# ---- design 1 ----
==> config.mk <==
export PLATFORM = sky130hd
export DESIGN_NAME = l2_bus_arbiter
export DESIGN_NICKNAME = d
export VERILOG_FILES = /design/src/rtl/l2_bus_arbiter.sv
export SDC_FILE = /design/constraint.sdc
export NUM_CORES = 1
export LEC_CHECK = 0
export ABC_AREA = 1
export CAP_MARGIN = 20
export CORE_AREA = 5 5 101 103
export CTS_CLUSTER_DIAMETER = 30
export DETAILED_ROUTE_END_ITERATION = 16
export DIE_AREA = 0 0 106 108
export PLACE_DENSITY_LB_ADDON = 0.2
export SLEW_MARGIN = 20
export SYNTH_ARGS = -nofsm -noshare
export SYNTH_HDL_FRONTEND = slang
export SYNTH_SLANG_ARGS = --single-unit
==> constraint.sdc <==
create_clock -name clk -period 1.4 [get_ports clk]
set_input_delay 0.14 -clock clk [delete_from_list [all_inputs] [get_ports clk]]
set_output_delay 0.14 -clock clk [all_outputs]
set_load 0.005 [all_outputs]
==> src/rtl/l2_bus_arbiter.sv <==
// rtl/l2_bus_arbiter.sv - two-master L1-to-L2 burst arbiter; L2_ARB_FIXED_PRIO_EN selects fixed priority (master 1 wins ties)
module l2_bus_arbiter #(
    parameter int BURST_LEN = 8
) (
    input  logic        clk,
    input  logic        rst_n,
    input  logic        m0_mem_en,
    input  logic        m1_mem_en,
    input  logic        m0_mem_wr_en,
    input  logic        m1_mem_wr_en,
    input  logic [31:0] m0_addr,
    input  logic [31:0] m1_addr,
    input  logic [31:0] m0_wr_data,
    input  logic [31:0] m1_wr_data,
    output logic        m0_rd_granted,
    output logic        m1_rd_granted,
    output logic        m0_wr_granted,
    output logic        m1_wr_granted,
    output logic        m0_ack,
    output logic        m1_ack,
    output logic [31:0] mx_rd_data,
    output logic        l2_req,
    output logic        l2_we,
    output logic [31:0] l2_addr,
    output logic [31:0] l2_wdata,
    input  logic [31:0] l2_rdata,
    input  logic        l2_ack
);
    localparam int CW = $clog2(BURST_LEN) + 1;

    localparam logic [1:0] S_IDLE = 2'd0;
    localparam logic [1:0] S_OWN0 = 2'd1;
    localparam logic [1:0] S_OWN1 = 2'd2;
    localparam logic [1:0] S_REL  = 2'd3;

    logic [1:0]    state_q, state_d;
    logic          is_wr_q, is_wr_d;
    logic [CW-1:0] cnt_q, cnt_d;
    logic          owning, own_sel, own_en, last_beat, release_w, pick1;

    assign owning    = (state_q == S_OWN0) || (state_q == S_OWN1);
    assign own_sel   = (state_q == S_OWN1);
    assign own_en    = own_sel ? m1_mem_en : m0_mem_en;
    assign last_beat = is_wr_q ? (cnt_q == CW'(0)) : (cnt_q == CW'(BURST_LEN - 1));
    // Ownership ends on the final beat's ack or when the owner abandons its request.
    assign release_w = owning && (!own_en || (l2_ack && last_beat));

`ifdef L2_ARB_FIXED_PRIO_EN
    assign pick1 = m1_mem_en;
`else
    logic rr_q, rr_d;

    // rr_q remembers the last owner; the other master wins a tie.
    assign pick1 = m1_mem_en && (!m0_mem_en || !rr_q);
    assign rr_d  = release_w ? own_sel : rr_q;

    always_ff @(posedge clk or negedge rst_n) begin
        if (!rst_n) begin
            rr_q <= 1'b1;
        end else begin
            rr_q <= rr_d;
        end
    end
`endif

    always_comb begin
        state_d = state_q;
        is_wr_d = is_wr_q;
        cnt_d   = cnt_q;
        case (state_q)
            S_IDLE: begin
                if (m0_mem_en || m1_mem_en) begin
                    state_d = pick1 ? S_OWN1 : S_OWN0;
                    is_wr_d = pick1 ? m1_mem_wr_en : m0_mem_wr_en;
                    cnt_d   = '0;
                end
            end
            S_OWN0, S_OWN1: begin
                if (own_en && l2_ack) begin
                    cnt_d = cnt_q + CW'(1);
                end
                if (release_w) begin
                    state_d = S_REL;
                end
            end
            default: state_d = S_IDLE;
        endcase
    end

    always_ff @(posedge clk or negedge rst_n) begin
        if (!rst_n) begin
            state_q <= S_IDLE;
            is_wr_q <= 1'b0;
            cnt_q   <= '0;
        end else begin
            state_q <= state_d;
            is_wr_q <= is_wr_d;
            cnt_q   <= cnt_d;
        end
    end

    assign m0_rd_granted = (state_q == S_OWN0) && !is_wr_q;
    assign m0_wr_granted = (state_q == S_OWN0) && is_wr_q;
    assign m1_rd_granted = (state_q == S_OWN1) && !is_wr_q;
    assign m1_wr_granted = (state_q == S_OWN1) && is_wr_q;

    assign m0_ack     = (state_q == S_OWN0) && m0_mem_en && l2_ack;
    assign m1_ack     = (state_q == S_OWN1) && m1_mem_en && l2_ack;
    assign mx_rd_data = l2_rdata;

    assign l2_req   = owning && own_en;
    assign l2_we    = owning && is_wr_q;
    assign l2_addr  = owning ? (own_sel ? m1_addr : m0_addr) : 32'd0;
    assign l2_wdata = owning ? (own_sel ? m1_wr_data : m0_wr_data) : 32'd0;
endmodule
# ---- design 2 ----
## config.mk

```make
export PLATFORM = sky130hd
export DESIGN_NAME = ccd_core
export DESIGN_NICKNAME = d
export VERILOG_FILES = /design/src/rtl/ccd_pkg.sv /design/src/rtl/ccd_alu.sv /design/src/rtl/ccd_core.sv
export SDC_FILE = /design/constraint.sdc
export NUM_CORES = 1
export LEC_CHECK = 0
export ABC_AREA = 1
export CAP_MARGIN = 20
export CORE_MARGIN = 2
export CORE_UTILIZATION = 57
export CTS_CLUSTER_SIZE = 8
export DETAILED_ROUTE_END_ITERATION = 10
export PLACE_DENSITY_LB_ADDON = 0.2
export SLEW_MARGIN = 10
export SYNTH_ARGS = -nofsm -noshare
export SYNTH_HDL_FRONTEND = slang
export SYNTH_SLANG_ARGS = --single-unit
export TNS_END_PERCENT = 50
```

## constraint.sdc

```tcl
create_clock -name clk -period 3 [get_ports clk]
set_clock_uncertainty 0.05 [all_clocks]
set_input_delay 0.75 -clock clk [delete_from_list [all_inputs] [get_ports clk]]
set_output_delay 0.75 -clock clk [all_outputs]
set_load 0.03 [all_outputs]
```

## src/rtl/ccd_pkg.sv

```systemverilog
// Shared types and instruction-field helpers for the ccd accumulator processor.
package ccd_pkg;

  localparam int OPC_W = 4;

  typedef enum logic [3:0] {
    OP_NOP  = 4'h0,
    OP_LDI  = 4'h1,
    OP_MOV  = 4'h2,
    OP_ST   = 4'h3,
    OP_ADD  = 4'h4,
    OP_SUB  = 4'h5,
    OP_AND  = 4'h6,
    OP_OR   = 4'h7,
    OP_HALT = 4'h8,
    OP_SHL  = 4'h9,
    OP_SHR  = 4'hA,
    OP_IN   = 4'hB,
    OP_OUT  = 4'hC,
    OP_JMP  = 4'hD,
    OP_JZ   = 4'hE,
    OP_JC   = 4'hF
  } opcode_e;

  typedef enum logic [1:0] {
    ST_FETCH   = 2'd0,
    ST_EXEC    = 2'd1,
    ST_IO_WAIT = 2'd2,
    ST_HALT    = 2'd3
  } state_e;

  // IR layout is [opcode | reg | imm], imm in the low bits.
  function automatic int instr_width(input int reg_aw, input int data_w);
    return OPC_W + reg_aw + data_w;
  endfunction

  function automatic int opc_lsb(input int reg_aw, input int data_w);
    return reg_aw + data_w;
  endfunction

  function automatic int reg_lsb(input int data_w);
    return data_w;
  endfunction

endpackage

```

## src/rtl/ccd_alu.sv

```systemverilog
// Combinational datapath for accumulator instructions; carry is bit DATA_W of the wide result.
module ccd_alu
  import ccd_pkg::*;
#(
  parameter int DATA_W = 4
) (
  input  logic [DATA_W-1:0] a_i,
  input  logic [DATA_W-1:0] b_i,
  input  opcode_e           op_i,
  output logic [DATA_W-1:0] result_o,
  output logic              carry_o,
  output logic              zero_o
);

  logic [DATA_W:0] sum;

  always_comb begin
    result_o = b_i;
    carry_o  = 1'b0;
    sum      = '0;
    case (op_i)
      OP_ADD: begin
        sum      = {1'b0, a_i} + {1'b0, b_i};
        result_o = sum[DATA_W-1:0];
        carry_o  = sum[DATA_W];
      end
      OP_SUB: begin
        // bit DATA_W of the wide difference is the borrow (a < b)
        sum      = {1'b0, a_i} - {1'b0, b_i};
        result_o = sum[DATA_W-1:0];
        carry_o  = sum[DATA_W];
      end
      OP_AND: result_o = a_i & b_i;
      OP_OR:  result_o = a_i | b_i;
      OP_SHL: {carry_o, result_o} = {a_i, 1'b0};
      OP_SHR: {result_o, carry_o} = {1'b0, a_i};
      default: result_o = b_i;
    endcase
  end

  assign zero_o = (result_o == '0);

endmodule

```

## src/rtl/ccd_core.sv

```systemverilog
// Multicycle accumulator processor: fetch/execute FSM, register file, flags and I/O port handshake.
//   state      | meaning
//   ST_FETCH   | latch imem_data into IR
//   ST_EXEC    | commit non-I/O result, advance or jump PC
//   ST_IO_WAIT | hold port_rd/port_wr until ack or timeout
//   ST_HALT    | parked until reset
module ccd_core
  import ccd_pkg::*;
#(
  parameter  int DATA_W     = 4,
  parameter  int REG_AW     = 3,
  parameter  int PC_W       = 4,
  parameter  int PORT_ID_W  = 3,
  parameter  int IO_TIMEOUT = 15,
  localparam int INSTR_W    = instr_width(REG_AW, DATA_W)
) (
  input  logic                 clk,
  input  logic                 reset,
  output logic [PC_W-1:0]      imem_addr,
  input  logic [INSTR_W-1:0]   imem_data,
  input  logic [DATA_W-1:0]    port_din,
  output logic [DATA_W-1:0]    port_dout,
  output logic [PORT_ID_W-1:0] port_id,
  output logic                 port_rd,
  output logic                 port_wr,
  input  logic                 port_ack,
  output logic                 carry_flag,
  output logic                 zero_flag,
  output logic                 io_err,
  output logic                 halted
);

  localparam int NREG    = 2 ** REG_AW;
  localparam int TMR_W   = $clog2(IO_TIMEOUT + 1);
  localparam int OPC_LSB = opc_lsb(REG_AW, DATA_W);
  localparam int REG_LSB = reg_lsb(DATA_W);

  state_e              state_q, state_d;
  logic [PC_W-1:0]     pc_q, pc_d;
  logic [DATA_W-1:0]   a_q, a_d;
  logic                c_q, c_d, z_q, z_d, err_q, err_d;
  logic [INSTR_W-1:0]  ir_q, ir_d;
  logic [TMR_W-1:0]    tmr_q, tmr_d;
  logic [DATA_W-1:0]   rf_q [NREG];
  logic                rf_we;

  opcode_e             opc;
  logic [REG_AW-1:0]   rsel;
  logic [DATA_W-1:0]   imm, rval, alu_b, alu_res;
  logic                alu_c, alu_z;
  logic [PC_W-1:0]     pc_inc, jmp_tgt;

  assign opc     = opcode_e'(ir_q[OPC_LSB +: OPC_W]);
  assign rsel    = ir_q[REG_LSB +: REG_AW];
  assign imm     = ir_q[DATA_W-1:0];
  assign rval    = rf_q[rsel];
  assign pc_inc  = pc_q + 1'b1;
  assign jmp_tgt = imm[PC_W-1:0];
  assign alu_b   = (opc == OP_LDI) ? imm : (opc == OP_IN) ? port_din : rval;

  ccd_alu #(.DATA_W(DATA_W)) u_alu (
    .a_i      (a_q),
    .b_i      (alu_b),
    .op_i     (opc),
    .result_o (alu_res),
    .carry_o  (alu_c),
    .zero_o   (alu_z)
  );

  always_comb begin
    state_d = state_q;
    pc_d    = pc_q;
    a_d     = a_q;
    c_d     = c_q;
    z_d     = z_q;
    err_d   = err_q;
    ir_d    = ir_q;
    tmr_d   = tmr_q;
    rf_we   = 1'b0;
    case (state_q)
      ST_FETCH: begin
        ir_d    = imem_data;
        state_d = ST_EXEC;
      end
      ST_EXEC: begin
        state_d = ST_FETCH;
        pc_d    = pc_inc;
        case (opc)
          OP_LDI, OP_MOV, OP_AND, OP_OR: begin
            a_d = alu_res;
            z_d = alu_z;
          end
          OP_ADD, OP_SUB, OP_SHL, OP_SHR: begin
            a_d = alu_res;
            z_d = alu_z;
            c_d = alu_c;
          end
          OP_ST: rf_we = 1'b1;
          OP_HALT: begin
            state_d = ST_HALT;
            pc_d    = pc_q;
          end
          OP_IN, OP_OUT: begin
            // PC advances only once the transfer completes or times out
            state_d = ST_IO_WAIT;
            pc_d    = pc_q;
            tmr_d   = TMR_W'(IO_TIMEOUT - 1);
          end
          OP_JMP: pc_d = jmp_tgt;
          OP_JZ:  if (z_q) pc_d = jmp_tgt;
          OP_JC:  if (c_q) pc_d = jmp_tgt;
          default: ;
        endcase
      end
      ST_IO_WAIT: begin
        // ack wins over timeout, including on the final countdown cycle
        if (port_ack) begin
          if (opc == OP_IN) begin
            a_d = alu_res;
            z_d = alu_z;
          end
          pc_d    = pc_inc;
          state_d = ST_FETCH;
        end else if (tmr_q == '0) begin
          err_d   = 1'b1;
          pc_d    = pc_inc;
          state_d = ST_FETCH;
        end else begin
          tmr_d = tmr_q - 1'b1;
        end
      end
      ST_HALT: ;
      default: state_d = ST_FETCH;
    endcase
  end

  always_ff @(posedge clk) begin
    if (reset) begin
      state_q <= ST_FETCH;
      pc_q    <= '0;
      a_q     <= '0;
      c_q     <= 1'b0;
      z_q     <= 1'b0;
      err_q   <= 1'b0;
      ir_q    <= '0;
      tmr_q   <= '0;
      for (int i = 0; i < NREG; i++) rf_q[i] <= '0;
    end else begin
      state_q <= state_d;
      pc_q    <= pc_d;
      a_q     <= a_d;
      c_q     <= c_d;
      z_q     <= z_d;
      err_q   <= err_d;
      ir_q    <= ir_d;
      tmr_q   <= tmr_d;
      if (rf_we) rf_q[rsel] <= a_q;
    end
  end

  assign imem_addr  = pc_q;
  assign port_dout  = a_q;
  assign port_id    = imm[PORT_ID_W-1:0];
  assign port_rd    = (state_q == ST_IO_WAIT) && (opc == OP_IN);
  assign port_wr    = (state_q == ST_IO_WAIT) && (opc == OP_OUT);
  assign carry_flag = c_q;
  assign zero_flag  = z_q;
  assign io_err     = err_q;
  assign halted     = (state_q == ST_HALT);

endmodule

```

# ---- design 3 ----
--- src/rtl/core_pkg.sv ---
// Types and default widths shared by the run-controller slice.
package core_pkg;
  typedef enum logic [1:0] {
    IDLE,
    LOAD,
    RUN,
    DONE
  } seq_state_t;

  localparam int unsigned D_DEF  = 12;
  localparam int unsigned TW_DEF = 16;
endpackage

--- src/rtl/seq_entry_table.sv ---
// Program entry-address table: one write port and one async read port.
module seq_entry_table #(
  parameter int unsigned D     = 12,
  parameter int unsigned NPROG = 4
) (
  input  logic                     clk,
  input  logic                     reset,
  input  logic                     i_we,
  input  logic [$clog2(NPROG)-1:0] i_wr_idx,
  input  logic [D-1:0]             i_wr_data,
  input  logic [$clog2(NPROG)-1:0] i_rd_idx,
  output logic [D-1:0]             o_rd_data
);
  logic [D-1:0] r_tbl [NPROG];

  always_ff @(posedge clk or negedge reset) begin
    if (!reset) begin
      for (int i = 0; i < int'(NPROG); i++) begin
        r_tbl[i] <= '0;
      end
    end else if (i_we) begin
      r_tbl[i_wr_idx] <= i_wr_data;
    end
  end

  assign o_rd_data = r_tbl[i_rd_idx];
endmodule

--- src/rtl/prog_sequencer.sv ---
// Run controller: entry-table start, start/halt handshake,
// RUN cycle counter and watchdog.
module prog_sequencer
  import core_pkg::*;
#(
  parameter int unsigned D       = D_DEF,
  parameter int unsigned NPROG   = 4,
  parameter int unsigned TW      = TW_DEF,
  parameter int unsigned TIMEOUT = 32'hFFFF
) (
  input  logic                     clk,
  input  logic                     reset,
  input  logic                     req,
  input  logic [$clog2(NPROG)-1:0] prog_sel,
  input  logic                     entry_we,
  input  logic [$clog2(NPROG)-1:0] entry_idx,
  input  logic [D-1:0]             entry_addr,
  input  logic                     halt,
  output logic                     core_clr,
  output logic                     pc_load,
  output logic [D-1:0]             pc_load_val,
  output logic                     run_en,
  output logic                     busy,
  output logic                     done,
  output logic                     timeout,
  output logic [TW-1:0]            cycles
);
  localparam logic [TW-1:0] LP_WD  = TW'(TIMEOUT - 1);
  localparam logic [TW-1:0] LP_SAT = '1;

  seq_state_t    r_state;
  seq_state_t    w_next;
  logic [D-1:0]  r_entry;
  logic [D-1:0]  w_tbl_rd;
  logic [TW-1:0] r_cycles;
  logic          r_timeout;
  logic          w_start;
  logic          w_wd;

  seq_entry_table #(
    .D     (D),
    .NPROG (NPROG)
  ) u_tbl (
    .clk       (clk),
    .reset     (reset),
    .i_we      (entry_we),
    .i_wr_idx  (entry_idx),
    .i_wr_data (entry_addr),
    .i_rd_idx  (prog_sel),
    .o_rd_data (w_tbl_rd)
  );

  assign w_start = req & ((r_state == IDLE) | (r_state == DONE));
  // halt has priority over the watchdog
  assign w_wd    = (r_state == RUN) & ~halt & (r_cycles == LP_WD);

  always_ff @(posedge clk or negedge reset) begin
    if (!reset) begin
      r_state <= IDLE;
    end else begin
      r_state <= w_next;
    end
  end

  always_comb begin
    w_next = r_state;
    unique case (r_state)
      IDLE, DONE: if (req) w_next = LOAD;
      LOAD:       w_next = RUN;
      RUN:        if (halt | (r_cycles == LP_WD)) w_next = DONE;
      default:    w_next = IDLE;
    endcase
  end

  // counters clear on the start edge so LOAD already shows a fresh run
  always_ff @(posedge clk or negedge reset) begin
    if (!reset) begin
      r_entry   <= '0;
      r_cycles  <= '0;
      r_timeout <= 1'b0;
    end else if (w_start) begin
      r_entry   <= w_tbl_rd;
      r_cycles  <= '0;
      r_timeout <= 1'b0;
    end else if (r_state == RUN) begin
      if (r_cycles != LP_SAT) r_cycles <= r_cycles + TW'(1);
      if (w_wd) r_timeout <= 1'b1;
    end
  end

  assign core_clr    = (r_state == LOAD);
  assign pc_load     = (r_state == LOAD);
  assign pc_load_val = (r_state == LOAD) ? r_entry : '0;
  assign run_en      = (r_state == RUN) & ~halt;
  assign busy        = (r_state == LOAD) | (r_state == RUN);
  assign done        = (r_state == DONE);
  assign timeout     = r_timeout;
  assign cycles      = r_cycles;
endmodule

--- config.mk ---
export PLATFORM = sky130hd
export DESIGN_NAME = prog_sequencer
export DESIGN_NICKNAME = d
export VERILOG_FILES = /design/src/rtl/core_pkg.sv /design/src/rtl/seq_entry_table.sv /design/src/rtl/prog_sequencer.sv
export SDC_FILE = /design/constraint.sdc
export NUM_CORES = 1
export LEC_CHECK = 0
export CORE_UTILIZATION = 58
export DETAILED_ROUTE_END_ITERATION = 12
export PLACE_DENSITY = 0.94
export SETUP_SLACK_MARGIN = 0.2
export SLEW_MARGIN = 20
export SYNTH_ARGS = -nofsm -noshare
export SYNTH_HDL_FRONTEND = slang
export SYNTH_SLANG_ARGS = --single-unit
--- constraint.sdc ---
create_clock -name clk -period 3.98 [get_ports clk]
set_input_delay 0.995 -clock clk [delete_from_list [all_inputs] [get_ports clk]]
set_output_delay 0.995 -clock clk [all_outputs]
set_load 0.02 [all_outputs]

==> layout pictures side by side <==
M4 wires.
image #1
Drawn at 4 px/micron.
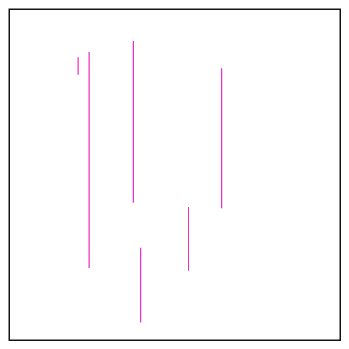
image #2
Drawn at 4 px/micron.
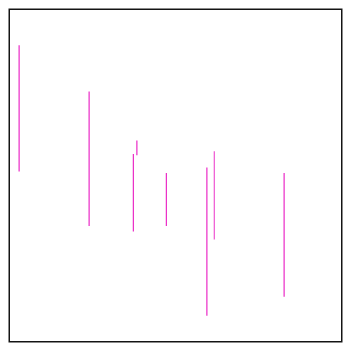
image #3
Drawn at 3 px/micron.
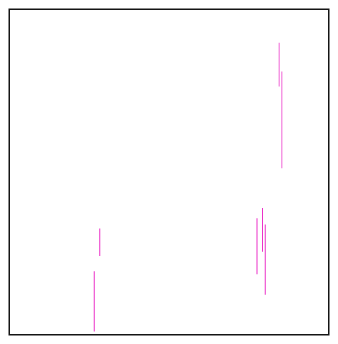
design 2 -> image #2
design 3 -> image #1
design 1 -> image #3

Key to image #1:
share of all routed wire: 2.2%
main direction: vertical

### Pin map, design 3

Drawn at 4 px/micron. Pins as bars across the die edge, other pins in gray.
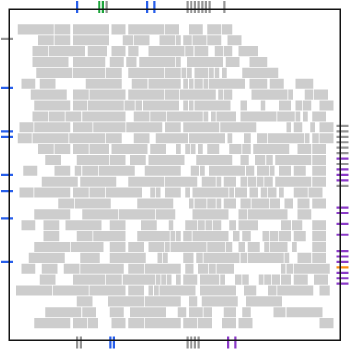
[orange] `reset` | pins: 1 | direction: input | edge: right
[blue] `entry_addr` | pins: 12 | direction: input | edge: 7 left, 3 top, 2 bottom
[purple] `cycles` | pins: 16 | direction: output | edge: 14 right, 2 bottom
[green] `entry_idx` | pins: 2 | direction: input | edge: top
die extent in x: 82.4 microns
vertical die dimension: 82.4 microns

### Metal layers overlaid, design 3

Drawn at 3 px/micron. Two of the layers only.
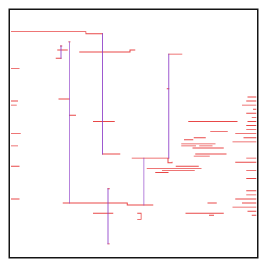
[purple] metal 4 | wire length: 167 microns
[red] metal 3 | wire length: 369 microns
final routed wirelength across all metal layers: 7580 microns
routed length per placed instance: 17.5 microns
global-route total usage across every layer: 0.260
Via Count: 2594

==> results_slide.txt, design 3 <==
Key Metrics from the Run

Layout
  – Post-route cell area: 4540 sq um
  – Cell group occupying the most layout area: sequential cells
  – Relative area change from synthesis to final layout: 21.2%
  – # diodes: 0
  – Seq cells: just under 80
  – Utilization after layout: 0.749
  – Commonest cells after routing, fill and taps aside: dfrtp_1, clkdlybuf4s50_1, mux2_2, nand2_1, and2_1

CTS
  – CTS Root Buffer Type: clkbuf_8
  – Number of gates resized after CTS: 0
  – Number of buffers added for setup after CTS: 0
  – TritonCTS clock tree: yes

Worst setup path
  – Sort of element at the start of the critical path: input port
  – Flop-to-flop setup slack: 1.92 ns
  – Cell depth of the worst flop-to-flop path: 5
  – CP Capture Point: run_en

Route
  – Number of nets with antenna violations after routing: 0
  – 1st-iter DRT viols: 163
  – DRC Markers: 0

Hold path
  – Number of cells traversed by the worst hold path: 2
  – Hold Path Origin: r_entry[4]

Timing
  – Final Hold Slack: approximately 0.5 ns
  – Final period demand of the worst path: 3.28 ns
  – Total count of max-transition violations in the final report: 0
  – Setup total negative slack: 0 ns
  – Rel. slew slack: 0.377
  – Setup clock skew after layout: between 0.01 and 0.015 ns

Logic synthesis
  – Post-synth net total: 327
  – Area fraction in and, or, nand and nor cells after synthesis: 0.139
  – Post-synth EDFFs: 0
  – Async set or reset register ratio after synthesis: 1.00
  – Post-synth area hogs: dfrtp_1, mux2_2, mux4_2
  – Average cell area after synthesis: 12.5 sq um
  – Dominant register cell in the synthesized netlist: dfrtp_1
  – Proportion of synthesized area in mux cells: 0.219

GRT
  – Global-route met3 utilization: 0.0473
  – Total congestion overflow after global routing: 0
  – Met1 track demand over resource: 0.324

Die
  – Area of the core: 6060 sq um
  – Initial core utilization: 0.618

Power and ir drop
  – Overall power consumption: 2.52 mW

Run status
  – Result of the run: completed
-- design 3: worst max-delay path, stage by stage --
cell and delay [ns]:
clkdlybuf4s50_1 0.40, nand2b_1 0.19, inv_1 0.10, clkdlybuf4s50_1 0.60
-- design 3: where the power goes --
group,internal [mW],switching (mW)
clock network,0.354,0.300
logic,0.371,0.415
registers,0.973,0.103
### Pin map, design 2

Drawn at 4 px/micron. Pins as bars across the die edge, other pins in gray.
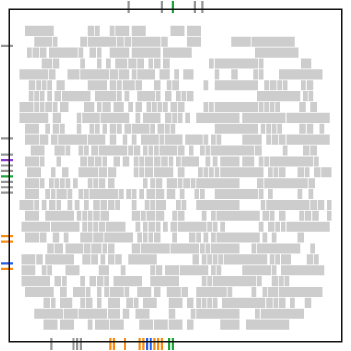
[orange] `imem_data` | pins: 11 | direction: input | edge: 8 bottom, 3 left
[purple] `reset` | pins: 1 | direction: input | edge: left
[green] `port_din` | pins: 4 | direction: input | edge: 2 bottom, 1 left, 1 top
[blue] `port_id` | pins: 3 | direction: output | edge: 2 bottom, 1 left
all pins by edge: 16 bottom, 14 left, 5 top
IO Port Bufs: 34
vertical die dimension: 82.7 microns
die extent in x: 82.7 microns

### Clock wiring as the flow saved it, design 2

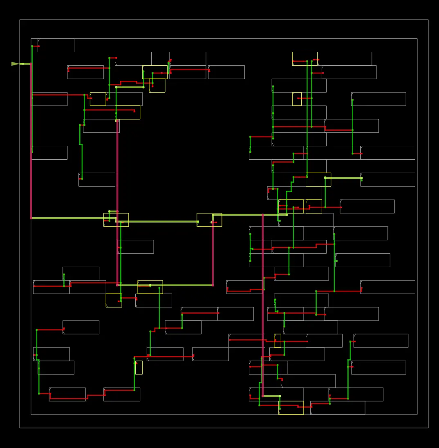
# clock sinks: 63
Clk. pwr: 0.655 mW
Seq cells: 63
number of clock buffer instances in the layout: 9
clk ins delay skew pair: 0.36 ns

==> results_slide.txt, design 2 <==
Key Metrics from the Run

Logic synthesis
  – Post-synth EDFFs: 32
  – Total standard cell area after synthesis: about 3500 sq um
  – Xor-xnor portion of the synthesized cell area: 0.00496
  – Post-synth area hogs: edfxtp_1, dfxtp_1, nand2_1
  – Ys cells: between 400 and 500
  – Fraction of post-synthesis cell area in the top cell type by area: 0.272

Layout
  – Buffers, non-clock: approximately 45
  – Logic share of the area: 0.399
  – Logic area: roughly 1700 sq um
  – Flip-flop count of the largest register after layout: 32
  – Post-route insts no fill: 593

Timing
  – Maximum achievable frequency: roughly 350 MHz

Worst setup path
  – Critical path's top delay family: simple AND/OR/NAND/NOR gates
  – Crit path max-delay cell type: dfxtp_2
  – List of cells traversed by the critical path: clkinvlp_4, buf_2, buf_4, nand2_1, nand3_1, nand3_1, nand3_1, nand2_1, nand2_2, inv_1, ha_1, or2_2, nand3_1, nand3_1, nor2_2, nand2_1, nor2_1, nand2_1, a21oi_1
  – Sort of element at the start of the critical path: flip-flop

Power and ir drop
  – Power share of the combinational group: 0.280
  – Heaviest power group: sequential cells
  – Net switching share of the total power: 0.359
  – Static leakage: 1.77 nW

Run status
  – Result of the run: completed

GRT
  – Global-route met3 utilization: 0.0435
  – Global routing usage on met2: 0.492
  – Global-route total usage across every layer: 0.277

Route
  – Routed length per placed instance: between 10 and 15 microns
  – First-pass iteration count of the detailed router: 5
  – Number of nets with antenna violations after routing: 0

CTS
  – CTS Root Buffer Type: clkbuf_8
  – Number of H-tree branching levels: 3
  – Number of buffers added for setup after CTS: 0

Flow run
  – Number of maximum-capacitance constraint violations: 0

Placement
  – Final HPWL DP: 6630 microns
design 2: per-stage QoR:
stage	instance area, sq um	setup TNS (ns)
2_1_floorplan	3530	0
3_3_place_gp	3950	-0.130
3_5_place_dp	3950	-0.241
4_1_cts	4120	0
5_1_grt	4150	-0.00402
6_report	4150	0
design 2: final timing paths:
path,slack [ns],to,startpoint,cells past startpoint
min reg2reg,0.41,tmr_q[2],tmr_q[2],2
min,0.41,tmr_q[2],tmr_q[2],2
max reg2reg,0.17,zero_flag,flip-flop,19
max,0.17,zero_flag,flip-flop,19
### Clock wiring as the flow saved it, design 1

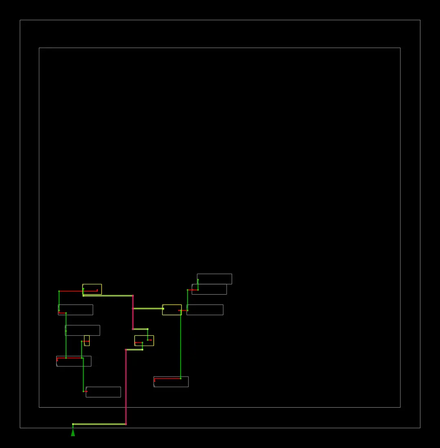
clk ins delay skew pair: 0.23 ns
Seq cells: 8

### Logic cells by family, design 1

Drawn at 3 px/micron.
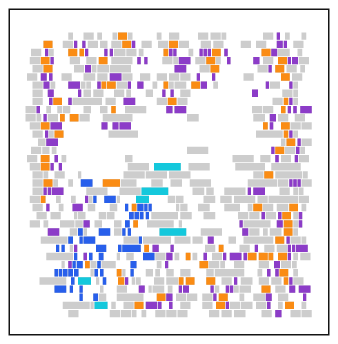
[cyan] fa/ha/maj cells | cells: 6
[orange] aoi and oai cells | cells: 71 | most used: o21ai_2 | where: widely spread
[purple] nor cells | cells: 136 | most used: nor2_1 | where: widely spread
[blue] nand cells | cells: 48 | most used: nand2_1 | where: lower left
post-route insts no fill: 690
most common cell after layout, fill and taps aside: clkdlybuf4s50_1
logic share of the area: 0.333

==> results_slide.txt, design 1 <==
Key Metrics from the Run

Layout
  – Non-clock buffer contribution to total cell area: 0.575
  – Most flop-heavy register: cnt_q
  – Share of layout cells above drive strength 1: 0.465

Run status
  – Result of the run: complete, but fails checks
  – Failing checks: setup timing

Die
  – Chip Area: 11400 sq um
  – Initial core utilization: 0.203
  – Vertical die dimension: 108 microns
  – Number of standard-cell rows in the floorplan: 35

Timing
  – Total count of max-transition violations in the final report: 0
  – Post-route worst setup slack: -0.389 ns
  – Total of endpoints with negative setup slack in the final report: 76

Logic synthesis
  – Synth Instances: 342

Worst setup path
  – Required time at the worst-slack endpoint: 1.26 ns
  – Sort of element at the start of the critical path: flip-flop

Power and ir drop
  – Overall power consumption: 12.8 mW
  – Sequential-cell power consumption: 0.452 mW

CTS
  – Number of gates resized after CTS: 388
==> design 1: cells in the mapped netlist, types with 2 or more instances <==
master | count | area [sq um]
nor2_1 | 135 | 507
o21ai_0 | 64 | 320
buf_4 | 33 | 248
nand2_1 | 30 | 113
inv_1 | 16 | 60.1
nand3_1 | 11 | 55.1
buf_2 | 9 | 45.0
dfrtp_1 | 7 | 175
buf_6 | 6 | 67.6
clkbuf_1 | 6 | 22.5
ha_1 | 6 | 75.1
nand2_4 | 5 | 56.3
a21oi_1 | 4 | 20.0
o21ai_1 | 2 | 10.0

# ---- design 4 ----
### Metal layers overlaid, design 4

Drawn at 3 px/micron. Two of the layers only.
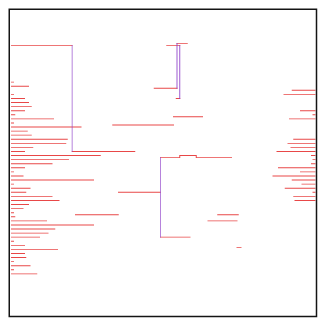

--- src/rtl/inst_fetch_pkg.sv ---
// Shared definitions for the instruction fetch stage: the reset vector, the NOP
// word, the FSM state encodings, the fault-cause codes and an alignment helper.
package inst_fetch_pkg;

   localparam logic [31:0] zero_word    = 32'h0000_0000;
   localparam logic [31:0] RESET_VECTOR = 32'h0000_1000;
   localparam logic [31:0] NOP_INST     = 32'h0000_0013;  // addi x0, x0, 0

   typedef enum logic [2:0] {
      IF_IDLE  = 3'd0,
      IF_REQ   = 3'd1,
      IF_WAIT  = 3'd2,
      IF_HOLD  = 3'd3,
      IF_FAULT = 3'd4
   } if_state_e;

   typedef enum logic [1:0] {
      FC_NONE     = 2'd0,
      FC_MISALIGN = 2'd1,
      FC_BUS_ERR  = 2'd2,
      FC_TIMEOUT  = 2'd3
   } fault_cause_e;

   function automatic logic is_aligned(input logic [31:0] addr);
      return (addr[1:0] == 2'b00);
   endfunction

endpackage

--- src/rtl/fetch_timer.sv ---
// Saturating cycle counter for the fetch response timeout. `expired` flags the
// enabled cycle on which the count reaches LIMIT, so the caller can act on that edge.
module fetch_timer #(
   parameter int LIMIT = 255
) (
   input  logic clk,
   input  logic rstn,
   input  logic clr,
   input  logic en,
   output logic expired
);

   localparam int            CW   = $clog2(LIMIT + 1);
   localparam logic [CW-1:0] LAST = CW'(LIMIT - 1);
   localparam logic [CW-1:0] MAX  = CW'(LIMIT);

   logic [CW-1:0] cnt_q;

   // NOTE: sequential state is written with non-blocking assignments only, so
   // every register samples the pre-edge value of its sources.
   always_ff @(posedge clk or negedge rstn) begin
      if (!rstn) begin
         cnt_q <= '0;
      end else if (clr) begin
         cnt_q <= '0;
      end else if (en && (cnt_q != MAX)) begin
         cnt_q <= cnt_q + 1'b1;
      end
   end

   assign expired = en && (cnt_q == LAST);

endmodule

--- src/rtl/inst_fetch.sv ---
// Instruction fetch stage: issues one word request per PC, holds the returned
// instruction until acknowledged and parks in a sticky fault state on any error.
module inst_fetch
   import inst_fetch_pkg::*;
#(
   parameter int TIMEOUT = 255
) (
   input  logic        clk,
   input  logic        rstn,
   input  logic [31:0] pc_in,
   output logic        pc_en,
   output logic        imem_req_valid,
   input  logic        imem_req_ready,
   output logic [31:0] imem_req_addr,
   input  logic        imem_rsp_valid,
   input  logic [31:0] imem_rsp_data,
   input  logic        imem_rsp_err,
   output logic        inst_valid,
   output logic [31:0] inst_out,
   output logic [31:0] inst_pc,
   input  logic        inst_ack,
   output logic        fetch_err,
   output logic [1:0]  fault_cause
);

   if_state_e    state_q, state_d;
   fault_cause_e fault_q;
   logic [31:0]  inst_q;
   logic [31:0]  inst_pc_q;

   logic aligned;
   logic req_fire;
   logic rsp_ok;
   logic rsp_bad;
   logic tmr_en;
   logic tmr_expired;

   assign aligned  = is_aligned(pc_in);
   assign req_fire = imem_req_valid & imem_req_ready;
   assign rsp_ok   = (state_q == IF_WAIT) & imem_rsp_valid & ~imem_rsp_err;
   assign rsp_bad  = (state_q == IF_WAIT) & imem_rsp_valid &  imem_rsp_err;
   // A response on the last counted cycle suppresses the tick, so it wins over the timeout.
   assign tmr_en   = (state_q == IF_WAIT) & ~imem_rsp_valid;

   fetch_timer #(
      .LIMIT (TIMEOUT)
   ) u_timer (
      .clk     (clk),
      .rstn    (rstn),
      .clr     (req_fire),
      .en      (tmr_en),
      .expired (tmr_expired)
   );

   always_ff @(posedge clk or negedge rstn) begin
      if (!rstn) begin
         state_q <= IF_IDLE;
      end else begin
         state_q <= state_d;
      end
   end

   // NOTE: every combinational output gets a default before the case statement,
   // so no path leaves a value unassigned and no latch is inferred.
   always_comb begin
      state_d = state_q;
      case (state_q)
         IF_IDLE: state_d = IF_REQ;
         IF_REQ: begin
            if (!aligned) begin
               state_d = IF_FAULT;
            end else if (imem_req_ready) begin
               state_d = IF_WAIT;
            end
         end
         IF_WAIT: begin
            if (imem_rsp_valid) begin
               state_d = imem_rsp_err ? IF_FAULT : IF_HOLD;
            end else if (tmr_expired) begin
               state_d = IF_FAULT;
            end
         end
         IF_HOLD: begin
            if (inst_ack) begin
               state_d = IF_REQ;
            end
         end
         IF_FAULT: state_d = IF_FAULT;
         default:  state_d = IF_IDLE;
      endcase
   end

   always_comb begin
      imem_req_valid = 1'b0;
      inst_valid     = 1'b0;
      fetch_err      = 1'b0;
      pc_en          = 1'b0;
      case (state_q)
         IF_REQ:   imem_req_valid = aligned;
         IF_HOLD: begin
            inst_valid = 1'b1;
            pc_en      = inst_ack;
         end
         IF_FAULT: begin
            inst_valid = 1'b1;
            fetch_err  = 1'b1;
         end
         default: ;
      endcase
   end

   always_ff @(posedge clk or negedge rstn) begin
      if (!rstn) begin
         inst_q    <= NOP_INST;
         inst_pc_q <= zero_word + RESET_VECTOR;
         fault_q   <= FC_NONE;
      end else begin
         if (req_fire) begin
            inst_pc_q <= pc_in;
         end
         if (rsp_ok) begin
            inst_q <= imem_rsp_data;
         end
         if ((state_q == IF_REQ) && !aligned) begin
            fault_q <= FC_MISALIGN;
         end else if (rsp_bad) begin
            fault_q <= FC_BUS_ERR;
         end else if (tmr_expired) begin
            fault_q <= FC_TIMEOUT;
         end
      end
   end

   assign imem_req_addr = pc_in;
   assign inst_out      = (state_q == IF_FAULT) ? NOP_INST : inst_q;
   assign inst_pc       = inst_pc_q;
   assign fault_cause   = fault_q;

endmodule

--- config.mk ---
export PLATFORM = sky130hd
export DESIGN_NAME = inst_fetch
export DESIGN_NICKNAME = d
export VERILOG_FILES = /design/src/rtl/inst_fetch_pkg.sv /design/src/rtl/fetch_timer.sv /design/src/rtl/inst_fetch.sv
export SDC_FILE = /design/constraint.sdc
export NUM_CORES = 1
export LEC_CHECK = 0
export ABC_AREA = 1
export ABC_CLOCK_PERIOD_IN_PS = 2000
export CAP_MARGIN = 20
export CORE_MARGIN = 4
export CORE_UTILIZATION = 42
export DETAILED_ROUTE_END_ITERATION = 16
export PLACE_DENSITY_LB_ADDON = 0.15
export REMOVE_ABC_BUFFERS = 1
export SYNTH_ARGS = -nofsm -noshare
export SYNTH_HDL_FRONTEND = slang
export SYNTH_HIERARCHICAL = 1
export SYNTH_SLANG_ARGS = --single-unit
export TNS_END_PERCENT = 100
--- constraint.sdc ---
create_clock -name clk -period 2 [get_ports clk]
set_clock_uncertainty 0.1 [all_clocks]
set_input_delay 0.4 -clock clk [delete_from_list [all_inputs] [get_ports clk]]
set_output_delay 0.4 -clock clk [all_outputs]
set_load 0.02 [all_outputs]
# ---- design 5 ----
<file path="config.mk">
export PLATFORM = sky130hd
export DESIGN_NAME = qea_run_sequencer
export DESIGN_NICKNAME = d
export VERILOG_FILES = /design/src/rtl/qea_seq_pkg.sv /design/src/rtl/qea_seq_out_slice.sv /design/src/rtl/qea_run_sequencer.sv
export SDC_FILE = /design/constraint.sdc
export NUM_CORES = 1
export LEC_CHECK = 0
export CAP_MARGIN = 15
export CELL_PAD_IN_SITES_DETAIL_PLACEMENT = 0
export CELL_PAD_IN_SITES_GLOBAL_PLACEMENT = 1
export CORE_AREA = 4 4 486 488
export CTS_CLUSTER_DIAMETER = 30
export DETAILED_ROUTE_END_ITERATION = 12
export DIE_AREA = 0 0 490 492
export GPL_TIMING_DRIVEN = 0
export PLACE_DENSITY_LB_ADDON = 0.1
export SLEW_MARGIN = 30
export SYNTH_ARGS = -nofsm -noshare
export SYNTH_HDL_FRONTEND = slang
export SYNTH_HIERARCHICAL = 1
export SYNTH_SLANG_ARGS = --single-unit
</file>
<file path="constraint.sdc">
create_clock -name clk -period 2.94 [get_ports clk]
set_input_delay 0.588 -clock clk [delete_from_list [all_inputs] [get_ports clk]]
set_output_delay 0.588 -clock clk [all_outputs]
set_load 0.01 [all_outputs]
</file>
<file path="src/rtl/qea_seq_pkg.sv">
// qea_seq_pkg: shared types and helpers for the QEA run sequencer.
//   seq_state_e  - sequencer FSM states
//   word_count   - STATE RAM words for a qubit count
//   cmd_legal    - job command legality check
package qea_seq_pkg;

  typedef enum logic [2:0] {
    IDLE,
    LOAD_CTX,
    LOAD_ST,
    START,
    RUN,
    RD_ADDR,
    RD_WAIT,
    RD_OUT
  } seq_state_e;

  // Wide enough to count RD_LATENCY cycles (1..4).
  localparam int LAT_W = 3;

  // Each STATE RAM word holds 2^pe_w amplitudes, so a job with qbit qubits
  // needs 2^(qbit-pe_w) words, with a floor of one word.
  function automatic int word_count(input int qbit, input int pe_w);
    return (qbit <= pe_w) ? 1 : (1 << (qbit - pe_w));
  endfunction

  function automatic logic cmd_legal(input int qbit, input int ins,
                                     input int st_aw, input int pe_w,
                                     input int ctx_aw);
    return (qbit <= st_aw + pe_w) &&
           (longint'(ins) <= (longint'(1) << ctx_aw));
  endfunction

endpackage

</file>
<file path="src/rtl/qea_seq_out_slice.sv">
// qea_seq_out_slice: single-entry output register for the readback stream.
//   in_valid/in_data/in_last - load strobe; only asserted while empty
//   out_valid/out_ready      - downstream handshake
//   out_data/out_last        - held stable until the handshake
module qea_seq_out_slice #(
  parameter int W = 256
) (
  input  logic         clk,
  input  logic         rst,
  input  logic         in_valid,
  input  logic [W-1:0] in_data,
  input  logic         in_last,
  output logic         out_valid,
  input  logic         out_ready,
  output logic [W-1:0] out_data,
  output logic         out_last
);

  always_ff @(posedge clk) begin
    if (rst) begin
      out_valid <= 1'b0;
      out_data  <= '0;
      out_last  <= 1'b0;
    end else if (in_valid) begin
      out_valid <= 1'b1;
      out_data  <= in_data;
      out_last  <= in_last;
    end else if (out_valid && out_ready) begin
      out_valid <= 1'b0;
    end
  end

endmodule

</file>
<file path="src/rtl/qea_run_sequencer.sv">
// qea_run_sequencer: runs one QEA job end to end.
//   cmd  - job command (qbit count, CTX word count)
//   ctx  - gate-context stream, written to CTX RAM at 0..ins_num-1
//   st   - initial state stream, written to STATE RAM at 0..W-1
//   qea  - QEA control, CTX and STATE RAM ports, complete input
//   out  - readback stream with last flag and backpressure
//   busy/done/error status, exec_cycles START..complete count
// Optional: define QEA_SEQ_CYCLE_COUNT_EN to build the exec cycle counter;
// otherwise o_exec_cycles is tied to 0.
module qea_run_sequencer
  import qea_seq_pkg::*;
#(
  parameter int PE_NUM_WIDTH            = 2,
  parameter int PE_NUM                  = 4,
  parameter int STATE_DATA_WIDTH        = 64,
  parameter int STATE_ADDR_WIDTH        = 16,
  parameter int GATE_CONTEXT_DATA_WIDTH = 64,
  parameter int GATE_CONTEXT_ADDR_WIDTH = 16,
  parameter int MAX_QBIT_WIDTH          = 6,
  parameter int RD_LATENCY              = 1,
  parameter int TIMEOUT_CYCLES          = 1048576
) (
  input  logic                               clk,
  input  logic                               rst,
  input  logic                               i_cmd_valid,
  output logic                               o_cmd_ready,
  input  logic [MAX_QBIT_WIDTH-1:0]          i_cmd_qbit_num,
  input  logic [GATE_CONTEXT_ADDR_WIDTH:0]   i_cmd_ins_num,
  input  logic                               i_ctx_valid,
  output logic                               o_ctx_ready,
  input  logic [GATE_CONTEXT_DATA_WIDTH-1:0] i_ctx_data,
  input  logic                               i_st_valid,
  output logic                               o_st_ready,
  input  logic [PE_NUM*STATE_DATA_WIDTH-1:0] i_st_data,
  output logic                               o_out_valid,
  input  logic                               i_out_ready,
  output logic [PE_NUM*STATE_DATA_WIDTH-1:0] o_out_data,
  output logic                               o_out_last,
  output logic                               o_busy,
  output logic                               o_done,
  output logic                               o_error,
  output logic [31:0]                        o_exec_cycles,
  output logic                               o_qea_start,
  output logic [MAX_QBIT_WIDTH-1:0]          o_qea_qbit_num,
  output logic                               o_qea_ctx_en,
  output logic                               o_qea_ctx_wea,
  output logic [GATE_CONTEXT_ADDR_WIDTH-1:0] o_qea_ctx_addr,
  output logic [GATE_CONTEXT_DATA_WIDTH-1:0] o_qea_ctx_data,
  output logic                               o_qea_state_ena,
  output logic                               o_qea_state_wea,
  output logic [STATE_ADDR_WIDTH-1:0]        o_qea_state_addra,
  output logic [PE_NUM*STATE_DATA_WIDTH-1:0] o_qea_state_dina,
  input  logic                               i_qea_complete,
  input  logic [PE_NUM*STATE_DATA_WIDTH-1:0] i_qea_state_dout
);

  localparam int SW     = PE_NUM * STATE_DATA_WIDTH;
  localparam int WCNT_W = STATE_ADDR_WIDTH + 1;
  localparam int IDX_W  = ((GATE_CONTEXT_ADDR_WIDTH > STATE_ADDR_WIDTH) ?
                           GATE_CONTEXT_ADDR_WIDTH : STATE_ADDR_WIDTH) + 1;
  localparam int TO_W   = $clog2(TIMEOUT_CYCLES + 1);

  seq_state_e state, state_nxt;

  logic [MAX_QBIT_WIDTH-1:0]        qbit;
  logic [GATE_CONTEXT_ADDR_WIDTH:0] ins;
  logic [WCNT_W-1:0]                words;
  // Shared word index: CTX k, then STATE load k, then readback j.
  logic [IDX_W-1:0]                 idx;
  logic [IDX_W-1:0]                 idx_inc;
  logic [TO_W-1:0]                  run_cnt;
  logic [LAT_W-1:0]                 lat_cnt;
  logic                             done_nxt, error_nxt;
  logic                             cmd_ok, ctx_fire, st_fire;
  logic                             ctx_last, st_last;
  logic                             complete_seen, timeout_hit, lat_done, out_fire;

  assign idx_inc  = idx + 1'b1;
  assign cmd_ok   = cmd_legal(int'(i_cmd_qbit_num), int'(i_cmd_ins_num),
                              STATE_ADDR_WIDTH, PE_NUM_WIDTH,
                              GATE_CONTEXT_ADDR_WIDTH);
  assign ctx_fire = (state == LOAD_CTX) && i_ctx_valid;
  assign st_fire  = (state == LOAD_ST) && i_st_valid;
  assign ctx_last = (idx_inc == IDX_W'(ins));
  // Same compare ends the state load and flags the last readback word.
  assign st_last  = (idx_inc == IDX_W'(words));

  // The first RUN cycle may still see a stale complete from a previous
  // job, so complete is only honoured once run_cnt has moved past zero.
  assign complete_seen = (state == RUN) && (run_cnt != '0) && i_qea_complete;
  assign timeout_hit   = (state == RUN) && !complete_seen &&
                         (run_cnt == TO_W'(TIMEOUT_CYCLES - 1));
  assign lat_done      = (state == RD_WAIT) && (lat_cnt == LAT_W'(RD_LATENCY - 1));
  assign out_fire      = o_out_valid && i_out_ready;

  always_comb begin
    state_nxt = state;
    done_nxt  = 1'b0;
    error_nxt = 1'b0;
    unique case (state)
      IDLE:
        if (i_cmd_valid) begin
          if (!cmd_ok)                 error_nxt = 1'b1;
          else if (i_cmd_ins_num == '0) state_nxt = LOAD_ST;
          else                         state_nxt = LOAD_CTX;
        end
      LOAD_CTX: if (ctx_fire && ctx_last) state_nxt = LOAD_ST;
      LOAD_ST:  if (st_fire && st_last)   state_nxt = START;
      START:    state_nxt = RUN;
      RUN:
        if (complete_seen) state_nxt = RD_ADDR;
        else if (timeout_hit) begin
          state_nxt = IDLE;
          error_nxt = 1'b1;
        end
      RD_ADDR:  state_nxt = RD_WAIT;
      RD_WAIT:  if (lat_done) state_nxt = RD_OUT;
      RD_OUT:
        if (out_fire) begin
          if (o_out_last) begin
            state_nxt = IDLE;
            done_nxt  = 1'b1;
          end else begin
            state_nxt = RD_ADDR;
          end
        end
      default:  state_nxt = IDLE;
    endcase
  end

  always_ff @(posedge clk) begin
    if (rst) begin
      state   <= IDLE;
      qbit    <= '0;
      ins     <= '0;
      words   <= '0;
      idx     <= '0;
      run_cnt <= '0;
      lat_cnt <= '0;
      o_done  <= 1'b0;
      o_error <= 1'b0;
    end else begin
      state   <= state_nxt;
      o_done  <= done_nxt;
      o_error <= error_nxt;
      if (state == IDLE && i_cmd_valid && cmd_ok) begin
        qbit  <= i_cmd_qbit_num;
        ins   <= i_cmd_ins_num;
        words <= WCNT_W'(word_count(int'(i_cmd_qbit_num), PE_NUM_WIDTH));
      end
      if (state == IDLE)                   idx <= '0;
      else if (ctx_fire)                   idx <= ctx_last ? '0 : idx_inc;
      else if (st_fire)                    idx <= st_last ? '0 : idx_inc;
      else if (state == RD_OUT && out_fire) idx <= o_out_last ? '0 : idx_inc;
      if (state == START)    run_cnt <= '0;
      else if (state == RUN) run_cnt <= run_cnt + 1'b1;
      if (state == RD_ADDR)      lat_cnt <= '0;
      else if (state == RD_WAIT) lat_cnt <= lat_cnt + 1'b1;
    end
  end

`ifdef QEA_SEQ_CYCLE_COUNT_EN
  // START counts as cycle 1; the cycle that samples complete is not added.
  logic [31:0] exec_cnt;
  always_ff @(posedge clk) begin
    if (rst)                                            exec_cnt <= '0;
    else if (state == START)                            exec_cnt <= 32'd1;
    else if (state == RUN && !complete_seen && exec_cnt != '1) exec_cnt <= exec_cnt + 1'b1;
  end
  assign o_exec_cycles = exec_cnt;
`else
  assign o_exec_cycles = '0;
`endif

  qea_seq_out_slice #(.W(SW)) u_out_slice (
    .clk       (clk),
    .rst       (rst),
    .in_valid  (lat_done),
    .in_data   (i_qea_state_dout),
    .in_last   (st_last),
    .out_valid (o_out_valid),
    .out_ready (i_out_ready),
    .out_data  (o_out_data),
    .out_last  (o_out_last)
  );

  // Ready signals decode state only so the upstream valid never loops back.
  assign o_cmd_ready       = (state == IDLE);
  assign o_ctx_ready       = (state == LOAD_CTX);
  assign o_st_ready        = (state == LOAD_ST);
  assign o_busy            = (state != IDLE);
  assign o_qea_start       = (state == START);
  assign o_qea_qbit_num    = qbit;
  assign o_qea_ctx_en      = ctx_fire;
  assign o_qea_ctx_wea     = ctx_fire;
  assign o_qea_ctx_addr    = ctx_fire ? idx[GATE_CONTEXT_ADDR_WIDTH-1:0] : '0;
  assign o_qea_ctx_data    = ctx_fire ? i_ctx_data : '0;
  assign o_qea_state_ena   = st_fire || (state == RD_ADDR);
  assign o_qea_state_wea   = st_fire;
  assign o_qea_state_addra = (st_fire || state == RD_ADDR) ?
                             idx[STATE_ADDR_WIDTH-1:0] : '0;
  assign o_qea_state_dina  = st_fire ? i_st_data : '0;

endmodule

</file>
# ---- design 6 ----
[config.mk]
export PLATFORM = sky130hd
export DESIGN_NAME = instr_fetch
export DESIGN_NICKNAME = d
export VERILOG_FILES = /design/src/rtl/instr_fetch.sv
export SDC_FILE = /design/constraint.sdc
export NUM_CORES = 2
export LEC_CHECK = 0
export ABC_AREA = 1
export ABC_CLOCK_PERIOD_IN_PS = 3040
export CORE_AREA = 2 2 544 546
export DETAILED_ROUTE_END_ITERATION = 7
export DIE_AREA = 0 0 546 548
export SYNTH_ARGS = -nofsm -noshare
export SYNTH_HDL_FRONTEND = slang
export SYNTH_SLANG_ARGS = --single-unit
[constraint.sdc]
create_clock -name clk -period 3.04 [get_ports clk]
set_input_delay 0.456 -clock clk [delete_from_list [all_inputs] [get_ports clk]]
set_output_delay 0.456 -clock clk [all_outputs]
set_load 0.02 [all_outputs]
[src/rtl/instr_fetch.sv]
// Instruction-fetch stage: loadable instruction memory, PC and IR.
// Field outputs are slices of IR for the downstream decoder.
module instr_fetch #(
  parameter int          ADDR_W    = 6,
  parameter int          MEM_DEPTH = 64,
  parameter logic [31:0] RESET_PC  = 32'h0000_0000,
  parameter logic [31:0] HALT_WORD = 32'hFFFF_FFFF
) (
  input  logic              clk,
  input  logic              rst_n,
  input  logic              load_en,
  input  logic [ADDR_W-1:0] load_addr,
  input  logic [31:0]       load_data,
  input  logic              run,
  input  logic              stall,
  output logic              instr_valid,
  output logic [31:0]       IR,
  output logic [5:0]        OP,
  output logic [4:0]        rs,
  output logic [4:0]        rt,
  output logic [4:0]        rd,
  output logic [4:0]        shamt,
  output logic [5:0]        func,
  output logic [31:0]       PC,
  output logic              halted
);

  typedef enum logic [1:0] {
    IDLE  = 2'd0,
    FETCH = 2'd1,
    ISSUE = 2'd2,
    HALT  = 2'd3
  } state_t;

  state_t state, state_nxt;

  logic [31:0]       mem [MEM_DEPTH];
  logic [ADDR_W-1:0] pc_idx;
  logic [31:0]       fetch_word;
  logic              mem_we;
  logic              ir_load;
  logic              pc_inc;

  // Word index wraps modulo MEM_DEPTH while the PC keeps counting.
  assign pc_idx     = PC[ADDR_W+1:2];
  assign fetch_word = mem[pc_idx];

  always_ff @(posedge clk or negedge rst_n) begin
    if (!rst_n) state <= IDLE;
    else        state <= state_nxt;
  end

  always_comb begin
    state_nxt = state;
    mem_we    = 1'b0;
    ir_load   = 1'b0;
    pc_inc    = 1'b0;
    case (state)
      IDLE: begin
        if (load_en)  mem_we    = 1'b1;
        else if (run) state_nxt = FETCH;
      end
      FETCH: begin
        if (fetch_word == HALT_WORD) begin
          state_nxt = HALT;
        end else begin
          ir_load   = 1'b1;
          state_nxt = ISSUE;
        end
      end
      ISSUE: begin
        if (!stall) begin
          pc_inc    = 1'b1;
          state_nxt = FETCH;
        end
      end
      HALT:    state_nxt = HALT;
      default: state_nxt = IDLE;
    endcase
  end

  // Memory contents survive reset, so this array has no reset branch.
  always_ff @(posedge clk) begin
    if (mem_we) mem[load_addr] <= load_data;
  end

  always_ff @(posedge clk or negedge rst_n) begin
    if (!rst_n) begin
      PC <= RESET_PC;
      IR <= '0;
    end else begin
      if (ir_load) IR <= fetch_word;
      if (pc_inc)  PC <= PC + 32'd4;
    end
  end

  assign instr_valid = (state == ISSUE);
  assign halted      = (state == HALT);

  assign OP    = IR[31:26];
  assign rs    = IR[25:21];
  assign rt    = IR[20:16];
  assign rd    = IR[15:11];
  assign shamt = IR[10:6];
  assign func  = IR[5:0];

endmodule
# ---- design 7 ----
<file path="src/rtl/regbank_wr_arbiter_if.sv">
`default_nettype none
// ============================================================================
// Module      : regbank_wr_arbiter_if
// Description : Producer handshakes, claim port and register-bank write port
//               of the register-bank write arbiter, grouped as one bundle.
//               The master modport is the producer/issue side, the slave
//               modport is the arbiter.
// Revision    : 1.0 - initial release
// ============================================================================
interface regbank_wr_arbiter_if #(
  parameter int BUS = 32,
  parameter int DIR = 4
);
  logic                  a_valid;
  logic [DIR-1:0]        a_rd;
  logic [BUS-1:0]        a_data;
  logic                  a_ready;
  logic                  m_valid;
  logic [DIR-1:0]        m_rd;
  logic [BUS-1:0]        m_data;
  logic                  m_ready;
  logic                  WE;
  logic [DIR-1:0]        RD;
  logic [BUS-1:0]        WB;
  logic                  pc_wr_err;
  logic                  claim_valid;
  logic [DIR-1:0]        claim_rd;
  logic [(2**DIR)-1:0]   busy;

  modport master (
    output a_valid, a_rd, a_data, m_valid, m_rd, m_data, claim_valid, claim_rd,
    input  a_ready, m_ready, WE, RD, WB, pc_wr_err, busy
  );

  modport slave (
    input  a_valid, a_rd, a_data, m_valid, m_rd, m_data, claim_valid, claim_rd,
    output a_ready, m_ready, WE, RD, WB, pc_wr_err, busy
  );
endinterface
`default_nettype wire

</file>
<file path="src/rtl/regbank_wr_arbiter.sv">
`default_nettype none
// ============================================================================
// Module      : regbank_wr_arbiter
// Description : Shares the single register-bank write port between the ALU
//               and load writeback paths. One holding slot per producer,
//               round-robin grant with an age override for same-register
//               collisions, and PC (r15) write suppression.
//               Optional busy-bit scoreboard: define REGBANK_SCOREBOARD_EN.
// Revision    : 1.0 - initial release
// ============================================================================
module regbank_wr_arbiter #(
  parameter int BUS = 32,
  parameter int DIR = 4
) (
  input wire                  clk,
  input wire                  rst_n,
  regbank_wr_arbiter_if.slave wr
);

  localparam int             c_NREG  = 2**DIR;
  localparam logic [DIR-1:0] c_PC_RD = DIR'(15);

  // Holding slots (HA = ALU, HM = load)
  logic           r_a_full, r_m_full;
  logic [DIR-1:0] r_a_rd,   r_m_rd;
  logic [BUS-1:0] r_a_data, r_m_data;
  // Age tag: set when HM holds the older (or same-edge) entry; only
  // meaningful while both slots are full.
  logic           r_m_older;
  // Last-granted pointer: 1 = HM was granted last
  logic           r_lg_m;

  logic           r_we, r_err;
  logic [DIR-1:0] r_rd;
  logic [BUS-1:0] r_wb;

  logic           w_gnt_a, w_gnt_m, w_gnt_any;
  logic [DIR-1:0] w_g_rd;
  logic [BUS-1:0] w_g_data;
  logic           w_g_pc, w_wr_fire;
  logic           w_a_ready, w_m_ready;
  logic           w_acc_a, w_acc_m;
  logic           w_a_keep, w_m_keep;

  // Pick at most one full slot for this cycle's write-port grant
  always_comb begin
    w_gnt_a = 1'b0;
    w_gnt_m = 1'b0;
    if (r_a_full && r_m_full) begin
      if (r_a_rd == r_m_rd) begin
        // Same destination: program order must be preserved, oldest first
        w_gnt_m = r_m_older;
        w_gnt_a = !r_m_older;
      end else begin
        w_gnt_a = r_lg_m;
        w_gnt_m = !r_lg_m;
      end
    end else begin
      w_gnt_a = r_a_full;
      w_gnt_m = r_m_full;
    end
  end

  assign w_gnt_any = w_gnt_a | w_gnt_m;
  assign w_g_rd    = w_gnt_m ? r_m_rd   : r_a_rd;
  assign w_g_data  = w_gnt_m ? r_m_data : r_a_data;
  assign w_g_pc    = (w_g_rd == c_PC_RD);
  assign w_wr_fire = w_gnt_any && !w_g_pc;

  // A slot being drained this cycle can be refilled on the same edge
  assign w_a_ready = !r_a_full || w_gnt_a;
  assign w_m_ready = !r_m_full || w_gnt_m;
  assign w_acc_a   = wr.a_valid && w_a_ready;
  assign w_acc_m   = wr.m_valid && w_m_ready;
  assign w_a_keep  = r_a_full && !w_gnt_a;
  assign w_m_keep  = r_m_full && !w_gnt_m;

  assign wr.a_ready   = w_a_ready;
  assign wr.m_ready   = w_m_ready;
  assign wr.WE        = r_we;
  assign wr.RD        = r_rd;
  assign wr.WB        = r_wb;
  assign wr.pc_wr_err = r_err;

  // Load, drain and age-track the two holding slots
  always_ff @(posedge clk or negedge rst_n) begin
    if (!rst_n) begin
      r_a_full  <= 1'b0;
      r_m_full  <= 1'b0;
      r_a_rd    <= '0;
      r_m_rd    <= '0;
      r_a_data  <= '0;
      r_m_data  <= '0;
      r_m_older <= 1'b1;
      r_lg_m    <= 1'b1;
    end else begin
      if (w_acc_a) begin
        r_a_full <= 1'b1;
        r_a_rd   <= wr.a_rd;
        r_a_data <= wr.a_data;
      end else if (w_gnt_a) begin
        r_a_full <= 1'b0;
      end
      if (w_acc_m) begin
        r_m_full <= 1'b1;
        r_m_rd   <= wr.m_rd;
        r_m_data <= wr.m_data;
      end else if (w_gnt_m) begin
        r_m_full <= 1'b0;
      end
      // Same-edge captures resolve in favour of HM
      if (w_acc_a && (w_acc_m || w_m_keep)) begin
        r_m_older <= 1'b1;
      end else if (w_acc_m && w_a_keep) begin
        r_m_older <= 1'b0;
      end
      if (w_gnt_any) begin
        r_lg_m <= w_gnt_m;
      end
    end
  end

  // Drive the registered bank write port; r15 grants are swallowed
  always_ff @(posedge clk or negedge rst_n) begin
    if (!rst_n) begin
      r_we  <= 1'b0;
      r_err <= 1'b0;
      r_rd  <= '0;
      r_wb  <= '0;
    end else begin
      r_we  <= w_wr_fire;
      r_err <= w_gnt_any && w_g_pc;
      if (w_wr_fire) begin
        r_rd <= w_g_rd;
        r_wb <= w_g_data;
      end
    end
  end

`ifdef REGBANK_SCOREBOARD_EN
  logic [c_NREG-1:0] r_busy;

  for (genvar gi = 0; gi < c_NREG; gi++) begin : g_busy
    localparam logic [DIR-1:0] c_IDX = DIR'(gi);
    logic w_set, w_clr;
    assign w_set = wr.claim_valid && (wr.claim_rd == c_IDX) && (c_IDX != c_PC_RD);
    assign w_clr = w_wr_fire && (w_g_rd == c_IDX);
    // Track issued-but-unwritten destinations; a new claim beats a retire
    always_ff @(posedge clk or negedge rst_n) begin
      if (!rst_n) begin
        r_busy[gi] <= 1'b0;
      end else if (w_set) begin
        r_busy[gi] <= 1'b1;
      end else if (w_clr) begin
        r_busy[gi] <= 1'b0;
      end
    end
  end

  assign wr.busy = r_busy;
`else
  logic w_unused_claim;
  assign w_unused_claim = ^{wr.claim_valid, wr.claim_rd};
  assign wr.busy        = '0;
`endif

endmodule
`default_nettype wire

</file>
<file path="src/flat_wrapper.sv">
// flat-port wrapper written by rule: the top's interface ports become plain ports
module regbank_wr_arbiter_flat 
#(
  parameter int BUS = 32,
  parameter int DIR = 4
)
  (clk, rst_n, wr_a_valid, wr_a_rd, wr_a_data, wr_m_valid, wr_m_rd, wr_m_data, wr_claim_valid, wr_claim_rd, wr_a_ready, wr_m_ready, wr_WE, wr_RD, wr_WB, wr_pc_wr_err, wr_busy);
  regbank_wr_arbiter_if #(.BUS(BUS), .DIR(DIR)) wr_i ();
  input wire clk;
  input wire rst_n;
  input wire logic [$bits(wr_i.a_valid)-1:0] wr_a_valid;
  input wire logic [$bits(wr_i.a_rd)-1:0] wr_a_rd;
  input wire logic [$bits(wr_i.a_data)-1:0] wr_a_data;
  input wire logic [$bits(wr_i.m_valid)-1:0] wr_m_valid;
  input wire logic [$bits(wr_i.m_rd)-1:0] wr_m_rd;
  input wire logic [$bits(wr_i.m_data)-1:0] wr_m_data;
  input wire logic [$bits(wr_i.claim_valid)-1:0] wr_claim_valid;
  input wire logic [$bits(wr_i.claim_rd)-1:0] wr_claim_rd;
  output wire logic [$bits(wr_i.a_ready)-1:0] wr_a_ready;
  output wire logic [$bits(wr_i.m_ready)-1:0] wr_m_ready;
  output wire logic [$bits(wr_i.WE)-1:0] wr_WE;
  output wire logic [$bits(wr_i.RD)-1:0] wr_RD;
  output wire logic [$bits(wr_i.WB)-1:0] wr_WB;
  output wire logic [$bits(wr_i.pc_wr_err)-1:0] wr_pc_wr_err;
  output wire logic [$bits(wr_i.busy)-1:0] wr_busy;
  assign wr_i.a_valid = wr_a_valid;
  assign wr_i.a_rd = wr_a_rd;
  assign wr_i.a_data = wr_a_data;
  assign wr_i.m_valid = wr_m_valid;
  assign wr_i.m_rd = wr_m_rd;
  assign wr_i.m_data = wr_m_data;
  assign wr_i.claim_valid = wr_claim_valid;
  assign wr_i.claim_rd = wr_claim_rd;
  assign wr_a_ready = wr_i.a_ready;
  assign wr_m_ready = wr_i.m_ready;
  assign wr_WE = wr_i.WE;
  assign wr_RD = wr_i.RD;
  assign wr_WB = wr_i.WB;
  assign wr_pc_wr_err = wr_i.pc_wr_err;
  assign wr_busy = wr_i.busy;
  regbank_wr_arbiter #(.BUS(BUS), .DIR(DIR)) u_core (.clk(clk), .rst_n(rst_n), .wr(wr_i));
endmodule
</file>
<file path="config.mk">
export PLATFORM = sky130hd
export DESIGN_NAME = regbank_wr_arbiter_flat
export DESIGN_NICKNAME = d
export VERILOG_FILES = /design/src/rtl/regbank_wr_arbiter_if.sv /design/src/rtl/regbank_wr_arbiter.sv /design/src/flat_wrapper.sv
export SDC_FILE = /design/constraint.sdc
export NUM_CORES = 1
export LEC_CHECK = 0
export ABC_AREA = 1
export ABC_CLOCK_PERIOD_IN_PS = 2750
export CAP_MARGIN = 20
export CELL_PAD_IN_SITES_DETAIL_PLACEMENT = 0
export CELL_PAD_IN_SITES_GLOBAL_PLACEMENT = 1
export CORE_UTILIZATION = 38
export CTS_BUF_LIST = sky130_fd_sc_hd__clkbuf_16
export CTS_CLUSTER_DIAMETER = 120
export DETAILED_ROUTE_END_ITERATION = 8
export PLACE_DENSITY = 0.86
export SYNTH_ARGS = -nofsm -noshare
export SYNTH_HDL_FRONTEND = slang
export SYNTH_SLANG_ARGS = --single-unit
</file>
<file path="constraint.sdc">
create_clock -name clk -period 2.75 [get_ports clk]
set_input_delay 0.55 -clock clk [delete_from_list [all_inputs] [get_ports clk]]
set_output_delay 0.55 -clock clk [all_outputs]
set_load 0.02 [all_outputs]
</file>

## Gallery

M4 wires.
picture 1
Drawn at 1 px/micron.
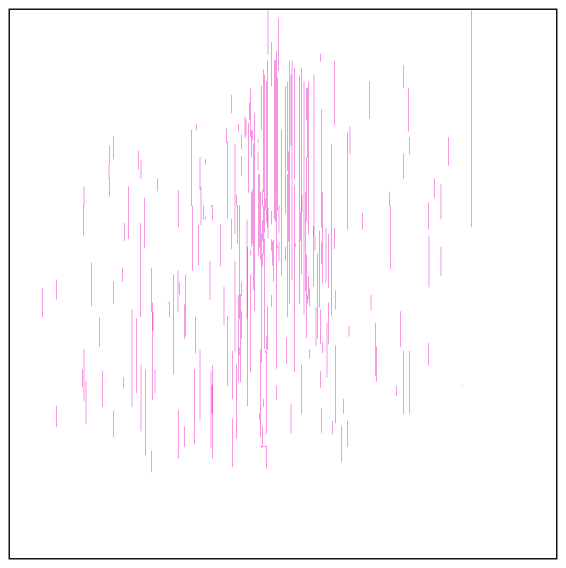
picture 2
Drawn at 1 px/micron.
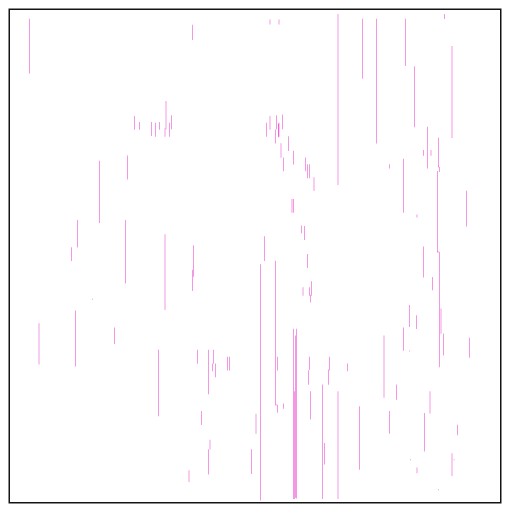
picture 3
Drawn at 3 px/micron.
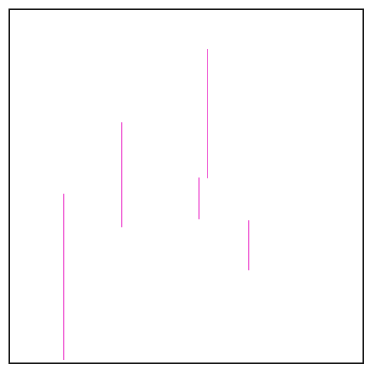
picture 3: design 7
picture 1: design 6
picture 2: design 5

Key to picture 1:
share of all routed wire: 4.4%
main direction: vertical
nets with wire on the layer: 145
wire length on this layer: 12400 microns
longest straight run: 318 microns

### Pin map, design 7

Drawn at 3 px/micron. Pins as bars across the die edge, other pins in gray.
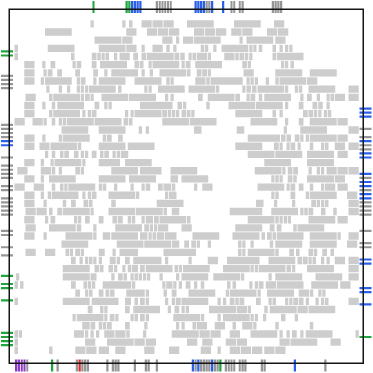
[blue] `wr_WB` | pins: 32 | direction: output | edge: 16 right, 10 top, 4 bottom, 2 left
[purple] `wr_claim_rd` | pins: 4 | direction: input | edge: bottom
[red] `rst_n` | pins: 1 | direction: input | edge: bottom
[green] `wr_busy` | pins: 16 | direction: output | edge: 10 left, 3 top, 2 bottom, 1 right
all pins by edge: 42 bottom, 36 left, 30 right, 29 top
die extent in x: 118 microns
IO Port Bufs: 115
vertical die dimension: 118 microns

==> results_slide.txt, design 7 <==
Key Metrics from the Run

GRT
  – Wire length of the first global-routing pass: 20300 microns
  – Global routing usage on met2: 0.311
  – Global-route total usage across every layer: 0.185
  – Total congestion overflow after global routing: 0

Logic synthesis
  – Average cell area after synthesis: ~8.3 sq um
  – Synth Instances: 612
  – Distinct cell type count of the synthesized netlist: 20
  – Top-count cell post-synth: nand2_1
  – Ys cells: 612

Layout
  – Sequential standard cell area: 2860 sq um
  – Final #Nets: 807

Power and ir drop
  – Net switching share of the total power: 0.354

CTS
  – Clk ins delay skew pair: around 0.4 ns
  – Number of gates resized after CTS: 0

Run status
  – Result of the run: completed

Worst setup path
  – First element of the critical path: u_core.r_m_rd[0]
[design 7: cell families (layout without fill, tap and decap cells)]
group / after synthesis / in the layout / synth area share
AND/OR/NAND/NOR: 324 / 324 / 0.264
flip-flops: 114 / 114 / 0.563
buffers and inverters: 99 / 211 / 0.0987
AND-OR/OR-AND: 74 / 74 / 0.0730
other: 1 / 16 / 0.000740
[design 7: critical path, cell delays in order (launching register included)]
cell and delay, ns:
dfrtp_1 0.36, inv_1 0.07, nand2_1 0.06, nand2_1 0.06
nor2_2 0.15, nand3_1 0.13, nand3_4 0.15, clkdlybuf4s50_1 0.62
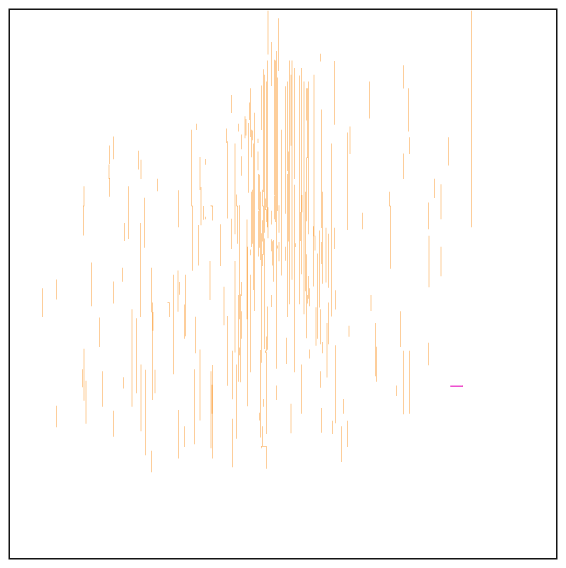
*Metal layers overlaid, design 6*
Drawn at 1 px/micron. Two of the layers only.
[magenta] metal 5 | wire length: 11.0 microns
[orange] metal 4 | wire length: 12400 microns
final routed wirelength across all metal layers: 284000 microns
Via Count: 61900
global-route total usage across every layer: 0.180
routed length per placed instance: 22.5 microns

==> results_slide.txt, design 6 <==
Key Metrics from the Run

Layout
  – Most flop-heavy register: mem
  – Sequential standard cell area: roughly 63000 sq um
  – Area fraction of clock buffers and clock inverters: 0.0620

Timing
  – Setup total negative slack: -5.45 ns
  – Maximum achievable frequency: approximately 310 MHz
  – Post-route worst setup slack: -0.186 ns
  – Total of endpoints with negative setup slack in the final report: 35

Route
  – 1st-iter DRT viols: between 7000 and 8000

CTS
  – Buffer depth of the longest clock path: 3

Worst setup path
  – Crit path depth: 22

Run status
  – Failing checks: setup timing
  – Result of the run: complete, but fails checks

Logic synthesis
  – Area fraction in and, or, nand and nor cells after synthesis: 0.178
  – Total number of yosys warnings: 0
  – Synth flops: 2112
  – Part of the Yosys area used for sequential elements: 0.720
  – Post-synth area hogs: edfxtp_1, nand2_1, nor2_1

Hold path
  – Hold Path Origin: load_data[25]
## design 6: what timing repair did
| action | in CTS | in global routing |
|---|---|---|
| buffers inserted | 33 | 60 |
| pin swaps | 19 | 120 |
| setup endpoints to repair | 36 | 42 |
| endpoints found under the hold margin | 59 | 0 |
| cloned | 22 | 40 |
| hold buffers | 4 | 0 |
| resized | 171 | 370 |
## design 6: power breakdown
part | internal (mW) | switching, mW | leakage (nW) | total (mW)
sequential | 32.3 | 0.482 | 19.2 | 32.8
clock | 14.5 | 11.2 | 3.30 | 25.7
combinational | 17.2 | 27.9 | 18.5 | 45.1
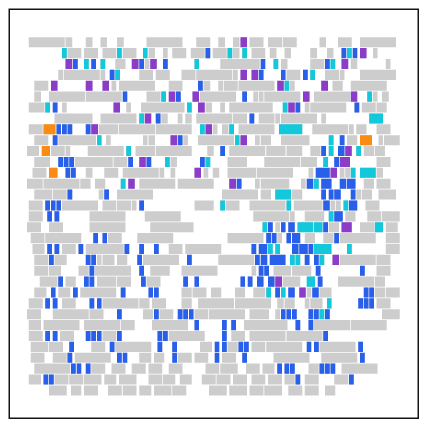
*Logic cells by family, design 4*
Drawn at 4 px/micron.
[blue] nand cells | cells: 185 | most used: nand2_1 | where: widely spread
[cyan] nor cells | cells: 58 | most used: nor2_1
[orange] and/or cells | cells: 4
[purple] aoi and oai cells | cells: 36 | most used: o21ai_0
most common cell after layout, fill and taps aside: nand2_1
logic share of the area: 0.223
post-route insts no fill: 747

### Clock distribution, design 4

Drawn at 4 px/micron.
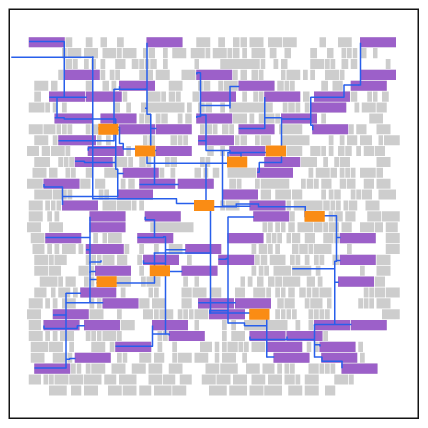
[purple] flip-flops | count: 77
[blue] clock wires | length: 943 microns
[orange] clock drivers | count: 9
routed clock nets: 10
flops lie: widely spread
Clk. pwr: 1.53 mW
share of power burned in the clock network: 0.182
clk ins delay skew pair: 0.34 ns

Notes on 'Metal layers overlaid' of design 4 above:
[red] metal 3 | wire length: 708 microns
[purple] metal 4 | wire length: 94.5 microns
final routed wirelength across all metal layers: 9980 microns
global-route total usage across every layer: 0.201
Via Count: 3424
routed length per placed instance: 13.4 microns

==> results_slide.txt, design 4 <==
Key Metrics from the Run

Run status
  – Result of the run: completed

Logic synthesis
  – Top-count cell post-synth: nand2_1
  – Synth Instances: about 460
  – Ys cells: 461
  – Complex Gates by Area: 0.0500
  – Proportion of synthesized area in mux cells: 0
  – Logic family by area: simple AND/OR/NAND/NOR gates
  – Area fraction in and, or, nand and nor cells after synthesis: 0.275

GRT
  – Largest net degree at the start of global routing: around 64
  – Total congestion overflow after global routing: 0

Placement
  – Final weighted congestion in routability-driven placement: 0.845
  – # placed instances: 727
  – Area after DPL: 5550 sq um

Die
  – Die extent in x: ~100 microns

Hold path
  – Endpoint of the worst hold-timing path: inst_q[1]
  – Number of cells traversed by the worst hold path: 2

Timing
  – Number of hold-slack violations in the final timing report: 0
  – Final period util: 0.993
  – Total count of max-transition violations in the final report: 0
  – Rel. slew slack: 0.745

Worst setup path
  – Critical path type: input port to output pin
  – Flop-to-flop setup slack: 0.26 ns
  – Top cell by count, worst path: clkdlybuf4s50_1
  – Cell depth of the worst flop-to-flop path: 10
  – List of cells traversed by the critical path: clkdlybuf4s50_1, clkdlybuf4s50_1

Layout
  – Number of logic gates: 288
  – Relative area change from synthesis to final layout: 55.7%
  – # diodes: 0
  – Layout inverter count without the clock tree: 49

CTS
  – Number of buffers added for setup after CTS: 2
  – # clock sinks: approximately 77
  – Number of H-tree branching levels: 3
  – Number of gates resized after CTS: approximately 160
  – Number of buffers inserted for hold repair after clock tree synthesis: 1

Route
  – First-pass iteration count of the detailed router: 4
-- design 4: tightest hold or removal path, delay by kind of cell (launching register included) --
kind	cells	cell delay, ns
flip-flops	1	0.38
AND/OR/NAND/NOR	2	0.09
-- design 4: routing by layer --
layer  track usage  vias to the layer above  wire [microns]
met1         0.245                     1606            3980
met4        0.0484                        0              94
met5             0                        -               0
met3        0.0696                        9             707
met2         0.345                       91            5190
li1              -                     1718               -
-- design 4: power breakdown --
group	total [mW]	switching (mW)	internal, mW
logic	4.25	2.42	1.83
clock network	1.53	0.541	0.991
registers	2.63	0.349	2.28
### Pin map, design 5

Pins as bars across the die edge, other pins in gray.
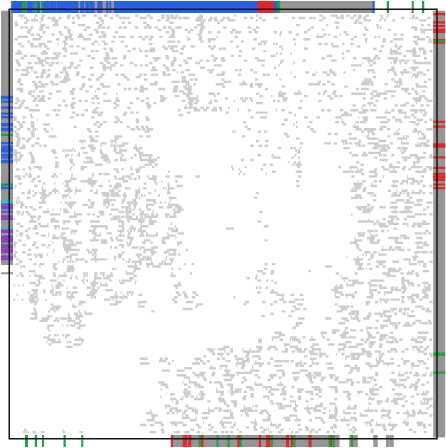
[cyan] `o_qea_qbit_num` | pins: 6 | direction: output | edge: left
[green] `o_exec_cycles` | pins: 32 | direction: output | edge: 15 bottom, 9 top, 4 left, 4 right
[red] `i_ctx_data` | pins: 64 | direction: input | edge: 25 top, 20 bottom, 19 right
[purple] `i_cmd_ins_num` | pins: 17 | direction: input | edge: left
[blue] `i_st_data` | pins: 256 | direction: input | edge: 236 top, 20 left
die extent in x: 490 microns
IO Port Bufs: 1229

==> results_slide.txt, design 5 <==
Key Metrics from the Run

Run status
  – Result of the run: complete, but fails checks
  – Failing checks: setup timing

Logic synthesis
  – Dominant register cell in the synthesized netlist: dfxtp_1
  – Fraction of post-synthesis cell area in the top cell type by area: 0.394
  – Proportion of synthesized area in mux cells: 0.149
  – Adder-cell area share of the yosys netlist: 0.00787
  – Total number of yosys warnings: 6

Timing
  – Total of endpoints with negative setup slack in the final report: 200
  – Post-route worst setup slack: -0.142 ns

Layout
  – Number of clock buffer instances in the layout: 242
  – Number of logic gates: roughly 1400
  – Most common cell after layout, fill and taps aside: clkdlybuf4s50_1
  – Post-route insts no fill: 6695

Power and ir drop
  – Reg power frac: 0.178
  – Heaviest power group: clock
  – Overall power consumption: 26.9 mW
  – Internal cell power: 19.1 mW

CTS
  – Number of gates resized after CTS: 2559

Flow run
  – Log Warnings: 34

GRT
  – Largest net degree at the start of global routing: 17
  – Met1 track demand over resource: 0.170
  – Antenna violations before repair: 93

Route
  – First-pass iteration count of the detailed router: 5

Worst setup path
  – Critical path type: flip-flop to output pin
  – Reg-to-reg critical path startpoint: idx[1]
## design 5: how the worst max path moves through the flow
stage / startpoint / to / slack (ns) / depth (start not counted)
3_5_place_dp: idx[1] / idx[6] / -1.73 / 11
5_1_grt: state[0] / o_qea_state_dina[108] / -0.23 / 8
3_3_place_gp: state[0] / o_qea_state_ena / -1.99 / 8
4_1_cts: state[0] / o_qea_state_dina[99] / -0.25 / 8
2_1_floorplan: idx[1] / idx[11] / 0.02 / 11
6_report: state[0] / o_qea_state_dina[98] / -0.14 / 8


==> notes/layouts.md <==
Pictures saved along the way, in no particular order.

Pin map.
panel A
Drawn at 4 px/micron. Pins as bars across the die edge, other pins in gray.
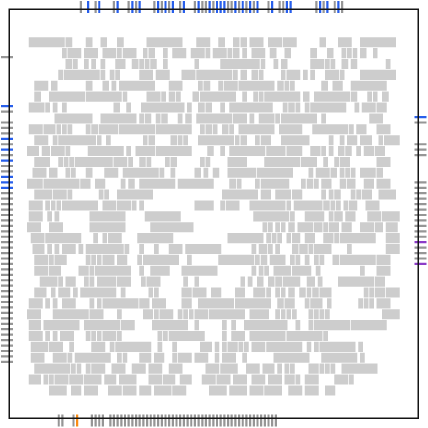
panel B
Pins as bars across the die edge, other pins in gray.
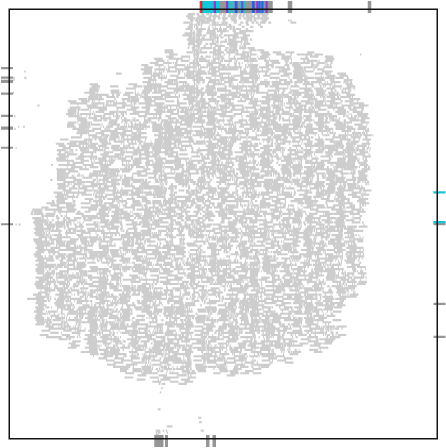
panel C
Drawn at 3 px/micron. Pins as bars across the die edge, other pins in gray.
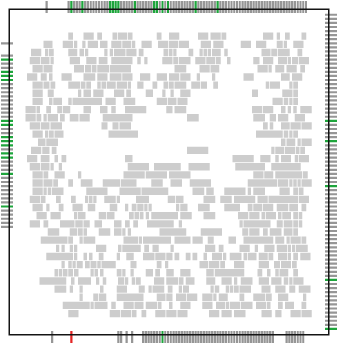
Design 1 is panel C.
Design 4 is panel A.
Design 6 is panel B.
The one with the most pins is panel C.
The one with the fewest pins is panel B.

Key to panel A:
[purple] `fault_cause` | pins: 2 | direction: output | edge: right
[orange] `rstn` | pins: 1 | direction: input | edge: bottom
[blue] `inst_out` | pins: 32 | direction: output | edge: 24 top, 7 left, 1 right
all pins by edge: 54 bottom, 49 top, 48 left, 21 right


==> notes/layouts.md <==
Pictures saved along the way, in no particular order.

Logic cells by family.
(a)
Drawn at 4 px/micron.
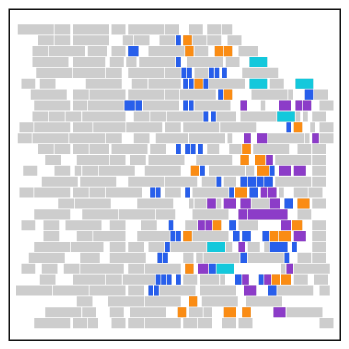
(b)
Drawn at 3 px/micron.
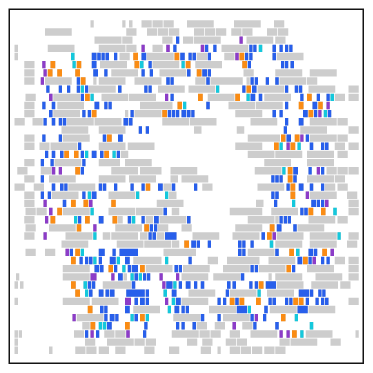
(c)
Drawn at 4 px/micron.
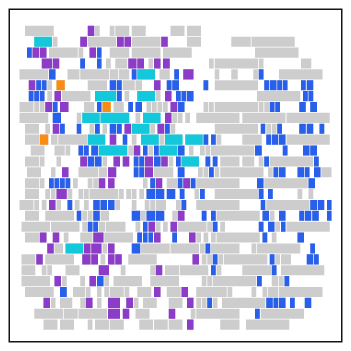
Design 7 is (b).
Design 3 is (a).
Design 2 is (c).
The one with the largest die is (b).

Key to (a):
[cyan] fa/ha/maj cells | cells: 6 | most used: ha_1
[purple] aoi and oai cells | cells: 29 | most used: a21oi_1
[orange] and/or cells | cells: 26 | most used: and2_1
[blue] nand cells | cells: 61 | most used: nand2_1

Power and IR drop assume default switching activity.
